=== hazard_scoreboard ===
==> src/rtl/hazard_scoreboard_pkg.sv <==
// Shared widths, forward-select encoding and scoreboard entry layout for hazard_scoreboard.
// REG_AW and T_W live here so the entry record has a single definition.
package hazard_scoreboard_pkg;

  localparam int REG_AW  = 5;
  localparam int T_W     = 2;
  localparam int FWD_GPR = 0;

  typedef struct packed {
    logic              valid;
    logic [REG_AW-1:0] dst;
    logic [T_W-1:0]    tnew;
  } entry_t;

  // Tnew counts down to zero and then stays there until the entry retires.
  function automatic logic [T_W-1:0] tnewDec(input logic [T_W-1:0] t);
    return (t == '0) ? '0 : t - 1'b1;
  endfunction

endpackage

==> src/rtl/hazard_scoreboard_hzd_match.sv <==
// Youngest-match priority search of the scoreboard for one D-stage operand.
// Reports whether any entry matches, which entry (lowest index wins) and its remaining Tnew.
module hzd_match
  import hazard_scoreboard_pkg::*;
#(
  parameter int STAGES = 3,
  parameter int SEL_W  = 2
) (
  input  entry_t [STAGES-1:0] entries_i,
  input  logic [REG_AW-1:0]   addr_i,
  input  logic                use_i,
  output logic                hit_o,
  output logic [SEL_W-1:0]    idx_o,
  output logic [T_W-1:0]      tnew_o
);

  // Scan oldest to youngest so the youngest match overwrites any older one.
  always_comb begin
    hit_o  = 1'b0;
    idx_o  = '0;
    tnew_o = '0;
    for (int k = STAGES - 1; k >= 0; k--) begin
      if (use_i && (addr_i != '0) && entries_i[k].valid && (entries_i[k].dst == addr_i)) begin
        hit_o  = 1'b1;
        idx_o  = SEL_W'(k);
        tnew_o = entries_i[k].tnew;
      end
    end
  end

endmodule

==> src/rtl/hazard_scoreboard.sv <==
// Scoreboard hazard unit: shift register of in-flight GPR writes driving D-stall and forward selects.
// Define HZD_MDU_EN to add md_busy/d_is_md and the mult/div structural stall.
module hazard_scoreboard
  import hazard_scoreboard_pkg::*;
#(
  parameter int STAGES = 3,
  parameter int SEL_W  = 2
) (
  input  logic              clk,
  input  logic              reset_n,
  input  logic [REG_AW-1:0] d_rs,
  input  logic [REG_AW-1:0] d_rt,
  input  logic              d_use_rs,
  input  logic              d_use_rt,
  input  logic [T_W-1:0]    d_tuse_rs,
  input  logic [T_W-1:0]    d_tuse_rt,
  input  logic              d_wr,
  input  logic [REG_AW-1:0] d_dst,
  input  logic [T_W-1:0]    d_tnew,
  input  logic              flush,
`ifdef HZD_MDU_EN
  input  logic              md_busy,
  input  logic              d_is_md,
`endif
  output logic              stall,
  output logic [SEL_W-1:0]  fwd_rs,
  output logic [SEL_W-1:0]  fwd_rt
);

  entry_t [STAGES-1:0] entries_q, entries_d;

  logic             hitRs, hitRt;
  logic [SEL_W-1:0] idxRs, idxRt;
  logic [T_W-1:0]   tnewRs, tnewRt;
  logic             stallRs, stallRt;

  hzd_match #(.STAGES(STAGES), .SEL_W(SEL_W)) u_match_rs (
    .entries_i (entries_q),
    .addr_i    (d_rs),
    .use_i     (d_use_rs),
    .hit_o     (hitRs),
    .idx_o     (idxRs),
    .tnew_o    (tnewRs)
  );

  hzd_match #(.STAGES(STAGES), .SEL_W(SEL_W)) u_match_rt (
    .entries_i (entries_q),
    .addr_i    (d_rt),
    .use_i     (d_use_rt),
    .hit_o     (hitRt),
    .idx_o     (idxRt),
    .tnew_o    (tnewRt)
  );

  assign stallRs = hitRs && (tnewRs > d_tuse_rs);
  assign stallRt = hitRt && (tnewRt > d_tuse_rt);
  assign fwd_rs  = (hitRs && (tnewRs == '0)) ? idxRs + 1'b1 : SEL_W'(FWD_GPR);
  assign fwd_rt  = (hitRt && (tnewRt == '0)) ? idxRt + 1'b1 : SEL_W'(FWD_GPR);

`ifdef HZD_MDU_EN
  logic mdShadow_q, mdShadow_d;

  // The shadow remembers an md issued last cycle, before md_busy can reflect it.
  assign stall      = stallRs | stallRt | (d_is_md & (md_busy | mdShadow_q));
  assign mdShadow_d = d_is_md & ~stall;

  always_ff @(posedge clk or negedge reset_n) begin
    if (!reset_n) mdShadow_q <= 1'b0;
    else          mdShadow_q <= mdShadow_d;
  end
`else
  assign stall = stallRs | stallRt;
`endif

  // A stalled, flushed or $0-writing instruction enters E as a bubble.
  always_comb begin
    entries_d          = '0;
    entries_d[0].valid = d_wr & ~stall & ~flush & (d_dst != '0);
    entries_d[0].dst   = d_dst;
    entries_d[0].tnew  = d_tnew;
    for (int k = 1; k < STAGES; k++) begin
      entries_d[k]      = entries_q[k-1];
      entries_d[k].tnew = tnewDec(entries_q[k-1].tnew);
    end
  end

  always_ff @(posedge clk or negedge reset_n) begin
    if (!reset_n) entries_q <= '0;
    else          entries_q <= entries_d;
  end

endmodule

==> config.mk <==
export PLATFORM = sky130hd
export DESIGN_NAME = hazard_scoreboard
export DESIGN_NICKNAME = d
export VERILOG_FILES = /design/src/rtl/hazard_scoreboard_pkg.sv /design/src/rtl/hazard_scoreboard_hzd_match.sv /design/src/rtl/hazard_scoreboard.sv
export SDC_FILE = /design/constraint.sdc
export NUM_CORES = 1
export LEC_CHECK = 0
export ABC_AREA = 1
export CORE_ASPECT_RATIO = 1.75
export CORE_MARGIN = 1
export CORE_UTILIZATION = 45
export DETAILED_ROUTE_END_ITERATION = 16
export MAX_ROUTING_LAYER = met4
export PLACE_DENSITY = 0.69
export SLEW_MARGIN = 0
export SYNTH_ARGS = -nofsm -noshare
export SYNTH_HDL_FRONTEND = slang
export SYNTH_SLANG_ARGS = --single-unit
==> constraint.sdc <==
create_clock -name clk -period 3.65 [get_ports clk]
set_input_delay 0.73 -clock clk [delete_from_list [all_inputs] [get_ports clk]]
set_output_delay 0.73 -clock clk [all_outputs]
set_load 0.02 [all_outputs]
### Clock wires, drivers and flops, hazard_scoreboard

The bar under the picture is 10 um long.
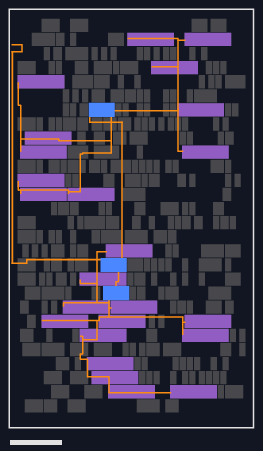
[clock wires] orange | length: 331 um
[clock-net drivers] blue | count: 3
[flip-flops] purple | count: 24
flops lie: spread over the die

### Placement view, hazard_scoreboard

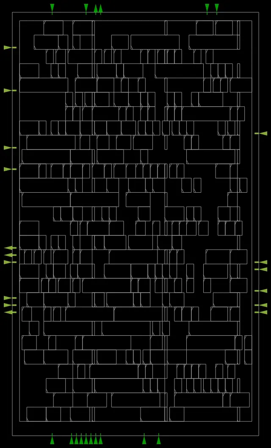
TAP cells: 45
Core Util, Final: 64.0%
# rows: 28

==> results.toml <==
# generated from flow reports
[clock_network]
ctsLongestPathBuffers = 2
cts_tree = "done"

[synthesis]
postSynthCellCount = 233
top_cell_area_share_pct = 37.9
syn-cell-area_um2 = 1580
yosys_cells = 233
xor_share_pct = 1.11
synthAoiAreaFrac_pct = 6.40
top_logic_kind = "simple AND/OR/NAND/NOR gates"
synth_top_cell_by_count = "nand2_1"
syn_nets = 264
yosys.area_share.adder_pct = 3.16
edf_count = 0
ys_top_cells_by_count = "nand2_1, nor2_1, inv_1"
postSynthAreaPerCell_um2 = 6.80
largest_area_cell = "dfrtp_1"
synth_cell_types = 23

[global_route]
grt_overflow = 0
grt_usage_pct = 24.7
grt_max_degree = 25
grt_pass1_wl_mm = 6.27

[die]
die_y_um = 80.5
ios = 32
die_w_um = 46.9

[final_timing]
finalWorstSetupSlack_ns = 0.209
slew_headroom_pct = 74.8
clock_skew_ns = 0.00226
finalClockPeriodUsage_pct = 94.3
hold-worst-slack_ns = 0.409

[setup_path]
rr_endpoint = "entries_d[15]"
endpoint_kind = "primary output"
critPathBufInv = 3
worstSetupPathType = "primary input to primary output"
worst_setup_path_start_kind = "primary input"
crit_top_cell = "nand2_1"
reg2reg_depth = 16
critical_path.top_delay_family = "simple AND/OR/NAND/NOR gates"
crit_cells = 15
cpMaxStageDelayCell = "dlygate4sd2_1"
r2r_slack_ns = 1.47

[run_status]
run_status = "complete, no violations"

[routing]
drtIter0Drc = 36
routedWlPerCell_um = 12.5
via_per_inst = 4.74
drtAntennaViolNets = 0
drcViolationCount = 0

[finish]
mostFrequentLayoutCell = "nand2_1"
comb_area_um2 = 851
diodes = 0
syn2layout_area_growth_pct = 35.9
finalNetCount = 317
flop-count = 24
buffers_excl_clock = 48
comb_share_pct = 39.5
mostFrequentLayoutCells = "nand2_1, inv_1, nor2_1"
largest_cell_class = "logic gates"
nNonClkInverters = 40
nMultiInputCombCells = 169

[pwr]
p_total_mw = 0.592
p_leak_nw = 1.20

[flow_run]
maxCapViolations = 0

[hold_path]
hold_end = "entries_q[23]"
whs_path_depth = 0
hp-class = "flip-flop to flip-flop"

[placement]
place_area_um2 = 2070
gp_congestion = 1.04
dp_slack_ns = -0.582
dp_hpwl_mm = 3.38
dpl.cell_count = 325
### Placement by cell class, hazard_scoreboard

The bar under the picture is 10 um long.
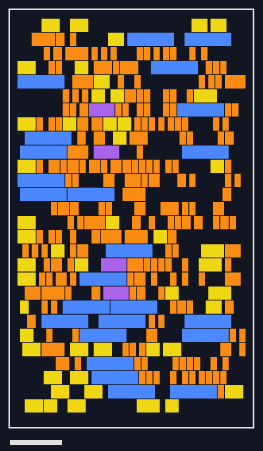
| class | color | cells | share of their area |
|---|---|---|---|
| sequential cells | blue | 24 | 29% |
| remaining buffers and delay cells | yellow | 48 | 21% |
| remaining logic cells | orange | 209 | 48% |
| clock drivers and dummy loads | purple | 4 | 2.6% |
flop share of the area: 27.9%
post-route cell area: 2150 um2
Core Area: 3360 um2

-- where the power goes --
part | internal (mW) | switching (mW) | total [mW]
sequential | 0.279 | 0.0128 | 0.292
clock | 0.0964 | 0.0866 | 0.183
combinational | 0.0531 | 0.0637 | 0.117
-- sequential cells by signal (all words and copies together) (netlist names) --
register and flops:
entries_q 12, entries_d 12
-- routing by layer --
layer | GRT usage (%) | vias up | routed length [um]
li1 | - | 814 | -
met1 | 23.5 | 695 | 1530
met2 | 43.9 | 40 | 2270
met3 | 2.47 | 16 | 111
met4 | 16.0 | 0 | 214
met5 | - | - | 0

=== ttc_trigger_tagger_flat ===
### M2 wires, ttc_trigger_tagger_flat

Cells faint in the background.
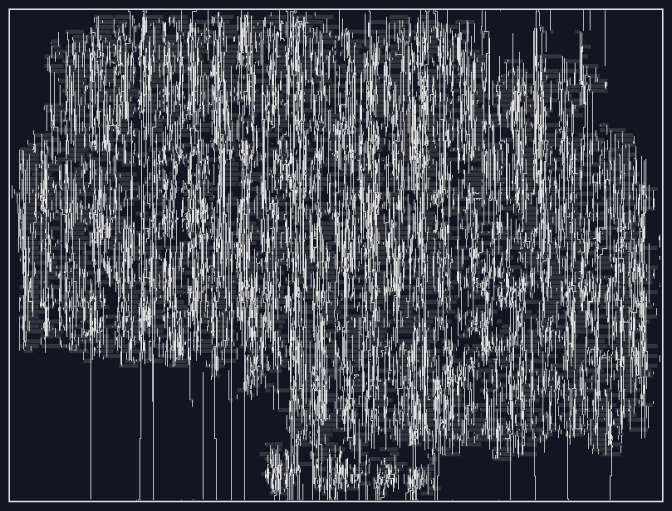
### Placement by cell class, ttc_trigger_tagger_flat

The bar under the picture is 100 um long.
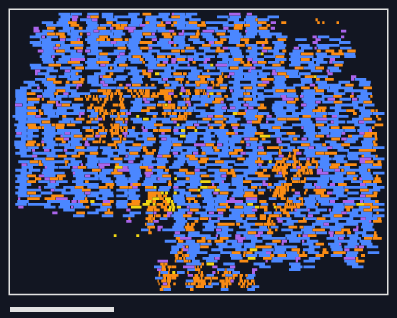
`src/rtl/ttc_pkg.sv`:
```
// Shared definitions for the TTC trigger tagging path: fill-type codes,
// default counter widths and the tag record.
package ttc_pkg;

    localparam int NUM_WIDTH_DEFAULT = 24;
    localparam int TS_WIDTH_DEFAULT  = 44;

    typedef enum logic [1:0] {
        FILL_NONE     = 2'b00,
        FILL_MUON     = 2'b01,
        FILL_LASER    = 2'b10,
        FILL_PEDESTAL = 2'b11
    } fill_type_e;

    typedef struct packed {
        logic [NUM_WIDTH_DEFAULT-1:0] trig_num;
        logic [TS_WIDTH_DEFAULT-1:0]  timestamp;
        logic [1:0]                   fill_type;
    } tag_t;

    // Drop counter sticks at all-ones rather than wrapping back to a small value.
    function automatic logic [15:0] sat_inc16(input logic [15:0] value);
        return (value == 16'hFFFF) ? value : value + 16'd1;
    endfunction

endpackage

```
`src/rtl/ttc_trigger_tagger_if.sv`:
```
// Valid/ready tag stream from the trigger tagger to the readout logic.
interface ttc_trigger_tagger_if #(
    parameter int NUM_WIDTH = 24,
    parameter int TS_WIDTH  = 44
);

    logic                 tag_valid;
    logic                 tag_ready;
    logic [NUM_WIDTH-1:0] tag_trig_num;
    logic [TS_WIDTH-1:0]  tag_timestamp;
    logic [1:0]           tag_fill_type;

    modport master (
        output tag_valid,
        output tag_trig_num,
        output tag_timestamp,
        output tag_fill_type,
        input  tag_ready
    );

    modport slave (
        input  tag_valid,
        input  tag_trig_num,
        input  tag_timestamp,
        input  tag_fill_type,
        output tag_ready
    );

endinterface

```
`src/rtl/ttc_tag_fifo.sv`:
```
// Synchronous show-ahead FIFO: dout always shows the head entry, and reads
// zero while empty so the tag outputs are clean after reset.
module ttc_tag_fifo #(
    parameter int WIDTH = 8,
    parameter int DEPTH = 16
) (
    input  logic                       clk,
    input  logic                       reset,
    input  logic                       push,
    input  logic                       pop,
    input  logic [WIDTH-1:0]           din,
    output logic [WIDTH-1:0]           dout,
    output logic [$clog2(DEPTH):0]     count,
    output logic                       full,
    output logic                       empty
);

    localparam int AW = $clog2(DEPTH);

    logic [WIDTH-1:0] mem [DEPTH];
    logic [AW-1:0]    wr_ptr;
    logic [AW-1:0]    rd_ptr;
    logic             push_ok;
    logic             pop_ok;

    assign full    = (count == (AW+1)'(DEPTH));
    assign empty   = (count == '0);
    assign push_ok = push && !full;
    assign pop_ok  = pop && !empty;
    assign dout    = empty ? '0 : mem[rd_ptr];

    always_ff @(posedge clk) begin
        if (reset) begin
            wr_ptr <= '0;
            rd_ptr <= '0;
            count  <= '0;
        end else begin
            if (push_ok) wr_ptr <= wr_ptr + AW'(1);
            if (pop_ok)  rd_ptr <= rd_ptr + AW'(1);
            if (push_ok && !pop_ok)      count <= count + (AW+1)'(1);
            else if (pop_ok && !push_ok) count <= count - (AW+1)'(1);
        end
    end

    // Storage is left unreset; stale contents are never visible because dout is masked when empty.
    always_ff @(posedge clk) begin
        if (push_ok) mem[wr_ptr] <= din;
    end

endmodule

```
`src/rtl/ttc_trigger_tagger.sv`:
```
// Timestamps and numbers each L1A trigger and queues the resulting tag
// for readout; triggers arriving while the queue is full are counted as drops.
module ttc_trigger_tagger
    import ttc_pkg::*;
#(
    parameter int NUM_WIDTH  = NUM_WIDTH_DEFAULT,
    parameter int TS_WIDTH   = TS_WIDTH_DEFAULT,
    parameter int FIFO_DEPTH = 16
) (
    input  logic                          clk,
    input  logic                          reset,
    input  logic                          trigger,
    input  logic [1:0]                    fill_type,
    input  logic                          reset_trig_num,
    input  logic                          reset_trig_timestamp,
    ttc_trigger_tagger_if.master          tag,
    output logic [$clog2(FIFO_DEPTH):0]   fifo_count,
    output logic                          overflow,
    output logic [15:0]                   drop_count
);

    typedef struct packed {
        logic [NUM_WIDTH-1:0] trig_num;
        logic [TS_WIDTH-1:0]  timestamp;
        logic [1:0]           fill_type;
    } local_tag_t;

    logic [TS_WIDTH-1:0]  ts_cnt;
    logic [TS_WIDTH-1:0]  ts_eff;
    logic [NUM_WIDTH-1:0] num_cnt;
    logic [NUM_WIDTH-1:0] num_base;
    logic [NUM_WIDTH-1:0] num_next;
    local_tag_t           tag_in;
    local_tag_t           tag_out;
    logic                 fifo_full;
    logic                 fifo_empty;
    logic                 fifo_pop;
    logic                 drop;

    // Clear strobes take effect in their own cycle, so a trigger coinciding
    // with a clear is tagged with the cleared values.
    always_comb begin
        ts_eff   = reset_trig_timestamp ? '0 : ts_cnt;
        num_base = reset_trig_num ? '0 : num_cnt;
        num_next = trigger ? num_base + NUM_WIDTH'(1) : num_base;

        tag_in           = '0;
        tag_in.trig_num  = num_base + NUM_WIDTH'(1);
        tag_in.timestamp = ts_eff;
        tag_in.fill_type = fill_type;
    end

    assign fifo_pop = !fifo_empty && tag.tag_ready;
    assign drop     = trigger && fifo_full;

    // The number still advances on a drop so the consumer sees the gap.
    always_ff @(posedge clk) begin
        if (reset) begin
            ts_cnt     <= '0;
            num_cnt    <= '0;
            overflow   <= 1'b0;
            drop_count <= '0;
        end else begin
            ts_cnt  <= ts_eff + TS_WIDTH'(1);
            num_cnt <= num_next;
            if (drop) begin
                overflow   <= 1'b1;
                drop_count <= sat_inc16(drop_count);
            end
        end
    end

    ttc_tag_fifo #(
        .WIDTH ($bits(local_tag_t)),
        .DEPTH (FIFO_DEPTH)
    ) u_fifo (
        .clk   (clk),
        .reset (reset),
        .push  (trigger),
        .pop   (fifo_pop),
        .din   (tag_in),
        .dout  (tag_out),
        .count (fifo_count),
        .full  (fifo_full),
        .empty (fifo_empty)
    );

    assign tag.tag_valid     = !fifo_empty;
    assign tag.tag_trig_num  = tag_out.trig_num;
    assign tag.tag_timestamp = tag_out.timestamp;
    assign tag.tag_fill_type = tag_out.fill_type;

endmodule

```
`src/flat_wrapper.sv`:
```
// flat-port wrapper written by rule: the top's interface ports become plain ports
module ttc_trigger_tagger_flat import ttc_pkg::*;
#(
    parameter int NUM_WIDTH  = NUM_WIDTH_DEFAULT,
    parameter int TS_WIDTH   = TS_WIDTH_DEFAULT,
    parameter int FIFO_DEPTH = 16
)
  (clk, reset, trigger, fill_type, reset_trig_num, reset_trig_timestamp, fifo_count, overflow, drop_count, tag_tag_valid, tag_tag_trig_num, tag_tag_timestamp, tag_tag_fill_type, tag_tag_ready);
  ttc_trigger_tagger_if #(.NUM_WIDTH(NUM_WIDTH), .TS_WIDTH(TS_WIDTH)) tag_i ();
  input  logic clk;
  input  logic reset;
  input  logic trigger;
  input  logic [1:0] fill_type;
  input  logic reset_trig_num;
  input  logic reset_trig_timestamp;
  output logic [$clog2(FIFO_DEPTH):0] fifo_count;
  output logic overflow;
  output logic [15:0] drop_count;
  output wire logic [$bits(tag_i.tag_valid)-1:0] tag_tag_valid;
  output wire logic [$bits(tag_i.tag_trig_num)-1:0] tag_tag_trig_num;
  output wire logic [$bits(tag_i.tag_timestamp)-1:0] tag_tag_timestamp;
  output wire logic [$bits(tag_i.tag_fill_type)-1:0] tag_tag_fill_type;
  input wire logic [$bits(tag_i.tag_ready)-1:0] tag_tag_ready;
  assign tag_tag_valid = tag_i.tag_valid;
  assign tag_tag_trig_num = tag_i.tag_trig_num;
  assign tag_tag_timestamp = tag_i.tag_timestamp;
  assign tag_tag_fill_type = tag_i.tag_fill_type;
  assign tag_i.tag_ready = tag_tag_ready;
  ttc_trigger_tagger #(.NUM_WIDTH(NUM_WIDTH), .TS_WIDTH(TS_WIDTH), .FIFO_DEPTH(FIFO_DEPTH)) u_core (.clk(clk), .reset(reset), .trigger(trigger), .fill_type(fill_type), .reset_trig_num(reset_trig_num), .reset_trig_timestamp(reset_trig_timestamp), .tag(tag_i), .fifo_count(fifo_count), .overflow(overflow), .drop_count(drop_count));
endmodule
```
`config.mk`:
```
export PLATFORM = sky130hd
export DESIGN_NAME = ttc_trigger_tagger_flat
export DESIGN_NICKNAME = d
export VERILOG_FILES = /design/src/rtl/ttc_pkg.sv /design/src/rtl/ttc_trigger_tagger_if.sv /design/src/rtl/ttc_tag_fifo.sv /design/src/rtl/ttc_trigger_tagger.sv /design/src/flat_wrapper.sv
export SDC_FILE = /design/constraint.sdc
export NUM_CORES = 1
export LEC_CHECK = 0
export CAP_MARGIN = 20
export CELL_PAD_IN_SITES_DETAIL_PLACEMENT = 0
export CELL_PAD_IN_SITES_GLOBAL_PLACEMENT = 1
export CORE_ASPECT_RATIO = 0.75
export CORE_MARGIN = 2
export CORE_UTILIZATION = 50
export CTS_BUF_LIST = sky130_fd_sc_hd__clkbuf_8
export CTS_CLUSTER_DIAMETER = 30
export CTS_CLUSTER_SIZE = 20
export DETAILED_ROUTE_END_ITERATION = 12
export DONT_BUFFER_PORTS = 1
export PLACE_DENSITY = 0.78
export SLEW_MARGIN = 40
export SYNTH_ARGS = -nofsm -noshare
export SYNTH_HDL_FRONTEND = slang
export SYNTH_SLANG_ARGS = --single-unit
export TNS_END_PERCENT = 5
```
`constraint.sdc`:
```
create_clock -name clk -period 17.6 [get_ports clk]
set_input_delay 4.4 -clock clk [delete_from_list [all_inputs] [get_ports clk]]
set_output_delay 4.4 -clock clk [all_outputs]
set_load 0.02 [all_outputs]
```
==> results.toml <==
# generated from flow reports
[finish]
fin_area_um2 = 53700
syn2layout_area_growth_pct = 12.3
finalNetCount = 2520

[routing]
drtAntennaViolNets = 0
dr.max_layer_used = "met4"

[run_status]
run_status = "complete, no violations"

[setup_path]
reg2reg_depth = 7

[placement]
dp_slack_ns = 9.58

[pwr]
switching_share_pct = 28.2
p_clk_mw = 2.43
power_leader = "sequential cells"

[clock_network]
cts_sinks = 1222

[synthesis]
area_leaders = "edfxtp_1, mux4_2, dfxtp_1, mux2i_1, xor2_1"
synth-simple-area-share_pct = 4.48

[die]
die_y_um = 272
core-area_um2 = 95000
Notes on 'M2 wires' of ttc_trigger_tagger_flat above:
wire length on this layer: 51.0 mm
nets with wire on the layer: 2226
main direction: vertical
longest straight run: 152 um

Notes on 'Placement by cell class' of ttc_trigger_tagger_flat above:
| class | color | cells | share of their area |
|---|---|---|---|
| clock drivers and dummy loads | purple | 316 | 7.4% |
| remaining logic cells | orange | 1051 | 23% |
| sequential cells | blue | 1222 | 68% |
| remaining buffers and delay cells | yellow | 56 | 1.2% |

[tightest hold or removal path, cell delays in order (launching register included)]
cell and delay [ns]:
dfxtp_1 0.31, o21ai_0 0.07, a21oi_1 0.07
[area by class of cell]
class,count,area (um2)
Fill cell,6845,41300
Sequential cell,1222,35700
Multi-Input combinational cell,1038,12000
Clock buffer,177,2440
Tap cell,1250,1560
Clock inverter,139,1400
Timing Repair Buffer,56,611
Inverter,13,48.8
Antenna cell,2,5.00

=== uart_tx_framer ===
$ cat src/rtl/uart_tx_framer.sv
// uart_tx_framer: UART transmitter. It takes one byte per valid/ready handshake and
// shifts it out LSB-first as start + data + [parity] + stop bits. The framer generates
// its own bit period, so it needs no external baud tick.
// Optional feature: define UART_TX_PARITY_EN to insert an even-parity bit between the
// data bits and the stop bit(s).
module uart_tx_framer #(
    parameter int CLKS_PER_BIT = 868,
    parameter int DATA_BITS    = 8,
    parameter int STOP_BITS    = 1
) (
    input  logic                 clk,
    input  logic                 rst,
    input  logic [DATA_BITS-1:0] tx_data,
    input  logic                 tx_valid,
    output logic                 tx_ready,
    output logic                 tx,
    output logic                 tx_busy,
    output logic                 tx_done
);

    localparam int CNT_W = (CLKS_PER_BIT > 1) ? $clog2(CLKS_PER_BIT) : 1;
    localparam int BIT_W = (DATA_BITS > 1) ? $clog2(DATA_BITS) : 1;

    localparam logic [CNT_W-1:0] CNT_LAST  = CNT_W'(CLKS_PER_BIT - 1);
    localparam logic [BIT_W-1:0] BIT_LAST  = BIT_W'(DATA_BITS - 1);
    localparam logic [BIT_W-1:0] STOP_LAST = BIT_W'(STOP_BITS - 1);

`ifdef UART_TX_PARITY_EN
    typedef enum logic [2:0] {
        ST_IDLE,
        ST_START,
        ST_DATA,
        ST_PARITY,
        ST_STOP
    } state_t;
`else
    typedef enum logic [1:0] {
        ST_IDLE,
        ST_START,
        ST_DATA,
        ST_STOP
    } state_t;
`endif

    state_t               state_q, state_d;
    logic [CNT_W-1:0]     cnt_q, cnt_d;
    logic [BIT_W-1:0]     bit_q, bit_d;
    logic [DATA_BITS-1:0] shreg_q, shreg_d;
    logic                 tx_q, tx_d;
    logic                 done_q, done_d;
`ifdef UART_TX_PARITY_EN
    logic [DATA_BITS-1:0] data_q, data_d;
`endif

    logic cnt_wrap;
    logic accept;

    assign cnt_wrap = (cnt_q == CNT_LAST);
    assign accept   = tx_valid && (state_q == ST_IDLE);

    // Next-state, counters and line level.
    // The tx value is derived from the current state and is then registered, so the
    // line lags the state by one cycle: the start bit begins on the edge after the accept.
    always_comb begin
        state_d = state_q;
        cnt_d   = cnt_wrap ? '0 : cnt_q + CNT_W'(1);
        bit_d   = bit_q;
        shreg_d = shreg_q;
        tx_d    = 1'b1;
        done_d  = 1'b0;
`ifdef UART_TX_PARITY_EN
        data_d  = data_q;
`endif
        case (state_q)
            ST_IDLE: begin
                tx_d  = 1'b1;
                cnt_d = '0;
                if (accept) begin
                    shreg_d = tx_data;
`ifdef UART_TX_PARITY_EN
                    data_d  = tx_data;
`endif
                    bit_d   = '0;
                    state_d = ST_START;
                end
            end
            ST_START: begin
                tx_d = 1'b0;
                if (cnt_wrap) begin
                    bit_d   = '0;
                    state_d = ST_DATA;
                end
            end
            ST_DATA: begin
                tx_d = shreg_q[0];
                if (cnt_wrap) begin
                    shreg_d = shreg_q >> 1;
                    if (bit_q == BIT_LAST) begin
                        bit_d   = '0;
`ifdef UART_TX_PARITY_EN
                        state_d = ST_PARITY;
`else
                        state_d = ST_STOP;
`endif
                    end else begin
                        bit_d = bit_q + BIT_W'(1);
                    end
                end
            end
`ifdef UART_TX_PARITY_EN
            ST_PARITY: begin
                // Parity comes from the copy latched at accept; the shift register is empty by now.
                tx_d = ^data_q;
                if (cnt_wrap) begin
                    bit_d   = '0;
                    state_d = ST_STOP;
                end
            end
`endif
            ST_STOP: begin
                tx_d = 1'b1;
                if (cnt_wrap) begin
                    if (bit_q == STOP_LAST) begin
                        bit_d   = '0;
                        done_d  = 1'b1;
                        state_d = ST_IDLE;
                    end else begin
                        bit_d = bit_q + BIT_W'(1);
                    end
                end
            end
            default: begin
                tx_d    = 1'b1;
                cnt_d   = '0;
                bit_d   = '0;
                state_d = ST_IDLE;
            end
        endcase
    end

    // Control state. A reset aborts any frame and drives the line back high.
    always_ff @(posedge clk) begin
        if (rst) begin
            state_q <= ST_IDLE;
            cnt_q   <= '0;
            bit_q   <= '0;
            tx_q    <= 1'b1;
            done_q  <= 1'b0;
        end else begin
            state_q <= state_d;
            cnt_q   <= cnt_d;
            bit_q   <= bit_d;
            tx_q    <= tx_d;
            done_q  <= done_d;
        end
    end

    // Data-path registers. They need no reset because they are only read after an accept.
    always_ff @(posedge clk) begin
        shreg_q <= shreg_d;
`ifdef UART_TX_PARITY_EN
        data_q  <= data_d;
`endif
    end

    assign tx       = tx_q;
    assign tx_done  = done_q;
    assign tx_ready = (state_q == ST_IDLE);
    assign tx_busy  = (state_q != ST_IDLE);

endmodule

$ cat config.mk
export PLATFORM = sky130hd
export DESIGN_NAME = uart_tx_framer
export DESIGN_NICKNAME = d
export VERILOG_FILES = /design/src/rtl/uart_tx_framer.sv
export SDC_FILE = /design/constraint.sdc
export NUM_CORES = 1
export LEC_CHECK = 0
export CAP_MARGIN = 15
export CORE_UTILIZATION = 45
export CTS_BUF_LIST = sky130_fd_sc_hd__clkbuf_16
export DETAILED_ROUTE_END_ITERATION = 10
export MAX_ROUTING_LAYER = met4
export PLACE_DENSITY = 0.74
export REMOVE_ABC_BUFFERS = 1
export SYNTH_ARGS = -nofsm -noshare
export SYNTH_HDL_FRONTEND = slang
export SYNTH_SLANG_ARGS = --single-unit
export TNS_END_PERCENT = 30
$ cat constraint.sdc
create_clock -name clk -period 2.6 [get_ports clk]
set_input_delay 0.65 -clock clk [delete_from_list [all_inputs] [get_ports clk]]
set_output_delay 0.65 -clock clk [all_outputs]
set_load 0.005 [all_outputs]
### Placement view, uart_tx_framer

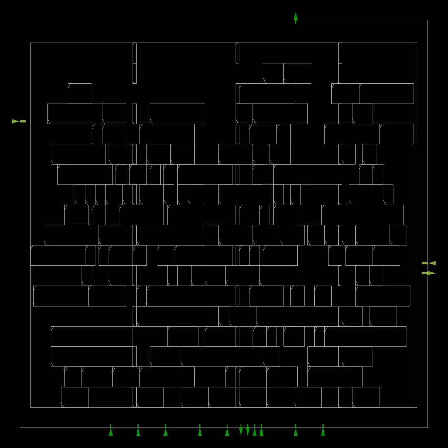
Layout Cells excl Fill: 167
flop count: 25

==> results.toml <==
# generated from flow reports
[run_status]
run_status = "complete, no violations"

[finish]
comb_share_pct = 41.6
clk_share_pct = 5.17
largest_register_ffs = 10
clkbuf_count = 3
fillCellCount = 213
top_register = "cnt_q"
reg_top3 = "cnt_q: 10 flops, shreg_q: 8 flops, bit_q: 3 flops"
largest_cell_class = "logic gates"
nNonClkInverters = 7
syn2layout_area_growth_pct = 21.8
final_core_util_pct = 59.9

[setup_path]
critical_path.top_delay_family = "buffers and inverters"
r2r_slack_ns = 0.46
endpoint_kind = "primary output"
crit_fanout = 6
worstSetupPathType = "flip-flop to primary output"
rr_endpoint = "shreg_q[5]"
reg2reg_depth = 5
critPathRequiredTime_ns = 1.95
crit_arrival_ns = 1.64
r2r_start = "cnt_q[0]"
cpMaxStageDelayCell = "clkdlybuf4s50_1"

[die]
fp-row-count = 18
ios = 15

[placement]
dp_hpwl_mm = 1.74
gp_congestion = 0.836
place_area_um2 = 1440

[synthesis]
synth_cell_types = 32
synth_top_cell_by_count = "dfxtp_1"
ys_top_cells_by_count = "dfxtp_1, nor2_1, ha_1"
ys_seq_share_pct = 46.4
area_leaders = "dfxtp_1, edfxtp_1, ha_1, mux2_2, nor2_1"
flop_cell = "dfxtp_1"
postSynthAreaPerCell_um2 = 10.6
yosys_cells = 118
synth-seq-cells = 25
ys_sh_mux_pct = 7.09
edf_count = 8

[pwr]
power_leader = "sequential cells"
p_comb_mw = 0.526
switching_share_pct = 31.5
internal_power_mw = 0.988
clkPwrFrac_pct = 22.8
power_density_nw_per_um2 = 946

[global_route]
grt_max_degree = 14
grt_pass1_vias = 901

[clock_network]
insertion_delay_ns = 0.25
clockRootBuffer = "clkbuf_16"
cts_buffers = 3
h-tree-depth = 1
cts_hold_buf = 0
post_cts_buffers = 0

[final_timing]
hold-worst-slack_ns = 0.471
clock_skew_ns = 0.00322
tightest_slew_ns = 0.627

[routing]
via_per_inst = 5.35
drcViolationCount = 0
routedWlPerCell_um = 14.4

[flow_run]
maxCapViolations = 0

[hold_path]
whs_path_depth = 1
### M2 wires, uart_tx_framer

Cells faint in the background.
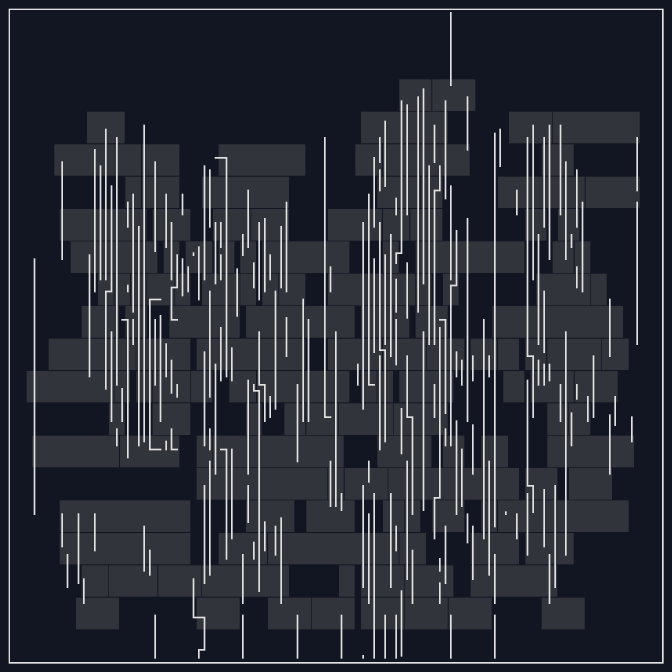
wire length on this layer: 1320 um
share of all routed wire: 55%
main direction: vertical
nets with wire on the layer: 138
GRT met2 Usage: 38.0%
DR vias: 893
WL final: 2.40 mm

worst register-to-register path, cell delays in order (launching register included):
cell	delay (ns)
dfxtp_1	0.36
ha_1	0.22
and4b_4	0.28
nand3_1	0.11
a211oi_1	0.58
clkbuf_2	0.29
per-layer routing:
layer / GRT usage, % / vias up / wire length [um]
li1: - / 444 / -
met1: 18.3 / 436 / 1020
met2: 38.0 / 11 / 1320
met3: 3.33 / 2 / 54
met4: 2.99 / 0 / 8
met5: - / - / 0

=== conv_frame_encoder ===
===== src/rtl/conv_frame_encoder.sv =====
// rtl/conv_frame_encoder.sv - rate 1/2 K=3 (7,5) convolutional frame encoder with input bit FIFO
module conv_frame_encoder #(
  parameter int FRAME_LEN  = 64,
  parameter int FIFO_DEPTH = 4
) (
  input  logic       clk,
  input  logic       rst,
  input  logic       enable_i,
  input  logic       d_in,
  output logic       ready_o,
  input  logic       stall_i,
  output logic       valid_o,
  output logic [1:0] d_out,
  output logic       frame_start_o,
  output logic       frame_end_o,
  output logic [7:0] frame_ct_o
);

  localparam int PTR_W = $clog2(FIFO_DEPTH);
  localparam logic [PTR_W:0] FIFO_FULL = (PTR_W + 1)'(FIFO_DEPTH);
  localparam logic [15:0] LAST_IDX = 16'(FRAME_LEN - 1);

  localparam logic [1:0] ST_IDLE = 2'd0;
  localparam logic [1:0] ST_DATA = 2'd1;
  localparam logic [1:0] ST_TAIL = 2'd2;

  logic [FIFO_DEPTH-1:0] mem;
  logic [PTR_W-1:0]      wr_ptr;
  logic [PTR_W-1:0]      rd_ptr;
  logic [PTR_W:0]        count;

  logic [1:0]  state;
  logic [1:0]  sr;
  logic [15:0] bit_cnt;
  logic        tail_cnt;

  logic fifo_empty;
  logic advance;
  logic push;
  logic pop;
  logic u;
  logic [1:0] sym;

  // FIFO handshake and the encoder datapath for the bit about to be registered
  always_comb begin
    fifo_empty = (count == '0);
    ready_o    = (count != FIFO_FULL);
    advance    = !(valid_o && stall_i);
    push       = enable_i && ready_o;
    // Pops only see entries already stored, so a bit written this edge waits one cycle
    pop        = advance && !fifo_empty && (state != ST_TAIL);
    u          = (state == ST_TAIL) ? 1'b0 : mem[rd_ptr];
    sym        = {u ^ sr[1] ^ sr[0], u ^ sr[0]};
  end

  // Input bit FIFO: simultaneous push and pop leave occupancy unchanged
  always_ff @(posedge clk or negedge rst) begin
    if (!rst) begin
      mem    <= '0;
      wr_ptr <= '0;
      rd_ptr <= '0;
      count  <= '0;
    end else begin
      if (push) begin
        mem[wr_ptr] <= d_in;
        wr_ptr      <= wr_ptr + 1'b1;
      end
      if (pop) begin
        rd_ptr <= rd_ptr + 1'b1;
      end
      case ({push, pop})
        2'b10:   count <= count + 1'b1;
        2'b01:   count <= count - 1'b1;
        default: count <= count;
      endcase
    end
  end

  // Frame sequencer: data symbols, two flushing tail symbols, frame counter
  always_ff @(posedge clk or negedge rst) begin
    if (!rst) begin
      state         <= ST_IDLE;
      sr            <= 2'b00;
      bit_cnt       <= '0;
      tail_cnt      <= 1'b0;
      valid_o       <= 1'b0;
      d_out         <= 2'b00;
      frame_start_o <= 1'b0;
      frame_end_o   <= 1'b0;
      frame_ct_o    <= 8'd0;
    end else if (advance) begin
      case (state)
        ST_IDLE, ST_DATA: begin
          if (!fifo_empty) begin
            d_out         <= sym;
            valid_o       <= 1'b1;
            frame_start_o <= (state == ST_IDLE);
            frame_end_o   <= 1'b0;
            sr            <= {u, sr[1]};
            bit_cnt       <= bit_cnt + 16'd1;
            if (bit_cnt == LAST_IDX) begin
              state    <= ST_TAIL;
              tail_cnt <= 1'b0;
            end else begin
              state <= ST_DATA;
            end
          end else begin
            // Bubble: nothing to encode, keep state, bit count and history
            valid_o       <= 1'b0;
            frame_start_o <= 1'b0;
            frame_end_o   <= 1'b0;
          end
        end
        ST_TAIL: begin
          d_out         <= sym;
          valid_o       <= 1'b1;
          frame_start_o <= 1'b0;
          if (tail_cnt) begin
            frame_end_o <= 1'b1;
            frame_ct_o  <= frame_ct_o + 8'd1;
            sr          <= 2'b00;
            bit_cnt     <= '0;
            tail_cnt    <= 1'b0;
            state       <= ST_IDLE;
          end else begin
            frame_end_o <= 1'b0;
            sr          <= {1'b0, sr[1]};
            tail_cnt    <= 1'b1;
          end
        end
        default: begin
          state <= ST_IDLE;
        end
      endcase
    end
  end

endmodule


===== config.mk =====
export PLATFORM = sky130hd
export DESIGN_NAME = conv_frame_encoder
export DESIGN_NICKNAME = d
export VERILOG_FILES = /design/src/rtl/conv_frame_encoder.sv
export SDC_FILE = /design/constraint.sdc
export NUM_CORES = 1
export LEC_CHECK = 0
export CORE_MARGIN = 5
export CORE_UTILIZATION = 57
export CTS_CLUSTER_SIZE = 10
export DETAILED_ROUTE_END_ITERATION = 7
export GPL_ROUTABILITY_DRIVEN = 0
export MAX_ROUTING_LAYER = met4
export PLACE_DENSITY = 0.77
export SYNTH_ARGS = -nofsm -noshare
export SYNTH_HDL_FRONTEND = slang
export SYNTH_SLANG_ARGS = --single-unit

===== constraint.sdc =====
create_clock -name clk -period 2.5 [get_ports clk]
set_input_delay 0.25 -clock clk [delete_from_list [all_inputs] [get_ports clk]]
set_output_delay 0.25 -clock clk [all_outputs]
set_load 0.01 [all_outputs]

### Gate families picked out, conv_frame_encoder

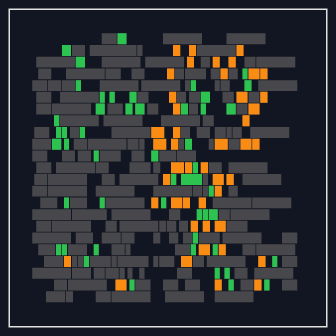
| family | color | cells | most used |
|---|---|---|---|
| aoi and oai cells | orange | 45 | o21ai_0 |
| nand cells | green | 49 | nand2_1 |
most used logic cell in the final layout: dfrtp_1
Layout Cells excl Fill: 305
Comb/total area: 40.9%

### Clock wires, drivers and flops, conv_frame_encoder

The bar under the picture is 20 um long.
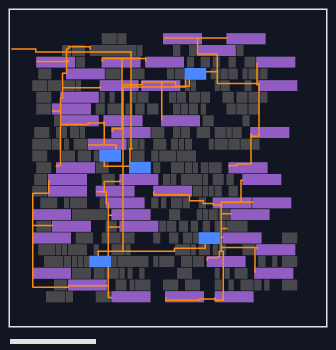
[clock wires] orange | length: 559 um
[flip-flops] purple | count: 45
[clock-net drivers] blue | count: 5
flops lie: spread over the die
Clock power frac: 22.7%
clk pwr: 0.568 mW
clock latency (worst-skew pair): 0.30 ns

==> results.toml <==
# generated from flow reports
[clock_network]
ctsLongestPathBuffers = 2
cts_sinks = 45
cts_hold_buf = 0
h-tree-depth = 2

[placement]
place_area_um2 = 2560
dp_hpwl_mm = 3.13
io_buffer_count = 18

[synthesis]
ys_top_cells_by_count = "dfrtp_1, nand2_1, o21ai_0"
xor_share_pct = 6.90
postSynthAreaPerCell_um2 = 10.1
ys_sh_mux_pct = 4.27
area_leaders = "dfrtp_1, nand2_1, xnor2_1, o21ai_0, ha_1"
flop_cell = "dfrtp_1"
syn_nets = 239
yosysChipArea_um2 = 2280
syn-cell-area_um2 = 2280

[finish]
ff_latch_area_um2 = 1130
nMultiInputCombCells = 165
seq-cell-share_pct = 42.1
finalNetCount = 267
nNonClkInverters = 11
syn2layout_area_growth_pct = 17.2

[die]
fp_util_pct = 57.9
ios = 19
die_w_um = 73.3

[global_route]
grt_overflow = 0

[routing]
via_per_inst = 5.74
drcViolationCount = 0
drtAntennaViolNets = 0

[final_timing]
setup_viol = 0
report.final.slew_viol_count = 0
hold-worst-slack_ns = 0.106
finalHoldViolations = 0
rsz0062_at_grt = "false"

[pwr]
sequentialPower_mw = 1.12
ir_drop_mv = 0.756
switching_share_pct = 33.0
p_total_mw = 2.50

[hold_path]
hp-class = "primary input to async pin"

[setup_path]
crit_top_cell = "xor2_1"
reg2reg_depth = 8
endpoint_kind = "flip-flop"
critical-path-max-stage-delay_ns = 0.46
cpMaxStageDelayCell = "dfrtp_1"
crit_fanout = 7
crit_chain = "nor2b_1 -> nor3_1 -> ha_1 -> inv_1 -> fa_1 -> xor2_1 -> nor2_1 -> xor2_1"
critPathBufInv = 1

[run_status]
run_status = "complete, no violations"
-- metal layers --
layer / vias up / track usage, % / wire, um
met5: - / - / 0
met4: 0 / 6.64 / 74
met3: 7 / 4.51 / 148
met2: 32 / 29.3 / 2030
met1: 853 / 26.4 / 2110
li1: 859 / - / -
-- kinds of logic (layout without fill, tap and decap cells) --
logic type | count (synthesis) | in the layout
AOI/OAI and AO/OA | 48 | 48
xor gates and xnor gates | 18 | 18
adders and majority gates | 8 | 8
buffers and inverters | 16 | 45
DFF | 45 | 45
muxes | 8 | 8
and+or+nand+nor | 83 | 83

=== rc_approx_pipe_adder ===
### config.mk
export PLATFORM = sky130hd
export DESIGN_NAME = rc_approx_pipe_adder
export DESIGN_NICKNAME = d
export VERILOG_FILES = /design/src/rtl/rc_approx_pipe_adder.sv
export SDC_FILE = /design/constraint.sdc
export NUM_CORES = 1
export LEC_CHECK = 0
export CAP_MARGIN = 10
export CORE_ASPECT_RATIO = 1.5
export CORE_MARGIN = 1
export CORE_UTILIZATION = 35
export DETAILED_ROUTE_END_ITERATION = 8
export MAX_ROUTING_LAYER = met4
export PLACE_DENSITY = 0.79
export SYNTH_ARGS = -nofsm -noshare
export SYNTH_HDL_FRONTEND = slang
export SYNTH_SLANG_ARGS = --single-unit
### constraint.sdc
create_clock -name clk -period 9.09 [get_ports clk]
set_input_delay 1.818 -clock clk [delete_from_list [all_inputs] [get_ports clk]]
set_output_delay 1.818 -clock clk [all_outputs]
set_load 0.005 [all_outputs]
### src/rtl/rc_approx_pipe_adder.sv
// Pipelined ripple-carry adder with approximate LSB cells and valid/ready flow control.
// Optional error monitor (err_dist/err_cnt/err_max) enabled by defining RC_APPROX_ERR_MON_EN.
module rc_approx_pipe_adder #(
  parameter int WIDTH       = 16,
  parameter int APPROX_BITS = 2,
  parameter int STAGES      = 1
) (
  input  logic             clk,
  input  logic             rst_n,
  input  logic             in_valid,
  output logic             in_ready,
  input  logic [WIDTH-1:0] in1,
  input  logic [WIDTH-1:0] in2,
  input  logic             cin,
  input  logic             approx_en,
  output logic             out_valid,
  input  logic             out_ready,
  output logic [WIDTH:0]   sum,
  output logic             out_approx
`ifdef RC_APPROX_ERR_MON_EN
  ,
  output logic [WIDTH:0]   err_dist,
  output logic [31:0]      err_cnt,
  output logic [WIDTH:0]   err_max
`endif
);

  localparam int SEG  = (WIDTH + STAGES - 1) / STAGES;
  localparam int LAST = STAGES - 1;

  logic [WIDTH-1:0] a_q [STAGES];
  logic [WIDTH-1:0] b_q [STAGES];
  logic [WIDTH-1:0] s_q [STAGES];
  logic             c_q  [STAGES];
  logic             ap_q [STAGES];
  logic             v_q  [STAGES];

  logic [WIDTH-1:0] a_src [STAGES];
  logic [WIDTH-1:0] b_src [STAGES];
  logic [WIDTH-1:0] s_src [STAGES];
  logic             c_src  [STAGES];
  logic             ap_src [STAGES];
  logic             v_src  [STAGES];
  logic [WIDTH-1:0] nxt_s [STAGES];
  logic             nxt_c [STAGES];

`ifdef RC_APPROX_ERR_MON_EN
  logic [WIDTH-1:0] ex_q   [STAGES];
  logic             ec_q   [STAGES];
  logic [WIDTH-1:0] ex_src [STAGES];
  logic             ec_src [STAGES];
  logic [WIDTH-1:0] nxt_x  [STAGES];
  logic             nxt_xc [STAGES];
`endif

  logic adv;

  assign adv        = ~(out_valid & ~out_ready);
  assign in_ready   = adv;
  assign out_valid  = v_q[LAST];
  assign sum        = {c_q[LAST], s_q[LAST]};
  assign out_approx = ap_q[LAST];

  // Slice k only evaluates bits [k*SEG, (k+1)*SEG); all other bits pass through.
  always_comb begin
    logic x, y, z, zx;
    x = 1'b0;
    y = 1'b0;
    z = 1'b0;
    zx = 1'b0;
    a_src[0]  = in1;
    b_src[0]  = in2;
    s_src[0]  = '0;
    c_src[0]  = cin;
    ap_src[0] = approx_en;
    v_src[0]  = in_valid;
`ifdef RC_APPROX_ERR_MON_EN
    ex_src[0] = '0;
    ec_src[0] = cin;
`endif
    for (int k = 1; k < STAGES; k++) begin
      a_src[k]  = a_q[k-1];
      b_src[k]  = b_q[k-1];
      s_src[k]  = s_q[k-1];
      c_src[k]  = c_q[k-1];
      ap_src[k] = ap_q[k-1];
      v_src[k]  = v_q[k-1];
`ifdef RC_APPROX_ERR_MON_EN
      ex_src[k] = ex_q[k-1];
      ec_src[k] = ec_q[k-1];
`endif
    end
    for (int k = 0; k < STAGES; k++) begin
      z        = c_src[k];
      nxt_s[k] = s_src[k];
`ifdef RC_APPROX_ERR_MON_EN
      zx       = ec_src[k];
      nxt_x[k] = ex_src[k];
`endif
      for (int i = 0; i < WIDTH; i++) begin
        if (i >= k * SEG && i < (k + 1) * SEG) begin
          x = a_src[k][i];
          y = b_src[k][i];
`ifdef RC_APPROX_ERR_MON_EN
          nxt_x[k][i] = x ^ y ^ zx;
          zx = (x & y) | (x & zx) | (y & zx);
`endif
          if (ap_src[k] && i < APPROX_BITS) begin
            nxt_s[k][i] = (x | y | z) & ~(x & y & z);
            z = y & (x | z);
          end else begin
            nxt_s[k][i] = x ^ y ^ z;
            z = (x & y) | (x & z) | (y & z);
          end
        end
      end
      nxt_c[k] = z;
`ifdef RC_APPROX_ERR_MON_EN
      nxt_xc[k] = zx;
`endif
    end
  end

  // Whole pipe advances together; payload only loads with a valid beat.
  always_ff @(posedge clk) begin
    if (!rst_n) begin
      for (int k = 0; k < STAGES; k++) begin
        v_q[k]  <= 1'b0;
        a_q[k]  <= '0;
        b_q[k]  <= '0;
        s_q[k]  <= '0;
        c_q[k]  <= 1'b0;
        ap_q[k] <= 1'b0;
`ifdef RC_APPROX_ERR_MON_EN
        ex_q[k] <= '0;
        ec_q[k] <= 1'b0;
`endif
      end
    end else if (adv) begin
      for (int k = 0; k < STAGES; k++) begin
        v_q[k] <= v_src[k];
        if (v_src[k]) begin
          a_q[k]  <= a_src[k];
          b_q[k]  <= b_src[k];
          s_q[k]  <= nxt_s[k];
          c_q[k]  <= nxt_c[k];
          ap_q[k] <= ap_src[k];
`ifdef RC_APPROX_ERR_MON_EN
          ex_q[k] <= nxt_x[k];
          ec_q[k] <= nxt_xc[k];
`endif
        end
      end
    end
  end

`ifdef RC_APPROX_ERR_MON_EN
  logic [WIDTH:0] exact_o;
  logic [WIDTH:0] dist;

  assign exact_o = {ec_q[LAST], ex_q[LAST]};
  assign dist    = (sum >= exact_o) ? (sum - exact_o) : (exact_o - sum);

  always_ff @(posedge clk) begin
    if (!rst_n) begin
      err_dist <= '0;
      err_cnt  <= '0;
      err_max  <= '0;
    end else if (out_valid && out_ready) begin
      err_dist <= dist;
      if (dist != '0 && err_cnt != 32'hFFFF_FFFF) err_cnt <= err_cnt + 32'd1;
      if (dist > err_max) err_max <= dist;
    end
  end
`endif

endmodule
### M2 wires, rc_approx_pipe_adder

Cells faint in the background.
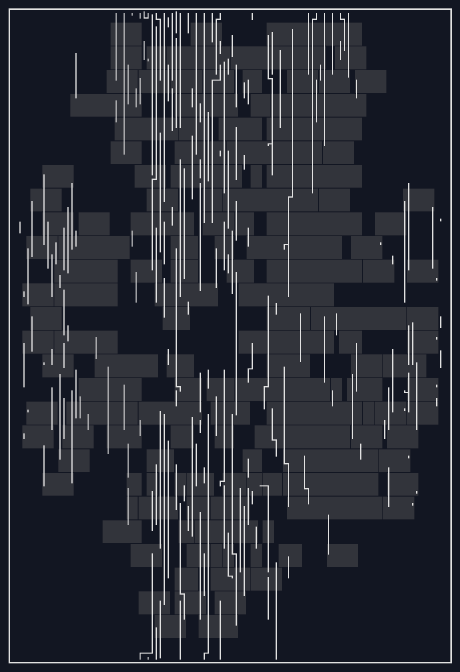
nets with wire on the layer: 172
share of all routed wire: 56%
longest straight run: 27.4 um
wire length on this layer: 1200 um
main direction: vertical
GRT met2 Usage: 22.4%
DR vias: 811
WL final: 2.14 mm

### Gate families picked out, rc_approx_pipe_adder

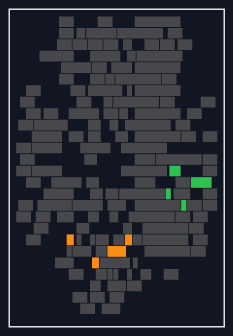
| family | color | cells | most used | where |
|---|---|---|---|---|
| aoi and oai cells | orange | 4 | a21oi_1 | bottom middle |
| nand cells | green | 4 | nand2_1 | right middle |
Layout Cells excl Fill: 185
most used logic cell in the final layout: clkdlybuf4s50_1

### Placement by cell class, rc_approx_pipe_adder

The bar under the picture is 20 um long.
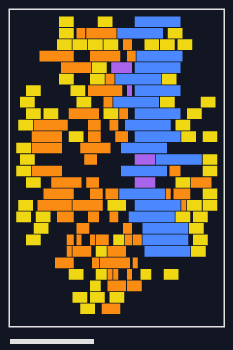
| class | color | cells | share of their area |
|---|---|---|---|
| clock drivers and dummy loads | purple | 4 | 2.4% |
| remaining logic cells | orange | 58 | 34% |
| sequential cells | blue | 19 | 31% |
| remaining buffers and delay cells | yellow | 62 | 33% |
# rows: 26
post-route cell area: 1920 um2
Core Area: 3380 um2
Core Util, Final: 56.8%
flop share of the area: 29.7%

==> results.toml <==
# generated from flow reports
[setup_path]
crit_top_cell = "fa_1"
critPathRequiredTime_ns = 9.10
critPathBufInv = 2
crit_cells = 21
crit_arrival_ns = 8.74
worst_setup_path_start_kind = "primary input"
critical_path.top_delay_family = "adder cells"
r2r_slack_ns = 7.63
startpoint = "cin"
endpoint_kind = "flip-flop"

[die]
ios = 58
die_w_um = 50.6
chipArea_um2 = 3790

[pwr]
seq_power_share_pct = 47.1
p_clk_mw = 0.0543
power_density_nw_per_um2 = 120
clkPwrFrac_pct = 23.5
p_sw_mw = 0.0495
ir_drop_mv = 0.0611
power_leader = "sequential cells"

[global_route]
grt_usage_pct = 13.0
grt_pass1_vias = 827
grt_pass1_wl_mm = 3.54
met1_usage_pct = 15.1

[finish]
drive_above_1_share_pct = 16.8
syn2layout_area_growth_pct = 55.3
top_register = "s_q"

[synthesis]
area_leaders = "edfxtp_1, fa_1, and2_4, and2_1, ha_1"
edf_count = 19
yosysWarnings = 0
synth_cell_types = 23
yosysChipArea_um2 = 1240
postSynthAreaPerCell_um2 = 15.5
yosys_cells = 80

[clock_network]
clockRootBuffer = "clkbuf_8"
post_cts_resized = 0
cts_sinks = 19
cts_hold_buf = 0

[flow_run]
warnings = 30
maxCapViolations = 0

[routing]
m1WireLength_um = 782
dr_wl_met2_mm = 1.20
drcViolationCount = 0

[run_status]
run_status = "complete, no violations"

[placement]
dp_hpwl_mm = 1.90
io_buffer_count = 57

[hold_path]
hold_path.startpoint = "v_q[0]"
hold_end = "v_q[0]"

[final_timing]
period_needed_ns = 8.73
slew_headroom_pct = 56.4
finalHoldViolations = 0
finalWorstSetupSlack_ns = 0.355
[kinds of logic after synthesis]
group	count (synthesis)	synth area share [%]
multiplexers	2	1.72
flip-flops	19	46.1
AND/OR/NAND/NOR	26	15.2
adder cells (fa/ha/maj)	20	29.9
AND-OR/OR-AND	5	2.93
buffers and inverters	8	4.24
[cell type report]
type | count | area, um2
Multi-Input combinational cell | 53 | 626
Timing Repair Buffer | 62 | 611
Inverter | 5 | 18.8
Fill cell | 300 | 1460
Sequential cell | 19 | 571
Clock buffer | 4 | 45.0
Tap cell | 42 | 52.6

=== register_serializer ===
### config.mk
export PLATFORM = sky130hd
export DESIGN_NAME = register_serializer
export DESIGN_NICKNAME = d
export VERILOG_FILES = /design/src/rtl/register_serializer.sv
export SDC_FILE = /design/constraint.sdc
export NUM_CORES = 1
export LEC_CHECK = 0
export ABC_AREA = 1
export CAP_MARGIN = 15
export CORE_UTILIZATION = 52
export DETAILED_ROUTE_END_ITERATION = 7
export GPL_TIMING_DRIVEN = 0
export PLACE_DENSITY = 0.88
export REMOVE_ABC_BUFFERS = 1
export SYNTH_ARGS = -nofsm -noshare
export SYNTH_HDL_FRONTEND = slang
export SYNTH_SLANG_ARGS = --single-unit
### constraint.sdc
create_clock -name clk -period 1.6 [get_ports clk]
set_input_delay 0.32 -clock clk [delete_from_list [all_inputs] [get_ports clk]]
set_output_delay 0.32 -clock clk [all_outputs]
set_load 0.02 [all_outputs]
### src/rtl/register_serializer.sv
// register_serializer: parallel word to bit-serial stream with a one-word holding buffer
module register_serializer #(
  parameter int DATA_WIDTH = 16,
  parameter bit MSB_FIRST = 1
) (
  input  logic                  clk,
  input  logic                  rst,
  input  logic [DATA_WIDTH-1:0] data_in,
  input  logic                  in_valid,
  output logic                  in_ready,
  output logic                  ser_data,
  output logic                  ser_valid,
  input  logic                  ser_ready,
  output logic                  ser_first,
  output logic                  ser_last,
  output logic                  busy,
  output logic [15:0]           words_sent
);
  localparam int CW = DATA_WIDTH > 1 ? $clog2(DATA_WIDTH) : 1;
  typedef enum logic {IDLE, SHIFT} state_t;
  state_t state, state_d;
  logic [DATA_WIDTH-1:0] hold, sh;
  logic hold_valid, accept, hs, at_last, load;
  logic [CW-1:0] cnt;
  assign in_ready = !rst && !hold_valid;
  assign ser_valid = state == SHIFT;
  assign ser_data = ser_valid && (MSB_FIRST ? sh[DATA_WIDTH-1] : sh[0]);
  assign ser_first = ser_valid && cnt == '0;
  assign ser_last = ser_valid && at_last;
  assign busy = ser_valid || hold_valid;
  // the held word enters the shifter either from idle or right behind the last bit
  always_comb begin
    accept = in_valid && in_ready;
    hs = ser_valid && ser_ready;
    at_last = cnt == CW'(DATA_WIDTH - 1);
    load = hold_valid && (state == IDLE || (hs && at_last));
    state_d = load ? SHIFT : (hs && at_last) ? IDLE : state;
  end
  always_ff @(posedge clk) begin
    if (rst) begin
      state <= IDLE;
      hold <= '0;
      hold_valid <= 1'b0;
      sh <= '0;
      cnt <= '0;
      words_sent <= '0;
    end else begin
      state <= state_d;
      if (accept) begin
        hold <= data_in;
        hold_valid <= 1'b1;
      end
      if (load) begin
        sh <= hold;
        hold_valid <= 1'b0;
        cnt <= '0;
      end else if (hs && !at_last) begin
        sh <= MSB_FIRST ? sh << 1 : sh >> 1;
        cnt <= cnt + 1'b1;
      end
      if (hs && at_last) words_sent <= words_sent + 16'd1;
    end
  end
endmodule

### Placement by cell class, register_serializer

The bar under the picture is 20 um long.
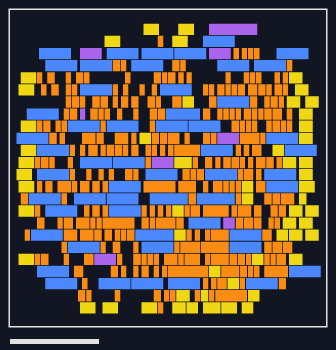
| class | color | cells | share of their area |
|---|---|---|---|
| clock drivers and dummy loads | purple | 8 | 3.5% |
| remaining buffers and delay cells | yellow | 55 | 16% |
| remaining logic cells | orange | 279 | 46% |
| sequential cells | blue | 54 | 35% |
post-route cell area: 3180 um2
Core Area: 4470 um2
Core Util, Final: 71.0%
# rows: 24
flop share of the area: 34.4%

==> power groups by stage <==
stage / combinational (mW) / sequential [mW] / clock [mW]
after floorplan: 0.211 / 1.48 / 0
after global placement: 0.320 / 1.49 / 0
after detailed placement: 0.332 / 1.49 / 0
after CTS: 0.337 / 1.46 / 0.931
after global routing: 0.402 / 1.47 / 0.978
final: 0.355 / 1.46 / 0.911
==> critical path, stage by stage (launching register included) <==
cell and delay [ns]:
dfxtp_4 0.38, ha_4 0.15, nand3_4 0.14, nor2_4 0.15, buf_6 0.12
==> results.toml <==
# generated from flow reports
[synthesis]
ys_top_cells_by_count = "nand2_1, dfxtp_1, o21ai_0"
synth-seq-cells = 54
synth-simple-area-share_pct = 27.8
yosysChipArea_um2 = 2470
area_leaders = "dfxtp_1, nand2_1, o21ai_0, inv_1, nor2_1"
synthAoiAreaFrac_pct = 15.4
edf_count = 0
ys_seq_share_pct = 43.7
top_cell_area_share_pct = 43.7
yosys_cells = 343

[routing]
routedWlPerCell_um = 11.8
dr.pass1.iters = 7
dr_wl_met3_um = 254
via_per_inst = 5.18
drcViolationCount = 6
wl_mm = 5.27
m1WireLength_mm = 2.30

[global_route]
grt_max_degree = 29
antenna_found_initial = 0
grt_usage_pct = 20.8
grt_pass1_wl_mm = 8.45
grt_pass1_vias = 2041

[finish]
nonClkBufAreaFrac_pct = 15.2
comb_area_um2 = 1240
fillCellCount = 347
nMultiInputCombCells = 232
comb_share_pct = 39.1
drive_above_1_share_pct = 17.9

[setup_path]
worstSetupPathType = "flip-flop to primary output"
endpoint_kind = "primary output"
rr_endpoint = "hold_valid"
startpoint = "cnt[0]"
r2r_start = "cnt[2]"
worst_setup_path_start_kind = "flip-flop"
critPathRequiredTime_ns = 1.28
critPathCapture = "ser_last"

[placement]
place_area_um2 = 2880
dpl.cell_count = 425
io_buffer_count = 41
dp_slack_ns = -0.640

[final_timing]
finalHoldViolations = 0
clock_skew_ns = 0.00865
period_needed_ns = 1.58
rsz0062_at_grt = "true"
report.final.slew_viol_count = 0

[clock_network]
post_cts_buffers = 2
clockRootBuffer = "clkbuf_8"
post_cts_resized = 45
cts_buffers = 5
cts_sinks = 54

[hold_path]
hold_end = "ser_valid"
whs_path_depth = 2
hp-class = "primary input to flip-flop"

[die]
die_y_um = 71.0
chipArea_um2 = 5040
die_w_um = 71.0
fp_util_pct = 55.3
ios = 42

[pwr]
clkPwrFrac_pct = 33.4
pwr-share-comb_pct = 13.0
ir_drop_mv = 0.813

[run_status]
run_status = "finished with violations"
violations = "DRC"

[flow_run]
warnings = 27
maxCapViolations = 0

=== expstate_wire_arbiter ===
==> src/rtl/expstate_arb_pkg.sv <==
// Shared types and constants for the export-state to import-wire arbiter.
// Holds the FSM state encoding, parameter defaults and the index-width helper.
package expstate_arb_pkg;

    typedef enum logic [0:0] {
        ST_IDLE = 1'b0,
        ST_HOLD = 1'b1
    } arb_state_e;

    localparam int unsigned DEF_NUM_SRC     = 32'd4;
    localparam int unsigned DEF_WIDTH       = 32'd32;
    localparam int unsigned DEF_HOLD_CYCLES = 32'd4;
    localparam int unsigned DEF_CNT_W       = 32'd8;

    // Ceiling log2: number of bits needed to index n items.
    function automatic int unsigned clog2(input int unsigned n);
        int unsigned r;
        r = 32'd0;
        while ((32'd1 << r) < n) begin
            r = r + 32'd1;
        end
        return r;
    endfunction

endpackage

==> src/rtl/expstate_wire_arbiter_rr_arbiter.sv <==
// Combinational round-robin picker: the first requester strictly after the
// pointer wins, searching upward and wrapping.
module rr_arbiter
    import expstate_arb_pkg::*;
#(
    parameter  int unsigned NUM_SRC = DEF_NUM_SRC,
    localparam int unsigned IDX_W   = clog2(NUM_SRC)
) (
    input  logic [NUM_SRC-1:0] req_i,
    input  logic [IDX_W-1:0]   ptr_i,
    output logic [NUM_SRC-1:0] gnt_o,
    output logic [IDX_W-1:0]   idx_o,
    output logic               any_o
);

    int             cand_s;
    logic [IDX_W-1:0] cand_idx_s;
    logic           hit_s;

    // Walk the ring once starting just past the pointer; first hit wins.
    always_comb begin
        gnt_o      = '0;
        idx_o      = '0;
        any_o      = 1'b0;
        cand_s     = 0;
        cand_idx_s = '0;
        hit_s      = 1'b0;
        for (int k = 1; k <= int'(NUM_SRC); k++) begin
            cand_s              = (int'(ptr_i) + k) % int'(NUM_SRC);
            cand_idx_s          = cand_s[IDX_W-1:0];
            hit_s               = req_i[cand_idx_s] & ~any_o;
            gnt_o[cand_idx_s]   = gnt_o[cand_idx_s] | hit_s;
            idx_o               = hit_s ? cand_idx_s : idx_o;
            any_o               = any_o | hit_s;
        end
    end

endmodule

==> src/rtl/expstate_wire_arbiter.sv <==
// Forwards changed producer export states onto one consumer import wire,
// round-robin, holding each forwarded value stable for HOLD_CYCLES cycles.
module expstate_wire_arbiter
    import expstate_arb_pkg::*;
#(
    parameter  int unsigned NUM_SRC     = DEF_NUM_SRC,
    parameter  int unsigned WIDTH       = DEF_WIDTH,
    parameter  int unsigned HOLD_CYCLES = DEF_HOLD_CYCLES,
    parameter  int unsigned CNT_W       = DEF_CNT_W,
    localparam int unsigned IDX_W       = clog2(NUM_SRC)
) (
    input  logic                     CLK,
    input  logic                     RESET_N,
    input  logic [NUM_SRC*WIDTH-1:0] EXPSTATE_IN,
    input  logic [NUM_SRC-1:0]       SRC_ENABLE,
    output logic [WIDTH-1:0]         IMPWIRE_OUT,
    output logic [IDX_W-1:0]         IMPWIRE_SRC,
    output logic                     UPDATE,
    output logic                     BUSY,
    output logic [CNT_W-1:0]         OVERWRITE_CNT
);

    localparam int unsigned HCNT_W = clog2(HOLD_CYCLES + 32'd1);

    logic [WIDTH-1:0]   last_seen_q [NUM_SRC];
    logic [NUM_SRC-1:0] pending_q, pending_d;
    logic [IDX_W-1:0]   ptr_q, ptr_d;
    arb_state_e         state_q, state_d;
    logic [HCNT_W-1:0]  hold_cnt_q, hold_cnt_d;
    logic [WIDTH-1:0]   impwire_q, impwire_d;
    logic [IDX_W-1:0]   src_q, src_d;
    logic               update_q, update_d;
    logic               busy_q, busy_d;
    logic [CNT_W-1:0]   ovw_cnt_q, ovw_cnt_d;

    logic [NUM_SRC-1:0] chg_s;
    logic [NUM_SRC-1:0] ovw_s;
    logic [NUM_SRC-1:0] gnt_s;
    logic [IDX_W-1:0]   sel_s;
    logic               any_s;
    logic               grant_s;

    for (genvar g = 0; g < int'(NUM_SRC); g++) begin : g_chg
        assign chg_s[g] = SRC_ENABLE[g] && (EXPSTATE_IN[g*WIDTH +: WIDTH] != last_seen_q[g]);
    end

    rr_arbiter #(
        .NUM_SRC (NUM_SRC)
    ) u_rr (
        .req_i   (pending_q),
        .ptr_i   (ptr_q),
        .gnt_o   (gnt_s),
        .idx_o   (sel_s),
        .any_o   (any_s)
    );

    assign grant_s = (state_q == ST_IDLE) && any_s;

    // Pending bookkeeping: disable clears, a change in the grant cycle re-arms
    // the granted source, and a change on an already-pending source is lost.
    always_comb begin
        pending_d = '0;
        ovw_s     = '0;
        ovw_cnt_d = ovw_cnt_q;
        for (int i = 0; i < int'(NUM_SRC); i++) begin
            ovw_s[i] = chg_s[i] & pending_q[i] & ~(grant_s & gnt_s[i]);
            if (!SRC_ENABLE[i]) begin
                pending_d[i] = 1'b0;
            end else if (grant_s && gnt_s[i]) begin
                pending_d[i] = chg_s[i];
            end else begin
                pending_d[i] = pending_q[i] | chg_s[i];
            end
            ovw_cnt_d = (ovw_s[i] && (ovw_cnt_d != {CNT_W{1'b1}}))
                        ? ovw_cnt_d + CNT_W'(1'b1) : ovw_cnt_d;
        end
    end

    // Grant / hold state machine and output next-state.
    always_comb begin
        state_d    = state_q;
        hold_cnt_d = hold_cnt_q;
        impwire_d  = impwire_q;
        src_d      = src_q;
        update_d   = 1'b0;
        busy_d     = busy_q;
        ptr_d      = ptr_q;
        case (state_q)
            ST_IDLE: begin
                if (any_s) begin
                    impwire_d  = EXPSTATE_IN[int'(sel_s)*WIDTH +: WIDTH];
                    src_d      = sel_s;
                    update_d   = 1'b1;
                    busy_d     = 1'b1;
                    ptr_d      = sel_s;
                    hold_cnt_d = HCNT_W'(HOLD_CYCLES - 32'd1);
                    state_d    = ST_HOLD;
                end else begin
                    busy_d     = 1'b0;
                end
            end
            ST_HOLD: begin
                if (hold_cnt_q == '0) begin
                    state_d    = ST_IDLE;
                    busy_d     = 1'b0;
                end else begin
                    hold_cnt_d = hold_cnt_q - HCNT_W'(1'b1);
                end
            end
            default: begin
                state_d = ST_IDLE;
                busy_d  = 1'b0;
            end
        endcase
    end

    // Last-seen sampling runs every cycle regardless of enable, so enabling a
    // source never reports a stale difference.
    always_ff @(posedge CLK or negedge RESET_N) begin
        if (!RESET_N) begin
            for (int i = 0; i < int'(NUM_SRC); i++) begin
                last_seen_q[i] <= '0;
            end
        end else begin
            for (int i = 0; i < int'(NUM_SRC); i++) begin
                last_seen_q[i] <= EXPSTATE_IN[i*WIDTH +: WIDTH];
            end
        end
    end

    // Control and output registers; pointer resets to the last source so that
    // source 0 has first priority.
    always_ff @(posedge CLK or negedge RESET_N) begin
        if (!RESET_N) begin
            pending_q  <= '0;
            ptr_q      <= IDX_W'(NUM_SRC - 32'd1);
            state_q    <= ST_IDLE;
            hold_cnt_q <= '0;
            impwire_q  <= '0;
            src_q      <= '0;
            update_q   <= 1'b0;
            busy_q     <= 1'b0;
            ovw_cnt_q  <= '0;
        end else begin
            pending_q  <= pending_d;
            ptr_q      <= ptr_d;
            state_q    <= state_d;
            hold_cnt_q <= hold_cnt_d;
            impwire_q  <= impwire_d;
            src_q      <= src_d;
            update_q   <= update_d;
            busy_q     <= busy_d;
            ovw_cnt_q  <= ovw_cnt_d;
        end
    end

    assign IMPWIRE_OUT   = impwire_q;
    assign IMPWIRE_SRC   = src_q;
    assign UPDATE        = update_q;
    assign BUSY          = busy_q;
    assign OVERWRITE_CNT = ovw_cnt_q;

endmodule

==> config.mk <==
export PLATFORM = sky130hd
export DESIGN_NAME = expstate_wire_arbiter
export DESIGN_NICKNAME = d
export VERILOG_FILES = /design/src/rtl/expstate_arb_pkg.sv /design/src/rtl/expstate_wire_arbiter_rr_arbiter.sv /design/src/rtl/expstate_wire_arbiter.sv
export SDC_FILE = /design/constraint.sdc
export NUM_CORES = 1
export LEC_CHECK = 0
export ABC_AREA = 0
export CORE_MARGIN = 2
export CORE_UTILIZATION = 25
export CTS_BUF_LIST = sky130_fd_sc_hd__clkbuf_2
export DETAILED_ROUTE_END_ITERATION = 8
export PLACE_DENSITY = 0.55
export SLEW_MARGIN = 10
export SYNTH_ARGS = -nofsm -noshare
export SYNTH_HDL_FRONTEND = slang
export SYNTH_SLANG_ARGS = --single-unit
==> constraint.sdc <==
create_clock -name CLK -period 8.16 [get_ports CLK]
set_input_delay 0.816 -clock CLK [delete_from_list [all_inputs] [get_ports CLK]]
set_output_delay 0.816 -clock CLK [all_outputs]
set_load 0.05 [all_outputs]
### M2 wires, expstate_wire_arbiter

Cells faint in the background.
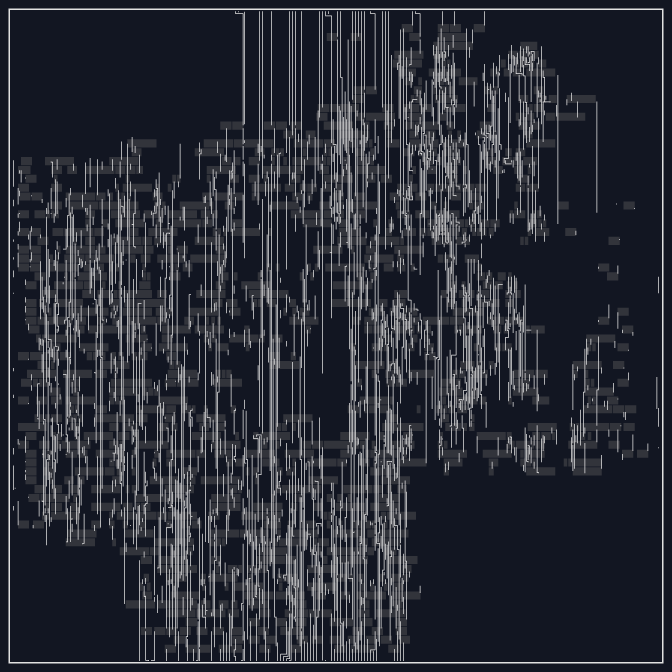
main direction: vertical
wire length on this layer: 15000 um
longest straight run: 116 um
nets with wire on the layer: 1046
share of all routed wire: 47%
WL final: 31.6 mm
GRT met2 Usage: 26.6%

### Gate families picked out, expstate_wire_arbiter

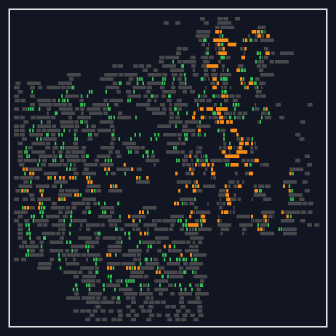
| family | color | cells | most used |
|---|---|---|---|
| nand cells | green | 319 | nand2_1 |
| aoi and oai cells | orange | 152 | o21ai_0 |
most used logic cell in the final layout: nand2_1
Layout Cells excl Fill: 1694

==> results.toml <==
# generated from flow reports
[setup_path]
crit_cells = 22
crit_chain = "inv_1 -> ha_1 -> mux4_2 -> mux2_4 -> a22o_1 -> a211oi_4 -> o31ai_2 -> a31oi_4 -> xnor2_1 -> inv_1 -> ha_1 -> nand3_2 -> o21ai_1 -> mux2_2 -> ha_1 -> o2111a_1 -> a31oi_4 -> o32ai_2 -> a41oi_4 -> nor4b_2 -> a211oi_1 -> nand3_1"
endpoint_kind = "flip-flop"
worstSetupPathType = "flip-flop to flip-flop"
critical-path-max-stage-delay_ns = 0.82
critPathRequiredTime_ns = 8.89

[clock_network]
ctsLongestPathBuffers = 2
cts_tree = "done"
post_cts_buffers = 0
clockRootBuffer = "clkbuf_2"
h-tree-depth = 4
clkSlewWorstSetupHoldPaths_ns = 0.33

[finish]
largest_register_ffs = 128
top_register = "last_seen_q"
buffers_excl_clock = 183
clk_share_pct = 1.83
drive_above_1_share_pct = 6.43
fillCellCount = 4017
flop-count = 182
finalNetCount = 1312

[synthesis]
ys_sh_mux_pct = 2.44
synth_cell_types = 80
postSynthAreaPerCell_um2 = 9.49
xor_share_pct = 13.5
syn-cell-area_um2 = 9610
syn_nets = 1155

[global_route]
grt_pass1_wl_mm = 47.9
grt_overflow = 0
grt_max_degree = 114
grt_usage_pct = 16.2

[pwr]
p_sw_mw = 2.47
power_density_nw_per_um2 = 379
p_leak_nw = 4.86
p_comb_mw = 2.92

[final_timing]
hold-worst-slack_ns = 0.130
period_needed_ns = 7.39
finalWorstSetupSlack_ns = 0.766
clock_skew_ns = 0.0590
rsz0062_at_grt = "false"
report.final.slew_viol_count = 0

[die]
fp_util_pct = 25.4
core-area_um2 = 37800
die_w_um = 200
chipArea_um2 = 40000

[placement]
place_area_um2 = 11900

[flow_run]
maxCapViolations = 0

[run_status]
run_status = "complete, no violations"
### Placement by cell class, expstate_wire_arbiter

The bar under the picture is 50 um long.
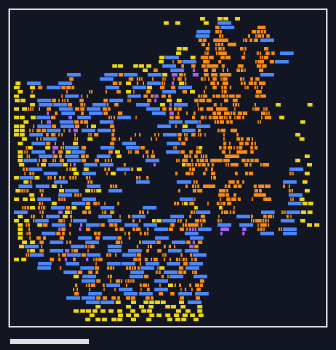
| class | color | cells | share of their area |
|---|---|---|---|
| remaining logic cells | orange | 785 | 43% |
| remaining buffers and delay cells | yellow | 183 | 16% |
| clock drivers and dummy loads | purple | 32 | 1.9% |
| sequential cells | blue | 182 | 40% |
# rows: 71
post-route cell area: 12100 um2
flop share of the area: 37.6%
Core Util, Final: 32.1%

[routing by layer]
metal  wire, um  part of all wire, %
met3       1770                  5.6
met5         37                 0.12
met2      15000                   47
met4        635                  2.0
met1      14200                   45
[synthesized netlist by cell type (7+ instances only)]
cell type  count
a21oi_1       18
buf_1          7
clkbuf_1      34
dfrtp_1      180
ha_1           9
inv_1         26
mux2i_1        7
nand2_1      236
nand3_1       43
nand4_1       32
nor2_1        29
nor3_1        10
nor4_1        19
o21a_1         7
o21ai_0       78
xnor2_1      110
xor2_1        38

=== mt_thread_sched ===
### Gate families picked out, mt_thread_sched

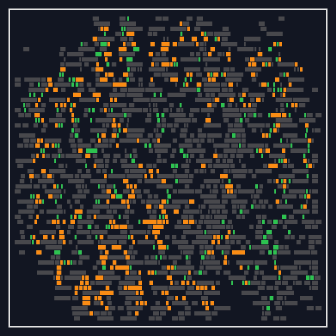
<file path="config.mk">
export PLATFORM = sky130hd
export DESIGN_NAME = mt_thread_sched
export DESIGN_NICKNAME = d
export VERILOG_FILES = /design/src/rtl/mt_thread_sched.sv
export SDC_FILE = /design/constraint.sdc
export NUM_CORES = 1
export LEC_CHECK = 0
export CAP_MARGIN = 20
export CELL_PAD_IN_SITES_DETAIL_PLACEMENT = 0
export CELL_PAD_IN_SITES_GLOBAL_PLACEMENT = 1
export CORE_MARGIN = 2
export CORE_UTILIZATION = 35
export CTS_CLUSTER_DIAMETER = 40
export DETAILED_ROUTE_END_ITERATION = 8
export PLACE_DENSITY_LB_ADDON = 0.15
export SYNTH_ARGS = -nofsm -noshare
export SYNTH_HDL_FRONTEND = slang
export SYNTH_SLANG_ARGS = --single-unit
</file>
<file path="constraint.sdc">
create_clock -name clk -period 2.5 [get_ports clk]
set_input_delay 0.25 -clock clk [delete_from_list [all_inputs] [get_ports clk]]
set_output_delay 0.25 -clock clk [all_outputs]
set_load 0.05 [all_outputs]
</file>
<file path="src/rtl/mt_thread_sched.sv">
// Barrel-thread issue scheduler: owns one PC per hardware thread and offers a
// registered (tid, pc) slot to fetch each cycle over a valid/ready handshake.
module mt_thread_sched #(
  parameter int unsigned              NUM_THREADS   = 4,
  parameter int unsigned              ADDRESS_WIDTH = 32,
  parameter int unsigned              TID_WIDTH     = (NUM_THREADS > 1) ? $clog2(NUM_THREADS) : 1,
  parameter logic [ADDRESS_WIDTH-1:0] RESET_PC      = '0,
  parameter logic [ADDRESS_WIDTH-1:0] PC_STRIDE     = '0,
  parameter logic [NUM_THREADS-1:0]   START_MASK    = '1,
  parameter bit                       SKIP_IDLE     = 1'b0
) (
  input  logic                     clk,
  input  logic                     rst,
  output logic                     issue_valid,
  input  logic                     issue_ready,
  output logic [TID_WIDTH-1:0]     issue_tid,
  output logic [ADDRESS_WIDTH-1:0] issue_pc,
  input  logic                     redir_en,
  input  logic [TID_WIDTH-1:0]     redir_tid,
  input  logic [ADDRESS_WIDTH-1:0] redir_pc,
  input  logic [NUM_THREADS-1:0]   thread_start,
  input  logic [NUM_THREADS-1:0]   thread_stop,
  input  logic [NUM_THREADS-1:0]   stall_mask,
  output logic [NUM_THREADS-1:0]   active_mask
);

  logic [ADDRESS_WIDTH-1:0] pc_q [NUM_THREADS];
  logic [ADDRESS_WIDTH-1:0] pc_d [NUM_THREADS];
  logic [NUM_THREADS-1:0]   active_q, active_d;
  logic [TID_WIDTH-1:0]     rr_ptr_q, rr_ptr_d;
  logic                     issue_valid_q, issue_valid_d;
  logic [TID_WIDTH-1:0]     issue_tid_q, issue_tid_d;
  logic [ADDRESS_WIDTH-1:0] issue_pc_q, issue_pc_d;

  logic [NUM_THREADS-1:0]   elig_c;
  logic [NUM_THREADS-1:0]   redir_hit_c;
  logic [NUM_THREADS-1:0]   hs_hit_c;
  logic                     handshake_c;
  logic                     advance_c;
  logic [ADDRESS_WIDTH-1:0] pc_inc_c;
  logic [TID_WIDTH-1:0]     strict_slot_c;
  logic [TID_WIDTH-1:0]     sel_tid_c;
  logic                     sel_found_c;
  logic [ADDRESS_WIDTH-1:0] sel_pc_c;

  assign elig_c      = active_q & ~stall_mask;
  assign handshake_c = issue_valid_q & issue_ready;
  assign advance_c   = ~issue_valid_q | issue_ready;
  assign pc_inc_c    = issue_pc_q + ADDRESS_WIDTH'(4);

  // Per-thread redirect / handshake hits; out-of-range redirect ids match nothing.
  always_comb begin : hit_decode
    redir_hit_c = '0;
    hs_hit_c    = '0;
    for (int i = 0; i < int'(NUM_THREADS); i++) begin
      redir_hit_c[i] = redir_en && (redir_tid == TID_WIDTH'(i));
      hs_hit_c[i]    = handshake_c && (issue_tid_q == TID_WIDTH'(i));
    end
  end

  // Next PC table; doubles as the bypass value for a thread selected this cycle.
  always_comb begin : pc_next
    for (int i = 0; i < int'(NUM_THREADS); i++) begin
      pc_d[i] = pc_q[i];
      if (redir_hit_c[i]) begin
        pc_d[i] = redir_pc;
      end else if (hs_hit_c[i]) begin
        pc_d[i] = pc_inc_c;
      end
    end
  end

  assign strict_slot_c = (rr_ptr_q == TID_WIDTH'(NUM_THREADS - 1)) ? TID_WIDTH'(0)
                                                                   : rr_ptr_q + 1'b1;

  // Slot selection: fixed next slot, or first eligible thread after rr_ptr.
  always_comb begin : select
    int unsigned idx;
    idx         = 0;
    sel_tid_c   = strict_slot_c;
    sel_found_c = elig_c[strict_slot_c];
    if (SKIP_IDLE) begin
      sel_tid_c   = rr_ptr_q;
      sel_found_c = 1'b0;
      for (int unsigned j = 1; j <= NUM_THREADS; j++) begin
        idx = 32'(rr_ptr_q) + j;
        if (idx >= NUM_THREADS) begin
          idx = idx - NUM_THREADS;
        end
        if (!sel_found_c && elig_c[TID_WIDTH'(idx)]) begin
          sel_found_c = 1'b1;
          sel_tid_c   = TID_WIDTH'(idx);
        end
      end
    end
  end

  assign sel_pc_c = pc_d[sel_tid_c];

  always_comb begin : next_state
    active_d      = (active_q | thread_start) & ~thread_stop;
    rr_ptr_d      = rr_ptr_q;
    issue_valid_d = issue_valid_q;
    issue_tid_d   = issue_tid_q;
    issue_pc_d    = issue_pc_q;
    if (advance_c) begin
      if (!SKIP_IDLE || sel_found_c) begin
        rr_ptr_d = sel_tid_c;
      end
      issue_valid_d = sel_found_c;
      if (sel_found_c) begin
        issue_tid_d = sel_tid_c;
        issue_pc_d  = sel_pc_c;
      end
    end else if (thread_stop[issue_tid_q]) begin
      issue_valid_d = 1'b0;
    end else if (redir_hit_c[issue_tid_q]) begin
      issue_pc_d = redir_pc;
    end
  end

  always_ff @(posedge clk or negedge rst) begin : state_reg
    if (!rst) begin
      for (int i = 0; i < int'(NUM_THREADS); i++) begin
        pc_q[i] <= RESET_PC + ADDRESS_WIDTH'(i) * PC_STRIDE;
      end
      active_q      <= START_MASK;
      rr_ptr_q      <= TID_WIDTH'(NUM_THREADS - 1);
      issue_valid_q <= 1'b0;
      issue_tid_q   <= '0;
      issue_pc_q    <= '0;
    end else begin
      for (int i = 0; i < int'(NUM_THREADS); i++) begin
        pc_q[i] <= pc_d[i];
      end
      active_q      <= active_d;
      rr_ptr_q      <= rr_ptr_d;
      issue_valid_q <= issue_valid_d;
      issue_tid_q   <= issue_tid_d;
      issue_pc_q    <= issue_pc_d;
    end
  end

  assign issue_valid = issue_valid_q;
  assign issue_tid   = issue_tid_q;
  assign issue_pc    = issue_pc_q;
  assign active_mask = active_q;

endmodule

</file>
==> results.toml <==
# generated from flow reports
[routing]
drtAntennaViolNets = 0
dr.max_layer_used = "met4"

[final_timing]
max_freq_mhz = 373
finalClockPeriodUsage_pct = 107
setup_viol = 6
finalWorstSetupSlack_ns = -0.178
clock_skew_ns = 0.0167
hold-worst-slack_ns = 0.329
period_needed_ns = 2.68
report.final.slew_viol_count = 0
fin_tns_setup_ns = -0.639

[synthesis]
yosys_cells = 1076
yosysWarnings = 0
ys_top_cells_by_count = "dfrtp_1, nand2_1, nor2_1"
synth_cell_types = 78
synthArstFlopShare_pct = 100
synth-simple-area-share_pct = 19.1
area_leaders = "dfrtp_1, nand2_1, o21ai_0, nor2_1, a21oi_1"
yosys.area_share.adder_pct = 0.262
edf_count = 0
syn-cell-area_um2 = 9550

[finish]
nMultiInputCombCells = 812
largest_cell_class = "logic gates"
clkbuf_count = 20
mostFrequentLayoutCells = "buf_4, dfrtp_1, nand2_1"
flop-count = 169
nNonClkInverters = 7
drive_above_1_share_pct = 30.4
final_core_util_pct = 51.2
seq-cell-share_pct = 31.0
finalNetCount = 1379

[placement]
place_area_um2 = 12500
dp_slack_ns = -0.225
gp_congestion = 0.893

[setup_path]
endpoint_kind = "flip-flop"
critical_path.top_delay_family = "simple AND/OR/NAND/NOR gates"
critPathBufInv = 1
crit_cells = 8
startpoint = "issue_pc[8]"
cpMaxStageDelayCell = "or4b_4"
worstSetupPathType = "flip-flop to flip-flop"

[pwr]
power_density_nw_per_um2 = 1250
p_total_mw = 17.2
p_leak_nw = 5.71

[flow_run]
maxCapViolations = 0

[clock_network]
clkSlewWorstSetupHoldPaths_ns = 0.08
cts_hold_buf = 1
cts_sinks = 169
cts_buffers = 17

[die]
tap-cell-count = 341
fp-row-count = 60
core-area_um2 = 26900

[hold_path]
hp-class = "primary input to flip-flop"
whs_path_depth = 2

[global_route]
globalRouteMet3Util_pct = 3.96
grt_overflow = 0
grt_pass1_vias = 9709

[run_status]
run_status = "finished with violations"
violations = "setup timing"
## Picture notes: 'Gate families picked out' of mt_thread_sched
| family | color | cells | most used | where |
|---|---|---|---|---|
| nand cells | green | 206 | nand2_1 | spread over the die |
| aoi and oai cells | orange | 310 | o21ai_0 | spread over the die |
Comb/total area: 40.0%
most used logic cell in the final layout: buf_4
Layout Cells excl Fill: 1681

-- power breakdown --
| part | total (mW) | switching, mW | internal, mW |
|---|---|---|---|
| Sequential | 4.39 | 0.549 | 3.84 |
| Clock | 2.89 | 1.25 | 1.65 |
| Combinational | 9.92 | 5.77 | 4.15 |
| Total | 17.2 | 7.57 | 9.64 |
-- registers in the layout, indices dropped and copies added, names as in the netlist --
name,flops
pc_q,128
issue_pc,32
active_mask,4
issue_tid,2
rr_ptr_q,2
issue_valid,1

=== mem_wb_stage ===
### Gate families picked out, mem_wb_stage

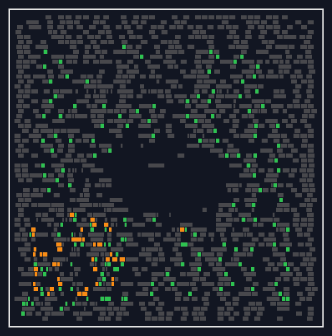
### M2 wires, mem_wb_stage

Cells faint in the background.
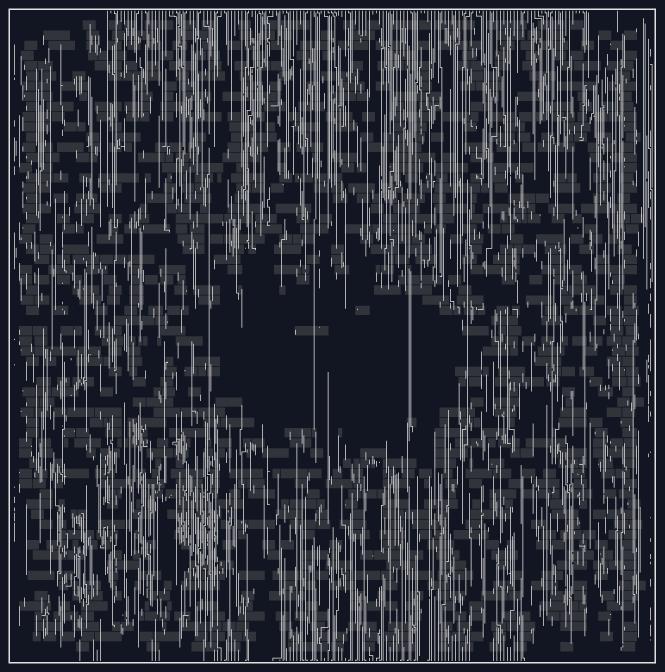
`src/rtl/spu_pkg.sv`:
```
// Shared SPU datapath constants and types, common to the Execute, Memory and Write-back stage registers.
package spu_pkg;
  localparam int DATA_W = 128;
  localparam int REG_W  = 7;

  typedef logic [DATA_W-1:0] quadword_t;
  typedef logic [REG_W-1:0]  reg_addr_t;
endpackage

```
`src/rtl/sat_counter.sv`:
```
// Saturating up-counter with enable and synchronous active-low clear, for performance counters.
module sat_counter #(
  parameter int CNT_W = 32
) (
  input  logic             clk,
  input  logic             clr_n,
  input  logic             en,
  output logic [CNT_W-1:0] count
);
  always_ff @(posedge clk) begin
    if (!clr_n)
      count <= '0;
    else if (en && (count != {CNT_W{1'b1}}))
      count <= count + CNT_W'(1);
  end
endmodule

```
`src/rtl/mem_wb_stage.sv`:
```
// MEM/WB pipeline register: selects the write-back data and drives the single register-file write port.
module mem_wb_stage #(
  parameter int DATA_W = spu_pkg::DATA_W,
  parameter int REG_W  = spu_pkg::REG_W,
  parameter int CNT_W  = 32
) (
  input  logic              clk,
  input  logic              reset,
  input  logic              stall,
  input  logic              flush,
  input  logic              in_valid,
  input  logic              regWrite_in,
  input  logic              memToReg_in,
  input  logic [REG_W-1:0]  registerRT_in,
  input  logic [DATA_W-1:0] ALU_Result,
  input  logic [DATA_W-1:0] Mem_readData,
  output logic              wb_valid,
  output logic              wb_regWrite,
  output logic [REG_W-1:0]  wb_registerRT,
  output logic [DATA_W-1:0] wb_writeData,
  output logic [CNT_W-1:0]  retired_count
);
  logic [DATA_W-1:0] wr_data;
  logic              retire;

  assign wr_data = memToReg_in ? Mem_readData : ALU_Result;
  assign retire  = !stall && !flush && in_valid;

  // Address/data still load on flush so the port contents stay deterministic.
  always_ff @(posedge clk) begin
    if (!reset) begin
      wb_valid      <= 1'b0;
      wb_regWrite   <= 1'b0;
      wb_registerRT <= '0;
      wb_writeData  <= '0;
    end else if (!stall) begin
      if (flush) begin
        wb_valid    <= 1'b0;
        wb_regWrite <= 1'b0;
      end else begin
        wb_valid    <= in_valid;
        wb_regWrite <= in_valid & regWrite_in;
      end
      wb_registerRT <= registerRT_in;
      wb_writeData  <= wr_data;
    end
  end

  sat_counter #(.CNT_W(CNT_W)) u_retired (
    .clk   (clk),
    .clr_n (reset),
    .en    (retire),
    .count (retired_count)
  );
endmodule

```
`config.mk`:
```
export PLATFORM = sky130hd
export DESIGN_NAME = mem_wb_stage
export DESIGN_NICKNAME = d
export VERILOG_FILES = /design/src/rtl/spu_pkg.sv /design/src/rtl/sat_counter.sv /design/src/rtl/mem_wb_stage.sv
export SDC_FILE = /design/constraint.sdc
export NUM_CORES = 1
export LEC_CHECK = 0
export CORE_AREA = 2 2 170 172
export DETAILED_ROUTE_END_ITERATION = 6
export DIE_AREA = 0 0 172 174
export GPL_TIMING_DRIVEN = 0
export PLACE_DENSITY_LB_ADDON = 0.08
export SLEW_MARGIN = 20
export SYNTH_ARGS = -nofsm -noshare
export SYNTH_HDL_FRONTEND = slang
export SYNTH_HIERARCHICAL = 1
export SYNTH_SLANG_ARGS = --single-unit
export TNS_END_PERCENT = 50
```
`constraint.sdc`:
```
create_clock -name clk -period 10.2 [get_ports clk]
set_input_delay 2.55 -clock clk [delete_from_list [all_inputs] [get_ports clk]]
set_output_delay 2.55 -clock clk [all_outputs]
set_load 0.02 [all_outputs]
```
==> results.toml <==
# generated from flow reports
[routing]
dr_wl_met3_mm = 2.88
dr.pass1.iters = 6
drcViolationCount = 0
dr.max_layer_used = "met5"

[placement]
io_buffer_count = 437

[hold_path]
hp-class = "flip-flop to flip-flop"
hold_end = "wb_regWrite"

[pwr]
power_leader = "sequential cells"
p_total_mw = 1.77
p_leak_nw = 6.08
internal_power_mw = 1.28
p_sw_mw = 0.491
switching_share_pct = 27.8

[synthesis]
xor_share_pct = 0.514
yosysWarnings = 6
yosys.area_share.adder_pct = 0.147
syn_nets = 1070
synthArstFlopShare_pct = 0
yosys_cells = 799
synth-seq-cells = 169
synth-simple-area-share_pct = 17.3
area_leaders = "dfxtp_1, mux2_2, o211a_1, nand2b_1, or2b_1"
ys_sh_mux_pct = 18.6
syn-cell-area_um2 = 8520
synthAoiAreaFrac_pct = 18.8

[setup_path]
crit_cells = 9
critPathBufInv = 3
crit_fanout = 10
r2r_slack_ns = 7.68
rr_endpoint = "u_retired/count[9]"

[final_timing]
finalClockPeriodUsage_pct = 56.6
finalHoldViolations = 0
period_needed_ns = 5.77

[global_route]
antenna_found_initial = 2
grt_usage_pct = 20.0
grt_max_degree = 18
grt.busiest_layer = "met2"
grt_overflow = 0

[clock_network]
insertion_delay_ns = 0.43
clkSlewWorstSetupHoldPaths_ns = 0.08
clockRootBuffer = "clkbuf_16"
ctsLongestPathBuffers = 2
cts_tree = "done"

[die]
fp_util_pct = 30.2
ios = 439
die_w_um = 172
core-area_um2 = 28200
chipArea_um2 = 29900

[flow_run]
warnings = 26

[finish]
drive_above_1_share_pct = 15.9
ff_latch_area_um2 = 3380
final_core_util_pct = 49.4
mostFrequentLayoutCells = "clkdlybuf4s50_1, dfxtp_1, mux2_2, o211a_1, nand2b_1"

[run_status]
run_status = "complete, no violations"
Notes on 'Gate families picked out' of mem_wb_stage above:
| family | color | cells | most used | where |
|---|---|---|---|---|
| aoi and oai cells | orange | 41 | a21oi_1 | bottom left |
| nand cells | green | 154 | nand2b_1 | spread over the die |
Comb/total area: 33.8%
Layout Cells excl Fill: 1653
most used logic cell in the final layout: clkdlybuf4s50_1

Notes on 'M2 wires' of mem_wb_stage above:
main direction: vertical
wire length on this layer: 15600 um
share of all routed wire: 50%
longest straight run: 70.7 um
nets with wire on the layer: 1326
WL final: 31.3 mm
DR vias: 7863
GRT met2 Usage: 36.2%

[final cells by class]
class | instances | area share (%)
Clock buffer | 19 | 3.18
Sequential cell | 169 | 24.3
Inverter | 3 | 0.0807
Multi-Input combinational cell | 557 | 33.8
Timing Repair Buffer | 437 | 31.4
Buffer | 70 | 2.99
Antenna cell | 1 | 0.0179
Tap cell | 384 | 3.44
Clock inverter | 13 | 0.897
[state kept, by name, indices dropped and copies added, names as in the netlist]
name             flops
wb_writeData       128
u_retired/count     32
wb_registerRT        7
wb_regWrite          1
wb_valid             1

=== uart_packet_tx_flat ===
### Clock wires, drivers and flops, uart_packet_tx_flat

The bar under the picture is 20 um long.
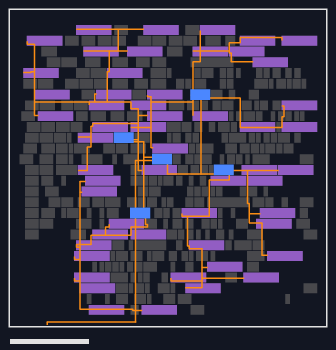
### Placement by cell class, uart_packet_tx_flat

The bar under the picture is 20 um long.
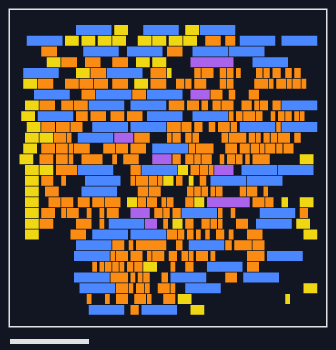
$ cat config.mk
export PLATFORM = sky130hd
export DESIGN_NAME = uart_packet_tx_flat
export DESIGN_NICKNAME = d
export VERILOG_FILES = /design/src/rtl/uart_packet_tx_if.sv /design/src/rtl/uart_packet_tx.sv /design/src/flat_wrapper.sv
export SDC_FILE = /design/constraint.sdc
export NUM_CORES = 1
export LEC_CHECK = 0
export CORE_MARGIN = 2
export CORE_UTILIZATION = 54
export DETAILED_ROUTE_END_ITERATION = 8
export PLACE_DENSITY = 0.84
export RECOVER_POWER = 100
export SLEW_MARGIN = 20
export SYNTH_ARGS = -nofsm -noshare
export SYNTH_HDL_FRONTEND = slang
export SYNTH_SLANG_ARGS = --single-unit
export TNS_END_PERCENT = 30
$ cat constraint.sdc
create_clock -name clk_i -period 2.9 [get_ports clk_i]
set_clock_uncertainty 0.1 [all_clocks]
set_input_delay 0.29 -clock clk_i [delete_from_list [all_inputs] [get_ports clk_i]]
set_output_delay 0.29 -clock clk_i [all_outputs]
set_load 0.05 [all_outputs]
$ cat src/rtl/uart_packet_tx_if.sv
// Purpose : handshake/bus bundle for the UART packet transmitter.
// Signals : start/addr/ctrl/len  - packet request and header bytes
//           data_in/data_valid/data_ready - upstream body byte stream
//           txd/busy/byte_done/pkt_done    - serial line and status
// Modports: master = packet builder side, slave = transmitter side.
interface uart_packet_tx_if;
    logic       start;
    logic [7:0] addr;
    logic [7:0] ctrl;
    logic [7:0] len;
    logic [7:0] data_in;
    logic       data_valid;
    logic       data_ready;
    logic       txd;
    logic       busy;
    logic       byte_done;
    logic       pkt_done;

    modport master (
        output start, addr, ctrl, len, data_in, data_valid,
        input  data_ready, txd, busy, byte_done, pkt_done
    );

    modport slave (
        input  start, addr, ctrl, len, data_in, data_valid,
        output data_ready, txd, busy, byte_done, pkt_done
    );
endinterface

$ cat src/rtl/uart_packet_tx.sv
// Purpose : transmit framer for the board-link UART packet protocol.
//           Sends ADDR, CTRL, LEN header bytes back to back, then
//           2*LEN+4 body bytes pulled from a valid/ready stream, each as
//           an 8N1 frame, LSB first.
// Ports   : clk_i  - system clock, posedge
//           rst_ni - asynchronous active-low reset
//           bus    - uart_packet_tx_if.slave (request, body stream, txd,
//                    busy, byte_done, pkt_done)
// Params  : CLKS_PER_BIT - clocks per UART bit (>= 2)
module uart_packet_tx #(
    parameter int CLKS_PER_BIT = 868
) (
    input  logic              clk_i,
    input  logic              rst_ni,
    uart_packet_tx_if.slave   bus
);

    localparam int CW = (CLKS_PER_BIT > 2) ? $clog2(CLKS_PER_BIT) : 1;

    typedef enum logic [2:0] {
        S_IDLE, S_START, S_DATA, S_STOP, S_FETCH
    } state_e;

    typedef enum logic [1:0] {
        PH_HDR0, PH_HDR1, PH_HDR2, PH_BODY
    } phase_e;

    state_e        state_q, state_d;
    phase_e        phase_q, phase_d;
    logic [CW-1:0] cnt_q, cnt_d;
    logic [2:0]    bit_q, bit_d;
    logic [7:0]    shift_q, shift_d;
    logic [7:0]    ctrl_q, ctrl_d;
    logic [7:0]    len_q, len_d;
    logic [9:0]    body_q, body_d;
    logic          byte_done_q, byte_done_d;
    logic          pkt_done_q, pkt_done_d;

    logic          bit_end;
    logic          accept;

    assign bit_end = (cnt_q == CW'(CLKS_PER_BIT - 1));
    // A start landing in the pkt_done cycle is treated as arriving while
    // the previous packet is still in flight, so it is dropped.
    assign accept  = bus.start && !pkt_done_q;

    // ---------------------------------------------------------------- state
    always_ff @(posedge clk_i or negedge rst_ni) begin
        if (!rst_ni) state_q <= S_IDLE;
        else         state_q <= state_d;
    end

    // ----------------------------------------------------------- next state
    always_comb begin
        state_d = state_q;
        unique case (state_q)
            S_IDLE:  if (accept) state_d = S_START;
            S_START: if (bit_end) state_d = S_DATA;
            S_DATA:  if (bit_end && bit_q == 3'd7) state_d = S_STOP;
            S_STOP: begin
                if (bit_end) begin
                    unique case (phase_q)
                        PH_HDR0, PH_HDR1: state_d = S_START;
                        PH_HDR2:          state_d = S_FETCH;
                        default:          state_d = (body_q == 10'd1) ? S_IDLE : S_FETCH;
                    endcase
                end
            end
            S_FETCH: if (bus.data_valid) state_d = S_START;
            default: state_d = S_IDLE;
        endcase
    end

    // -------------------------------------------------------------- datapath
    always_comb begin
        phase_d     = phase_q;
        bit_d       = bit_q;
        shift_d     = shift_q;
        ctrl_d      = ctrl_q;
        len_d       = len_q;
        body_d      = body_q;
        byte_done_d = 1'b0;
        pkt_done_d  = 1'b0;

        // Bit timer restarts on every state entry and idles at 0 where no
        // bit is being timed.
        if (state_d != state_q || bit_end || state_q == S_IDLE || state_q == S_FETCH)
            cnt_d = '0;
        else
            cnt_d = cnt_q + 1'b1;

        unique case (state_q)
            S_IDLE: begin
                bit_d = 3'd0;
                if (accept) begin
                    shift_d = bus.addr;
                    ctrl_d  = bus.ctrl;
                    len_d   = bus.len;
                    phase_d = PH_HDR0;
                end
            end
            S_DATA: begin
                if (bit_end) begin
                    shift_d = {1'b0, shift_q[7:1]};
                    bit_d   = bit_q + 3'd1;   // wraps to 0 after bit 7
                end
            end
            S_STOP: begin
                if (bit_end) begin
                    byte_done_d = 1'b1;
                    unique case (phase_q)
                        PH_HDR0: begin
                            shift_d = ctrl_q;
                            phase_d = PH_HDR1;
                        end
                        PH_HDR1: begin
                            shift_d = len_q;
                            phase_d = PH_HDR2;
                        end
                        PH_HDR2: body_d = {1'b0, len_q, 1'b0} + 10'd4;
                        default: begin
                            body_d     = body_q - 10'd1;
                            pkt_done_d = (body_q == 10'd1);
                        end
                    endcase
                end
            end
            S_FETCH: begin
                if (bus.data_valid) begin
                    shift_d = bus.data_in;
                    phase_d = PH_BODY;
                end
            end
            default: ;
        endcase
    end

    always_ff @(posedge clk_i or negedge rst_ni) begin
        if (!rst_ni) begin
            phase_q     <= PH_HDR0;
            cnt_q       <= '0;
            bit_q       <= 3'd0;
            shift_q     <= 8'd0;
            ctrl_q      <= 8'd0;
            len_q       <= 8'd0;
            body_q      <= 10'd0;
            byte_done_q <= 1'b0;
            pkt_done_q  <= 1'b0;
        end else begin
            phase_q     <= phase_d;
            cnt_q       <= cnt_d;
            bit_q       <= bit_d;
            shift_q     <= shift_d;
            ctrl_q      <= ctrl_d;
            len_q       <= len_d;
            body_q      <= body_d;
            byte_done_q <= byte_done_d;
            pkt_done_q  <= pkt_done_d;
        end
    end

    // --------------------------------------------------------------- outputs
    // txd and data_ready decode registered state only, so reset forces the
    // line high immediately and data_valid never reaches data_ready.
    always_comb begin
        bus.txd        = 1'b1;
        bus.data_ready = 1'b0;
        unique case (state_q)
            S_START: bus.txd        = 1'b0;
            S_DATA:  bus.txd        = shift_q[0];
            S_FETCH: bus.data_ready = 1'b1;
            default: ;
        endcase
        bus.busy      = (state_q != S_IDLE);
        bus.byte_done = byte_done_q;
        bus.pkt_done  = pkt_done_q;
    end

endmodule

$ cat src/flat_wrapper.sv
// flat-port wrapper written by rule: the top's interface ports become plain ports
module uart_packet_tx_flat 
#(
    parameter int CLKS_PER_BIT = 868
)
  (clk_i, rst_ni, bus_start, bus_addr, bus_ctrl, bus_len, bus_data_in, bus_data_valid, bus_data_ready, bus_txd, bus_busy, bus_byte_done, bus_pkt_done);
  uart_packet_tx_if bus_i ();
  input  logic clk_i;
  input  logic rst_ni;
  input wire logic [$bits(bus_i.start)-1:0] bus_start;
  input wire logic [$bits(bus_i.addr)-1:0] bus_addr;
  input wire logic [$bits(bus_i.ctrl)-1:0] bus_ctrl;
  input wire logic [$bits(bus_i.len)-1:0] bus_len;
  input wire logic [$bits(bus_i.data_in)-1:0] bus_data_in;
  input wire logic [$bits(bus_i.data_valid)-1:0] bus_data_valid;
  output wire logic [$bits(bus_i.data_ready)-1:0] bus_data_ready;
  output wire logic [$bits(bus_i.txd)-1:0] bus_txd;
  output wire logic [$bits(bus_i.busy)-1:0] bus_busy;
  output wire logic [$bits(bus_i.byte_done)-1:0] bus_byte_done;
  output wire logic [$bits(bus_i.pkt_done)-1:0] bus_pkt_done;
  assign bus_i.start = bus_start;
  assign bus_i.addr = bus_addr;
  assign bus_i.ctrl = bus_ctrl;
  assign bus_i.len = bus_len;
  assign bus_i.data_in = bus_data_in;
  assign bus_i.data_valid = bus_data_valid;
  assign bus_data_ready = bus_i.data_ready;
  assign bus_txd = bus_i.txd;
  assign bus_busy = bus_i.busy;
  assign bus_byte_done = bus_i.byte_done;
  assign bus_pkt_done = bus_i.pkt_done;
  uart_packet_tx #(.CLKS_PER_BIT(CLKS_PER_BIT)) u_core (.clk_i(clk_i), .rst_ni(rst_ni), .bus(bus_i));
endmodule
==> results.toml <==
# generated from flow reports
[finish]
mostFrequentLayoutCell = "dfrtp_1"

[routing]
wl_mm = 6.77

[run_status]
run_status = "complete, no violations"

[setup_path]
critPathCapture = "u_core.shift_q[1]"
crit_cells = 6
critical_path.top_delay_family = "simple AND/OR/NAND/NOR gates"

[global_route]
grt_overflow = 0

[synthesis]
ys_seq_share_pct = 43.5
yosysChipArea_um2 = 3110
flop_cell = "dfrtp_1"
ys_top_cells_by_count = "dfrtp_1, nor2_1, nand2_1"

[pwr]
p_leak_nw = 1.63

[final_timing]
period_needed_ns = 2.64

[hold_path]
hp-class = "flip-flop to flip-flop"

[die]
ios = 41
core-area_um2 = 5540

[clock_network]
cts_hold_buf = 1
## Picture notes: 'Clock wires, drivers and flops' of uart_packet_tx_flat
[clock-net drivers] blue | count: 5
[clock wires] orange | length: 627 um
[flip-flops] purple | count: 54
routed clock nets: 6
clk pwr: 0.600 mW
clock latency (worst-skew pair): 0.31 ns

## Picture notes: 'Placement by cell class' of uart_packet_tx_flat
| class | color | cells | share of their area |
|---|---|---|---|
| remaining buffers and delay cells | yellow | 48 | 12% |
| clock drivers and dummy loads | purple | 8 | 3.9% |
| sequential cells | blue | 54 | 38% |
| remaining logic cells | orange | 235 | 46% |

==> flip-flops by register name, indices dropped and copies added (netlist names) <==
signal	cells
u_core.phase_q	2
u_core.state_q	3
u_core.len_q	8
u_core.bus.pkt_done	1
u_core.bit_q	3
u_core.bus.byte_done	1
u_core.body_q	10
u_core.ctrl_q	8
u_core.cnt_q	10
u_core.shift_q	8
==> power breakdown <==
group          internal, mW  switching, mW
sequential            0.846          0.111
combinational         0.163          0.125
clock                 0.346          0.254
==> routing by layer <==
metal	track usage, %	part of all wire (%)
met1	31.7	45
met3	3.62	5.1
met4	7.29	1.9
met5	0	0
met2	36.5	48

=== fetch_unit ===
### Gate families picked out, fetch_unit

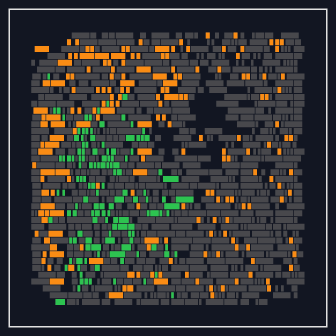
### Clock wires, drivers and flops, fetch_unit

The bar under the picture is 50 um long.
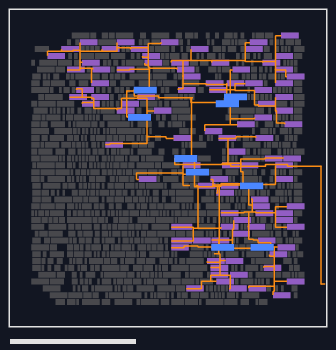
[src/rtl/fetch_unit.sv]
// fetch_unit: drives the PC register's next_pc/pc_enable, fetches the word at curr_pc
// over a req/ack instruction-memory port and holds it for decode under valid/ready.
// Taken branches/jumps from EX redirect the flow at any point. A redirect that lands
// while a fetch is still outstanding parks the old address in drain_addr so the
// request stays stable until memory answers, and that answer is thrown away.
module fetch_unit #(
    parameter logic [31:0] RESET_PC = 32'h0000_3000
) (
    input  logic        clk,
    input  logic        rst_n,
    input  logic [31:0] curr_pc,
    output logic [31:0] next_pc,
    output logic        pc_enable,
    output logic        imem_req,
    output logic [31:0] imem_addr,
    input  logic        imem_ack,
    input  logic [31:0] imem_rdata,
    output logic        instr_valid,
    output logic [31:0] instr,
    output logic [31:0] instr_pc,
    input  logic        id_ready,
    input  logic        redirect_valid,
    input  logic [31:0] redirect_pc
);

    typedef enum logic [1:0] {
        BOOT  = 2'd0,
        REQ   = 2'd1,
        VALID = 2'd2,
        DRAIN = 2'd3
    } state_e;

    state_e      state_q, state_d;
    logic [31:0] instr_q, instr_d;
    logic [31:0] instr_pc_q, instr_pc_d;
    logic [31:0] drain_addr_q, drain_addr_d;

    logic [31:0] redir_tgt;
    logic [31:0] seq_pc;

    // Targets are word-aligned; sequential advance wraps naturally at 2^32.
    assign redir_tgt = {redirect_pc[31:2], 2'b00};
    assign seq_pc    = curr_pc + 32'd4;

    // Next-state, register updates and all outputs decoded from state and inputs.
    always_comb begin
        state_d      = state_q;
        instr_d      = instr_q;
        instr_pc_d   = instr_pc_q;
        drain_addr_d = drain_addr_q;
        pc_enable    = 1'b0;
        next_pc      = seq_pc;
        imem_req     = 1'b0;
        imem_addr    = curr_pc;
        instr_valid  = 1'b0;

        case (state_q)
            BOOT: begin
                // Load the reset vector; EX cannot have anything meaningful yet.
                pc_enable = 1'b1;
                next_pc   = RESET_PC;
                state_d   = REQ;
            end

            REQ: begin
                imem_req  = 1'b1;
                imem_addr = curr_pc;
                if (imem_ack && !redirect_valid) begin
                    instr_d    = imem_rdata;
                    instr_pc_d = curr_pc;
                    pc_enable  = 1'b1;
                    state_d    = VALID;
                end else if (imem_ack) begin
                    // Word arrived on the wrong path: drop it and refetch at target.
                    pc_enable = 1'b1;
                    next_pc   = redir_tgt;
                end else if (redirect_valid) begin
                    // Request is still open; keep presenting the old address.
                    drain_addr_d = curr_pc;
                    pc_enable    = 1'b1;
                    next_pc      = redir_tgt;
                    state_d      = DRAIN;
                end
            end

            VALID: begin
                instr_valid = !redirect_valid;
                if (redirect_valid) begin
                    pc_enable = 1'b1;
                    next_pc   = redir_tgt;
                    state_d   = REQ;
                end else if (id_ready) begin
                    state_d = REQ;
                end
            end

            DRAIN: begin
                imem_req  = 1'b1;
                imem_addr = drain_addr_q;
                // A later redirect only moves the PC; the stale fetch still completes.
                if (redirect_valid) begin
                    pc_enable = 1'b1;
                    next_pc   = redir_tgt;
                end
                if (imem_ack) begin
                    state_d = REQ;
                end
            end

            default: state_d = BOOT;
        endcase
    end

    // State and holding registers with synchronous active-low reset.
    always_ff @(posedge clk) begin
        if (!rst_n) begin
            state_q      <= BOOT;
            instr_q      <= 32'd0;
            instr_pc_q   <= 32'd0;
            drain_addr_q <= 32'd0;
        end else begin
            state_q      <= state_d;
            instr_q      <= instr_d;
            instr_pc_q   <= instr_pc_d;
            drain_addr_q <= drain_addr_d;
        end
    end

    assign instr    = instr_q;
    assign instr_pc = instr_pc_q;

endmodule

[config.mk]
export PLATFORM = sky130hd
export DESIGN_NAME = fetch_unit
export DESIGN_NICKNAME = d
export VERILOG_FILES = /design/src/rtl/fetch_unit.sv
export SDC_FILE = /design/constraint.sdc
export NUM_CORES = 1
export LEC_CHECK = 0
export ABC_AREA = 1
export CAP_MARGIN = 20
export CORE_MARGIN = 8
export CORE_UTILIZATION = 42
export DETAILED_ROUTE_END_ITERATION = 8
export PLACE_DENSITY = 0.87
export SETUP_SLACK_MARGIN = 0.4
export SKIP_LAST_GASP = 1
export SLEW_MARGIN = 20
export SYNTH_ARGS = -nofsm -noshare
export SYNTH_HDL_FRONTEND = slang
export SYNTH_SLANG_ARGS = --single-unit
export TNS_END_PERCENT = 30
[constraint.sdc]
create_clock -name clk -period 1.7 [get_ports clk]
set_input_delay 0.17 -clock clk [delete_from_list [all_inputs] [get_ports clk]]
set_output_delay 0.17 -clock clk [all_outputs]
set_load 0.05 [all_outputs]
==> results.toml <==
# generated from flow reports
[run_status]
run_status = "finished with violations"
violations = "setup timing"

[routing]
m1WireLength_mm = 8.29
drtIter0Drc = 569
via_count = 6694
via_per_inst = 5.56
dr.pass1.iters = 5
routedWlPerCell_um = 19.9

[synthesis]
synth-simple-area-share_pct = 29.1
ys_sh_mux_pct = 4.01
area_leaders = "dfxtp_1, nor2_1, o21ai_0, nand2_1, a21oi_1"
ys_seq_share_pct = 38.8
synth_cell_types = 32
synthArstFlopShare_pct = 0
edf_count = 0
top_logic_kind = "simple AND/OR/NAND/NOR gates"
postSynthAreaPerCell_um2 = 6.67
largest_area_cell = "dfxtp_1"
yosys_cells = 758

[pwr]
internal_power_mw = 4.94
p_comb_mw = 3.16
pwr-share-comb_pct = 41.1
p_clk_mw = 2.03
p_total_mw = 7.69
switching_share_pct = 35.7

[setup_path]
crit_fanout = 10
critPathRequiredTime_ns = 1.53
crit_chain = "nor2_4 -> inv_4 -> buf_12 -> o21ai_0 -> buf_4 -> nor2_4 -> buf_12"
crit_arrival_ns = 1.54
endpoint_kind = "primary output"
r2r_start = "state_q[1]"
worst_setup_path_start_kind = "flip-flop"
critPathCapture = "next_pc[27]"
critical-path-max-stage-delay_ns = 0.41
startpoint = "state_q[0]"

[finish]
syn2layout_area_growth_pct = 96.0
largest_cell_class = "non-clock buffers"
buffers_excl_clock = 326
comb_area_um2 = 3610
clk_share_pct = 2.93
mostFrequentLayoutCells = "nor2_1, buf_4, o21ai_0"
finalNetCount = 1152
mostFrequentLayoutCell = "nor2_1"
diodes = 3

[global_route]
grt_util_met2_pct = 51.1
met1_usage_pct = 28.9
grt_usage_pct = 28.1
grt_pass1_wl_mm = 35.4
grt.busiest_layer = "met2"
grt_overflow = 0

[final_timing]
finalClockPeriodUsage_pct = 101
fin_tns_setup_ns = -0.0205
finalWorstSetupSlack_ns = -0.00851
setup_viol = 3
period_needed_ns = 1.71

[placement]
gp_congestion = 0.914
place_area_um2 = 8980

[flow_run]
warnings = 31

[die]
fp-row-count = 40
fp_util_pct = 42.6
die_y_um = 126

[clock_network]
post_cts_buffers = 7
ctsLongestPathBuffers = 2
cts_hold_buf = 0
h-tree-depth = 3
cts_buffers = 9
Notes on 'Gate families picked out' of fetch_unit above:
| family | color | cells | most used |
|---|---|---|---|
| nand cells | green | 131 | nand2_1 |
| aoi and oai cells | orange | 187 | o21ai_0 |

Notes on 'Clock wires, drivers and flops' of fetch_unit above:
[clock-net drivers] blue | count: 9
[flip-flops] purple | count: 98
[clock wires] orange | length: 1150 um
routed clock nets: 10
Clock power frac: 26.4%
clock latency (worst-skew pair): 0.34 ns
Setup Skew: 0.00762 ns

## Yosys cell counts (3+ instances only)
library cell	n
nor2_2	5
o211ai_1	4
o21ai_0	118
inv_1	37
buf_6	3
xnor2_1	5
nand2_1	102
nor2_1	215
clkbuf_1	22
inv_2	3
nand3b_1	4
buf_2	15
a21oi_1	61
dfxtp_1	98
mux2_2	17
nand3_1	22
o21ai_1	3
buf_4	5
## worst max-delay path, delay by kind of cell, from the launching register on
| kind | cells | cell delay, ns |
|---|---|---|
| compound gates | 1 | 0.07 |
| buf+inv | 4 | 0.52 |
| flops | 1 | 0.41 |
| simple gates | 2 | 0.19 |

=== prio_bit_scanner_flat ===
### config.mk
export PLATFORM = sky130hd
export DESIGN_NAME = prio_bit_scanner_flat
export DESIGN_NICKNAME = d
export VERILOG_FILES = /design/src/rtl/prio_bit_scanner_if.sv /design/src/rtl/prio_bit_scanner.sv /design/src/flat_wrapper.sv
export SDC_FILE = /design/constraint.sdc
export NUM_CORES = 1
export LEC_CHECK = 0
export ABC_AREA = 1
export ABC_CLOCK_PERIOD_IN_PS = 1400
export CORE_MARGIN = 4
export CORE_UTILIZATION = 43
export DETAILED_ROUTE_END_ITERATION = 10
export PLACE_DENSITY = 0.74
export SETUP_SLACK_MARGIN = 0.3
export SLEW_MARGIN = 20
export SYNTH_ARGS = -nofsm -noshare
export SYNTH_HDL_FRONTEND = slang
export SYNTH_SLANG_ARGS = --single-unit
### constraint.sdc
create_clock -name clk -period 1.4 [get_ports clk]
set_input_delay 0.14 -clock clk [delete_from_list [all_inputs] [get_ports clk]]
set_output_delay 0.14 -clock clk [all_outputs]
set_load 0.01 [all_outputs]
### src/rtl/prio_bit_scanner_if.sv
`default_nettype none
// ============================================================================
// Module      : prio_bit_scanner_if
// Description : Request/beat handshake bundle for prio_bit_scanner.
// Revision    : 1.0 - initial release
// ============================================================================
interface prio_bit_scanner_if #(
    parameter int IN_WIDTH  = 8,
    parameter int IDX_WIDTH = $clog2(IN_WIDTH),
    parameter int SEQ_WIDTH = $clog2(IN_WIDTH + 1)
);
    logic                 in_valid;
    logic                 in_ready;
    logic [IN_WIDTH-1:0]  in_vec;
    logic                 out_valid;
    logic                 out_ready;
    logic [IDX_WIDTH-1:0] out_idx;
    logic [SEQ_WIDTH-1:0] out_seq;
    logic                 out_last;
    logic                 out_none;

    // Scanner side
    modport slave (
        input  in_valid, in_vec, out_ready,
        output in_ready, out_valid, out_idx, out_seq, out_last, out_none
    );

    // Producer/consumer side
    modport master (
        output in_valid, in_vec, out_ready,
        input  in_ready, out_valid, out_idx, out_seq, out_last, out_none
    );
endinterface
`default_nettype wire

### src/rtl/prio_bit_scanner.sv
`default_nettype none
// ============================================================================
// Module      : prio_bit_scanner
// Description : Enumerates every set bit of an accepted request vector, one
//               index per beat, highest priority first. Define
//               PRIO_SCAN_LSB_FIRST_EN to enumerate lowest bit first instead.
// Revision    : 1.0 - initial release
// ============================================================================
module prio_bit_scanner #(
    parameter int IN_WIDTH  = 8,
    parameter int IDX_WIDTH = $clog2(IN_WIDTH),
    parameter int SEQ_WIDTH = $clog2(IN_WIDTH + 1)
) (
    input  wire logic          clk,
    input  wire logic          rst,
    prio_bit_scanner_if.slave  bus
);

    typedef enum logic [0:0] {
        S_IDLE = 1'b0,
        S_SCAN = 1'b1
    } state_t;

    state_t               r_state;
    state_t               w_state_nxt;
    logic [IN_WIDTH-1:0]  r_pending;
    logic [IN_WIDTH-1:0]  w_pending_nxt;
    logic                 r_zero;
    logic                 w_zero_nxt;
    logic [SEQ_WIDTH-1:0] r_seq;
    logic [SEQ_WIDTH-1:0] w_seq_nxt;

    logic [IDX_WIDTH-1:0] w_idx;
    logic                 w_scan;
    logic                 w_last;
    logic                 w_in_ready;
    logic                 w_accept;

    // Later loop iterations override earlier ones, so the iteration order
    // decides which set bit wins.
    always_comb begin
        w_idx = '0;
`ifdef PRIO_SCAN_LSB_FIRST_EN
        for (int i = IN_WIDTH - 1; i >= 0; i--) begin
            if (r_pending[i]) w_idx = IDX_WIDTH'(i);
        end
`else
        for (int i = 0; i < IN_WIDTH; i++) begin
            if (r_pending[i]) w_idx = IDX_WIDTH'(i);
        end
`endif
    end

    assign w_scan     = (r_state == S_SCAN);
    // At most one bit left (or the zero-vector marker) means final beat.
    assign w_last     = w_scan &
                        (r_zero | ((r_pending & (r_pending - IN_WIDTH'(1))) == '0));
    assign w_in_ready = ~w_scan | (w_last & bus.out_ready);
    assign w_accept   = bus.in_valid & w_in_ready;

    always_comb begin
        w_state_nxt   = r_state;
        w_pending_nxt = r_pending;
        w_zero_nxt    = r_zero;
        w_seq_nxt     = r_seq;
        if (w_accept) begin
            w_state_nxt   = S_SCAN;
            w_pending_nxt = bus.in_vec;
            w_zero_nxt    = (bus.in_vec == '0);
            w_seq_nxt     = '0;
        end else if (w_scan && bus.out_ready) begin
            if (!w_last) begin
                w_pending_nxt[w_idx] = 1'b0;
                w_seq_nxt            = r_seq + SEQ_WIDTH'(1);
            end else begin
                w_state_nxt   = S_IDLE;
                w_pending_nxt = '0;
                w_zero_nxt    = 1'b0;
                w_seq_nxt     = '0;
            end
        end
    end

    always_ff @(posedge clk or posedge rst) begin
        if (rst) begin
            r_state   <= S_IDLE;
            r_pending <= '0;
            r_zero    <= 1'b0;
            r_seq     <= '0;
        end else begin
            r_state   <= w_state_nxt;
            r_pending <= w_pending_nxt;
            r_zero    <= w_zero_nxt;
            r_seq     <= w_seq_nxt;
        end
    end

    assign bus.in_ready  = w_in_ready;
    assign bus.out_valid = w_scan;
    assign bus.out_idx   = (w_scan && !r_zero) ? w_idx : '0;
    assign bus.out_seq   = w_scan ? r_seq : '0;
    assign bus.out_last  = w_last;
    assign bus.out_none  = w_scan & r_zero;

endmodule
`default_nettype wire
### src/flat_wrapper.sv
// flat-port wrapper written by rule: the top's interface ports become plain ports
module prio_bit_scanner_flat 
#(
    parameter int IN_WIDTH  = 8,
    parameter int IDX_WIDTH = $clog2(IN_WIDTH),
    parameter int SEQ_WIDTH = $clog2(IN_WIDTH + 1)
)
  (clk, rst, bus_in_valid, bus_in_vec, bus_out_ready, bus_in_ready, bus_out_valid, bus_out_idx, bus_out_seq, bus_out_last, bus_out_none);
  prio_bit_scanner_if #(.IN_WIDTH(IN_WIDTH), .IDX_WIDTH(IDX_WIDTH), .SEQ_WIDTH(SEQ_WIDTH)) bus_i ();
  input  wire logic clk;
  input  wire logic rst;
  input wire logic [$bits(bus_i.in_valid)-1:0] bus_in_valid;
  input wire logic [$bits(bus_i.in_vec)-1:0] bus_in_vec;
  input wire logic [$bits(bus_i.out_ready)-1:0] bus_out_ready;
  output wire logic [$bits(bus_i.in_ready)-1:0] bus_in_ready;
  output wire logic [$bits(bus_i.out_valid)-1:0] bus_out_valid;
  output wire logic [$bits(bus_i.out_idx)-1:0] bus_out_idx;
  output wire logic [$bits(bus_i.out_seq)-1:0] bus_out_seq;
  output wire logic [$bits(bus_i.out_last)-1:0] bus_out_last;
  output wire logic [$bits(bus_i.out_none)-1:0] bus_out_none;
  assign bus_i.in_valid = bus_in_valid;
  assign bus_i.in_vec = bus_in_vec;
  assign bus_i.out_ready = bus_out_ready;
  assign bus_in_ready = bus_i.in_ready;
  assign bus_out_valid = bus_i.out_valid;
  assign bus_out_idx = bus_i.out_idx;
  assign bus_out_seq = bus_i.out_seq;
  assign bus_out_last = bus_i.out_last;
  assign bus_out_none = bus_i.out_none;
  prio_bit_scanner #(.IN_WIDTH(IN_WIDTH), .IDX_WIDTH(IDX_WIDTH), .SEQ_WIDTH(SEQ_WIDTH)) u_core (.clk(clk), .rst(rst), .bus(bus_i));
endmodule
### Placement view, prio_bit_scanner_flat

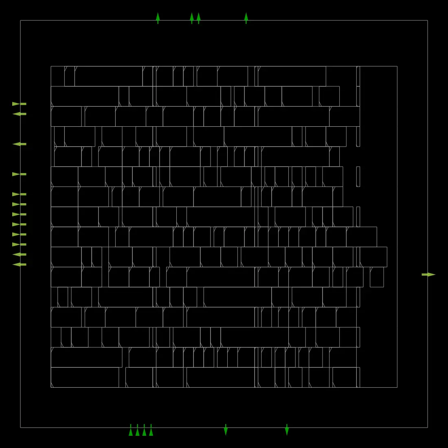
Layout Cells excl Fill: 227
flop count: 14

==> results.toml <==
# generated from flow reports
[synthesis]
synth_top_cell_by_count = "nand2_1"
largest_area_cell = "dfrtp_1"
yosys.area_share.adder_pct = 1.31
syn_nets = 152

[routing]
via_per_inst = 5.29
drcViolationCount = 0
drtAntennaViolNets = 0
drtIter0Drc = 40
via_count = 1201
wl_mm = 3.73

[setup_path]
crit_arrival_ns = 1.52
crit_cells = 6

[final_timing]
clock_skew_ns = 0.00191
finalWorstSetupSlack_ns = -0.257
rsz0062_at_grt = "true"
report.final.slew_viol_count = 0
fin_tns_setup_ns = -3.35
setup_viol = 19

[global_route]
grt_util_met2_pct = 40.6
grt_usage_pct = 22.9
globalRouteMet3Util_pct = 2.68
grt_pass1_wl_mm = 4.84

[placement]
dpl.cell_count = 211
dp_slack_ns = -0.354

[clock_network]
clkSlewWorstSetupHoldPaths_ns = 0.09
cts_buffers = 3
ctsLongestPathBuffers = 2
clockRootBuffer = "clkbuf_4"

[die]
core-area_um2 = 2040
ios = 23

[run_status]
violations = "setup timing"
run_status = "finished with violations"

[finish]
finalNetCount = 214
mostFrequentLayoutCell = "nand2_1"

[pwr]
ir_drop_mv = 1.40
### Placement by cell class, prio_bit_scanner_flat

The bar under the picture is 20 um long.
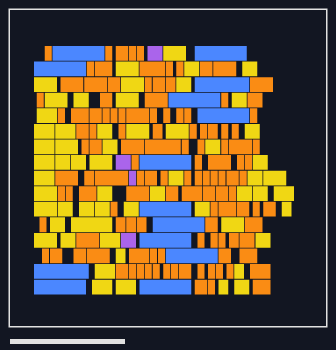
| class | color | cells | share of their area |
|---|---|---|---|
| remaining logic cells | orange | 124 | 45% |
| sequential cells | blue | 14 | 22% |
| clock drivers and dummy loads | purple | 4 | 1.6% |
| remaining buffers and delay cells | yellow | 58 | 32% |
# rows: 16
Core Util, Final: 81.3%
flop share of the area: 21.3%

[final cells by class]
type,instances,area (um2)
timing repair buffer,58,522
clock buffer,4,26.3
inverter,19,78.8
tap,27,33.8
multi-input combinational,105,646
sequential,14,353
fill,123,383
[sequential cells by signal, indices dropped and copies added, names as in the netlist]
register and flops:
u_core.r_zero 1, u_core.r_seq 4, u_core.r_pending 8, u_core.bus.out_valid 1
[report_power, final]
part | switching [mW] | internal [mW] | leakage, nW | total [mW]
clock | 0.146 | 0.111 | 0.0150 | 0.257
sequential | 0.172 | 0.533 | 0.182 | 0.705
combinational | 1.54 | 1.42 | 0.702 | 2.96


==> notes/layouts.md <==
Pictures saved along the way, in no particular order.

Placement by cell class.
picture 1
The bar under the picture is 50 um long.
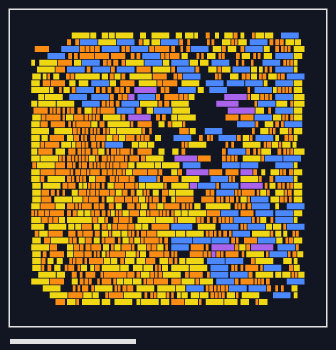
picture 2
The bar under the picture is 50 um long.
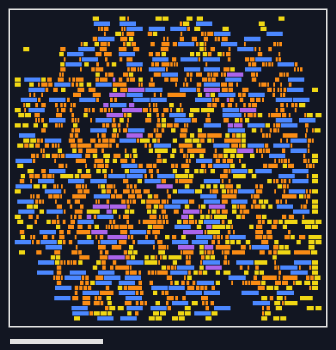
picture 3
The bar under the picture is 20 um long.
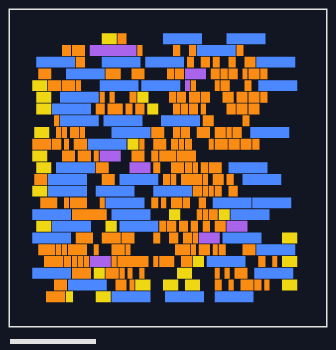
picture 4
The bar under the picture is 20 um long.
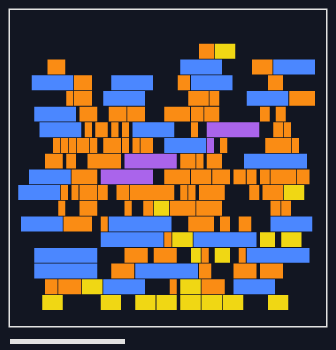
picture 5
The bar under the picture is 50 um long.
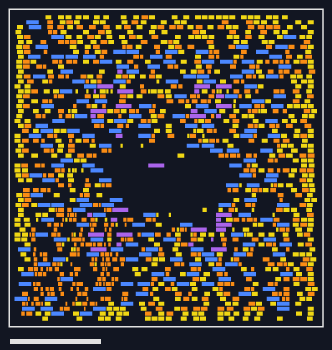
For conv_frame_encoder, see picture 3.
For mem_wb_stage, see picture 5.
For mt_thread_sched, see picture 2.
For fetch_unit, see picture 1.
For uart_tx_framer, see picture 4.
- highest utilization: picture 1

Key to picture 4:
| class | color | cells | share of their area |
|---|---|---|---|
| remaining buffers and delay cells | yellow | 18 | 11% |
| sequential cells | blue | 25 | 39% |
| remaining logic cells | orange | 90 | 44% |
| clock drivers and dummy loads | purple | 4 | 5.3% |


==> gallery <==
Clock wires, drivers and flops.
image #1
The bar under the picture is 20 um long.
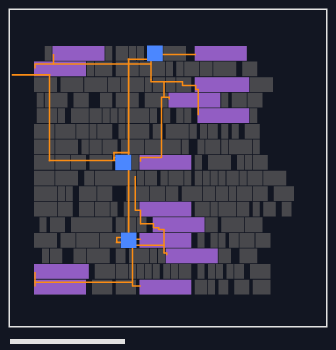
image #2
The bar under the picture is 50 um long.
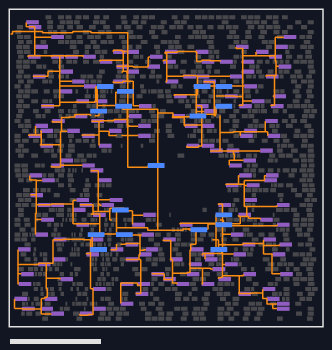
image #3
The bar under the picture is 100 um long.
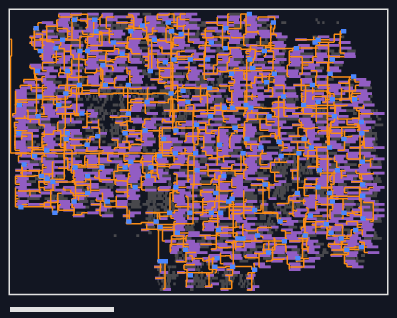
image #4
The bar under the picture is 20 um long.
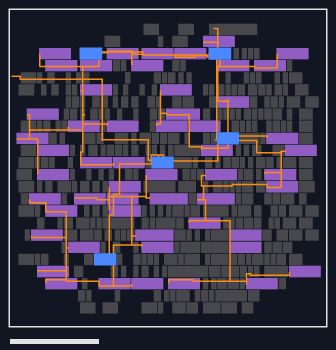
image #5
The bar under the picture is 50 um long.
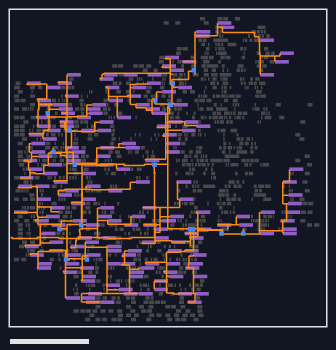
image #6
The bar under the picture is 50 um long.
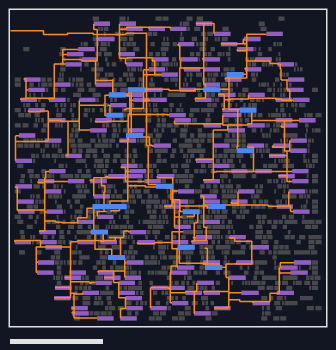
Of these, most sequential cells: image #3
Image #2 comes from mem_wb_stage.
Image #6 comes from mt_thread_sched.
Image #1 comes from prio_bit_scanner_flat.
Image #3 comes from ttc_trigger_tagger_flat.
Image #5 comes from expstate_wire_arbiter.
Image #4 comes from register_serializer.

No activity file was given, so power comes from the tool's default toggle rates.
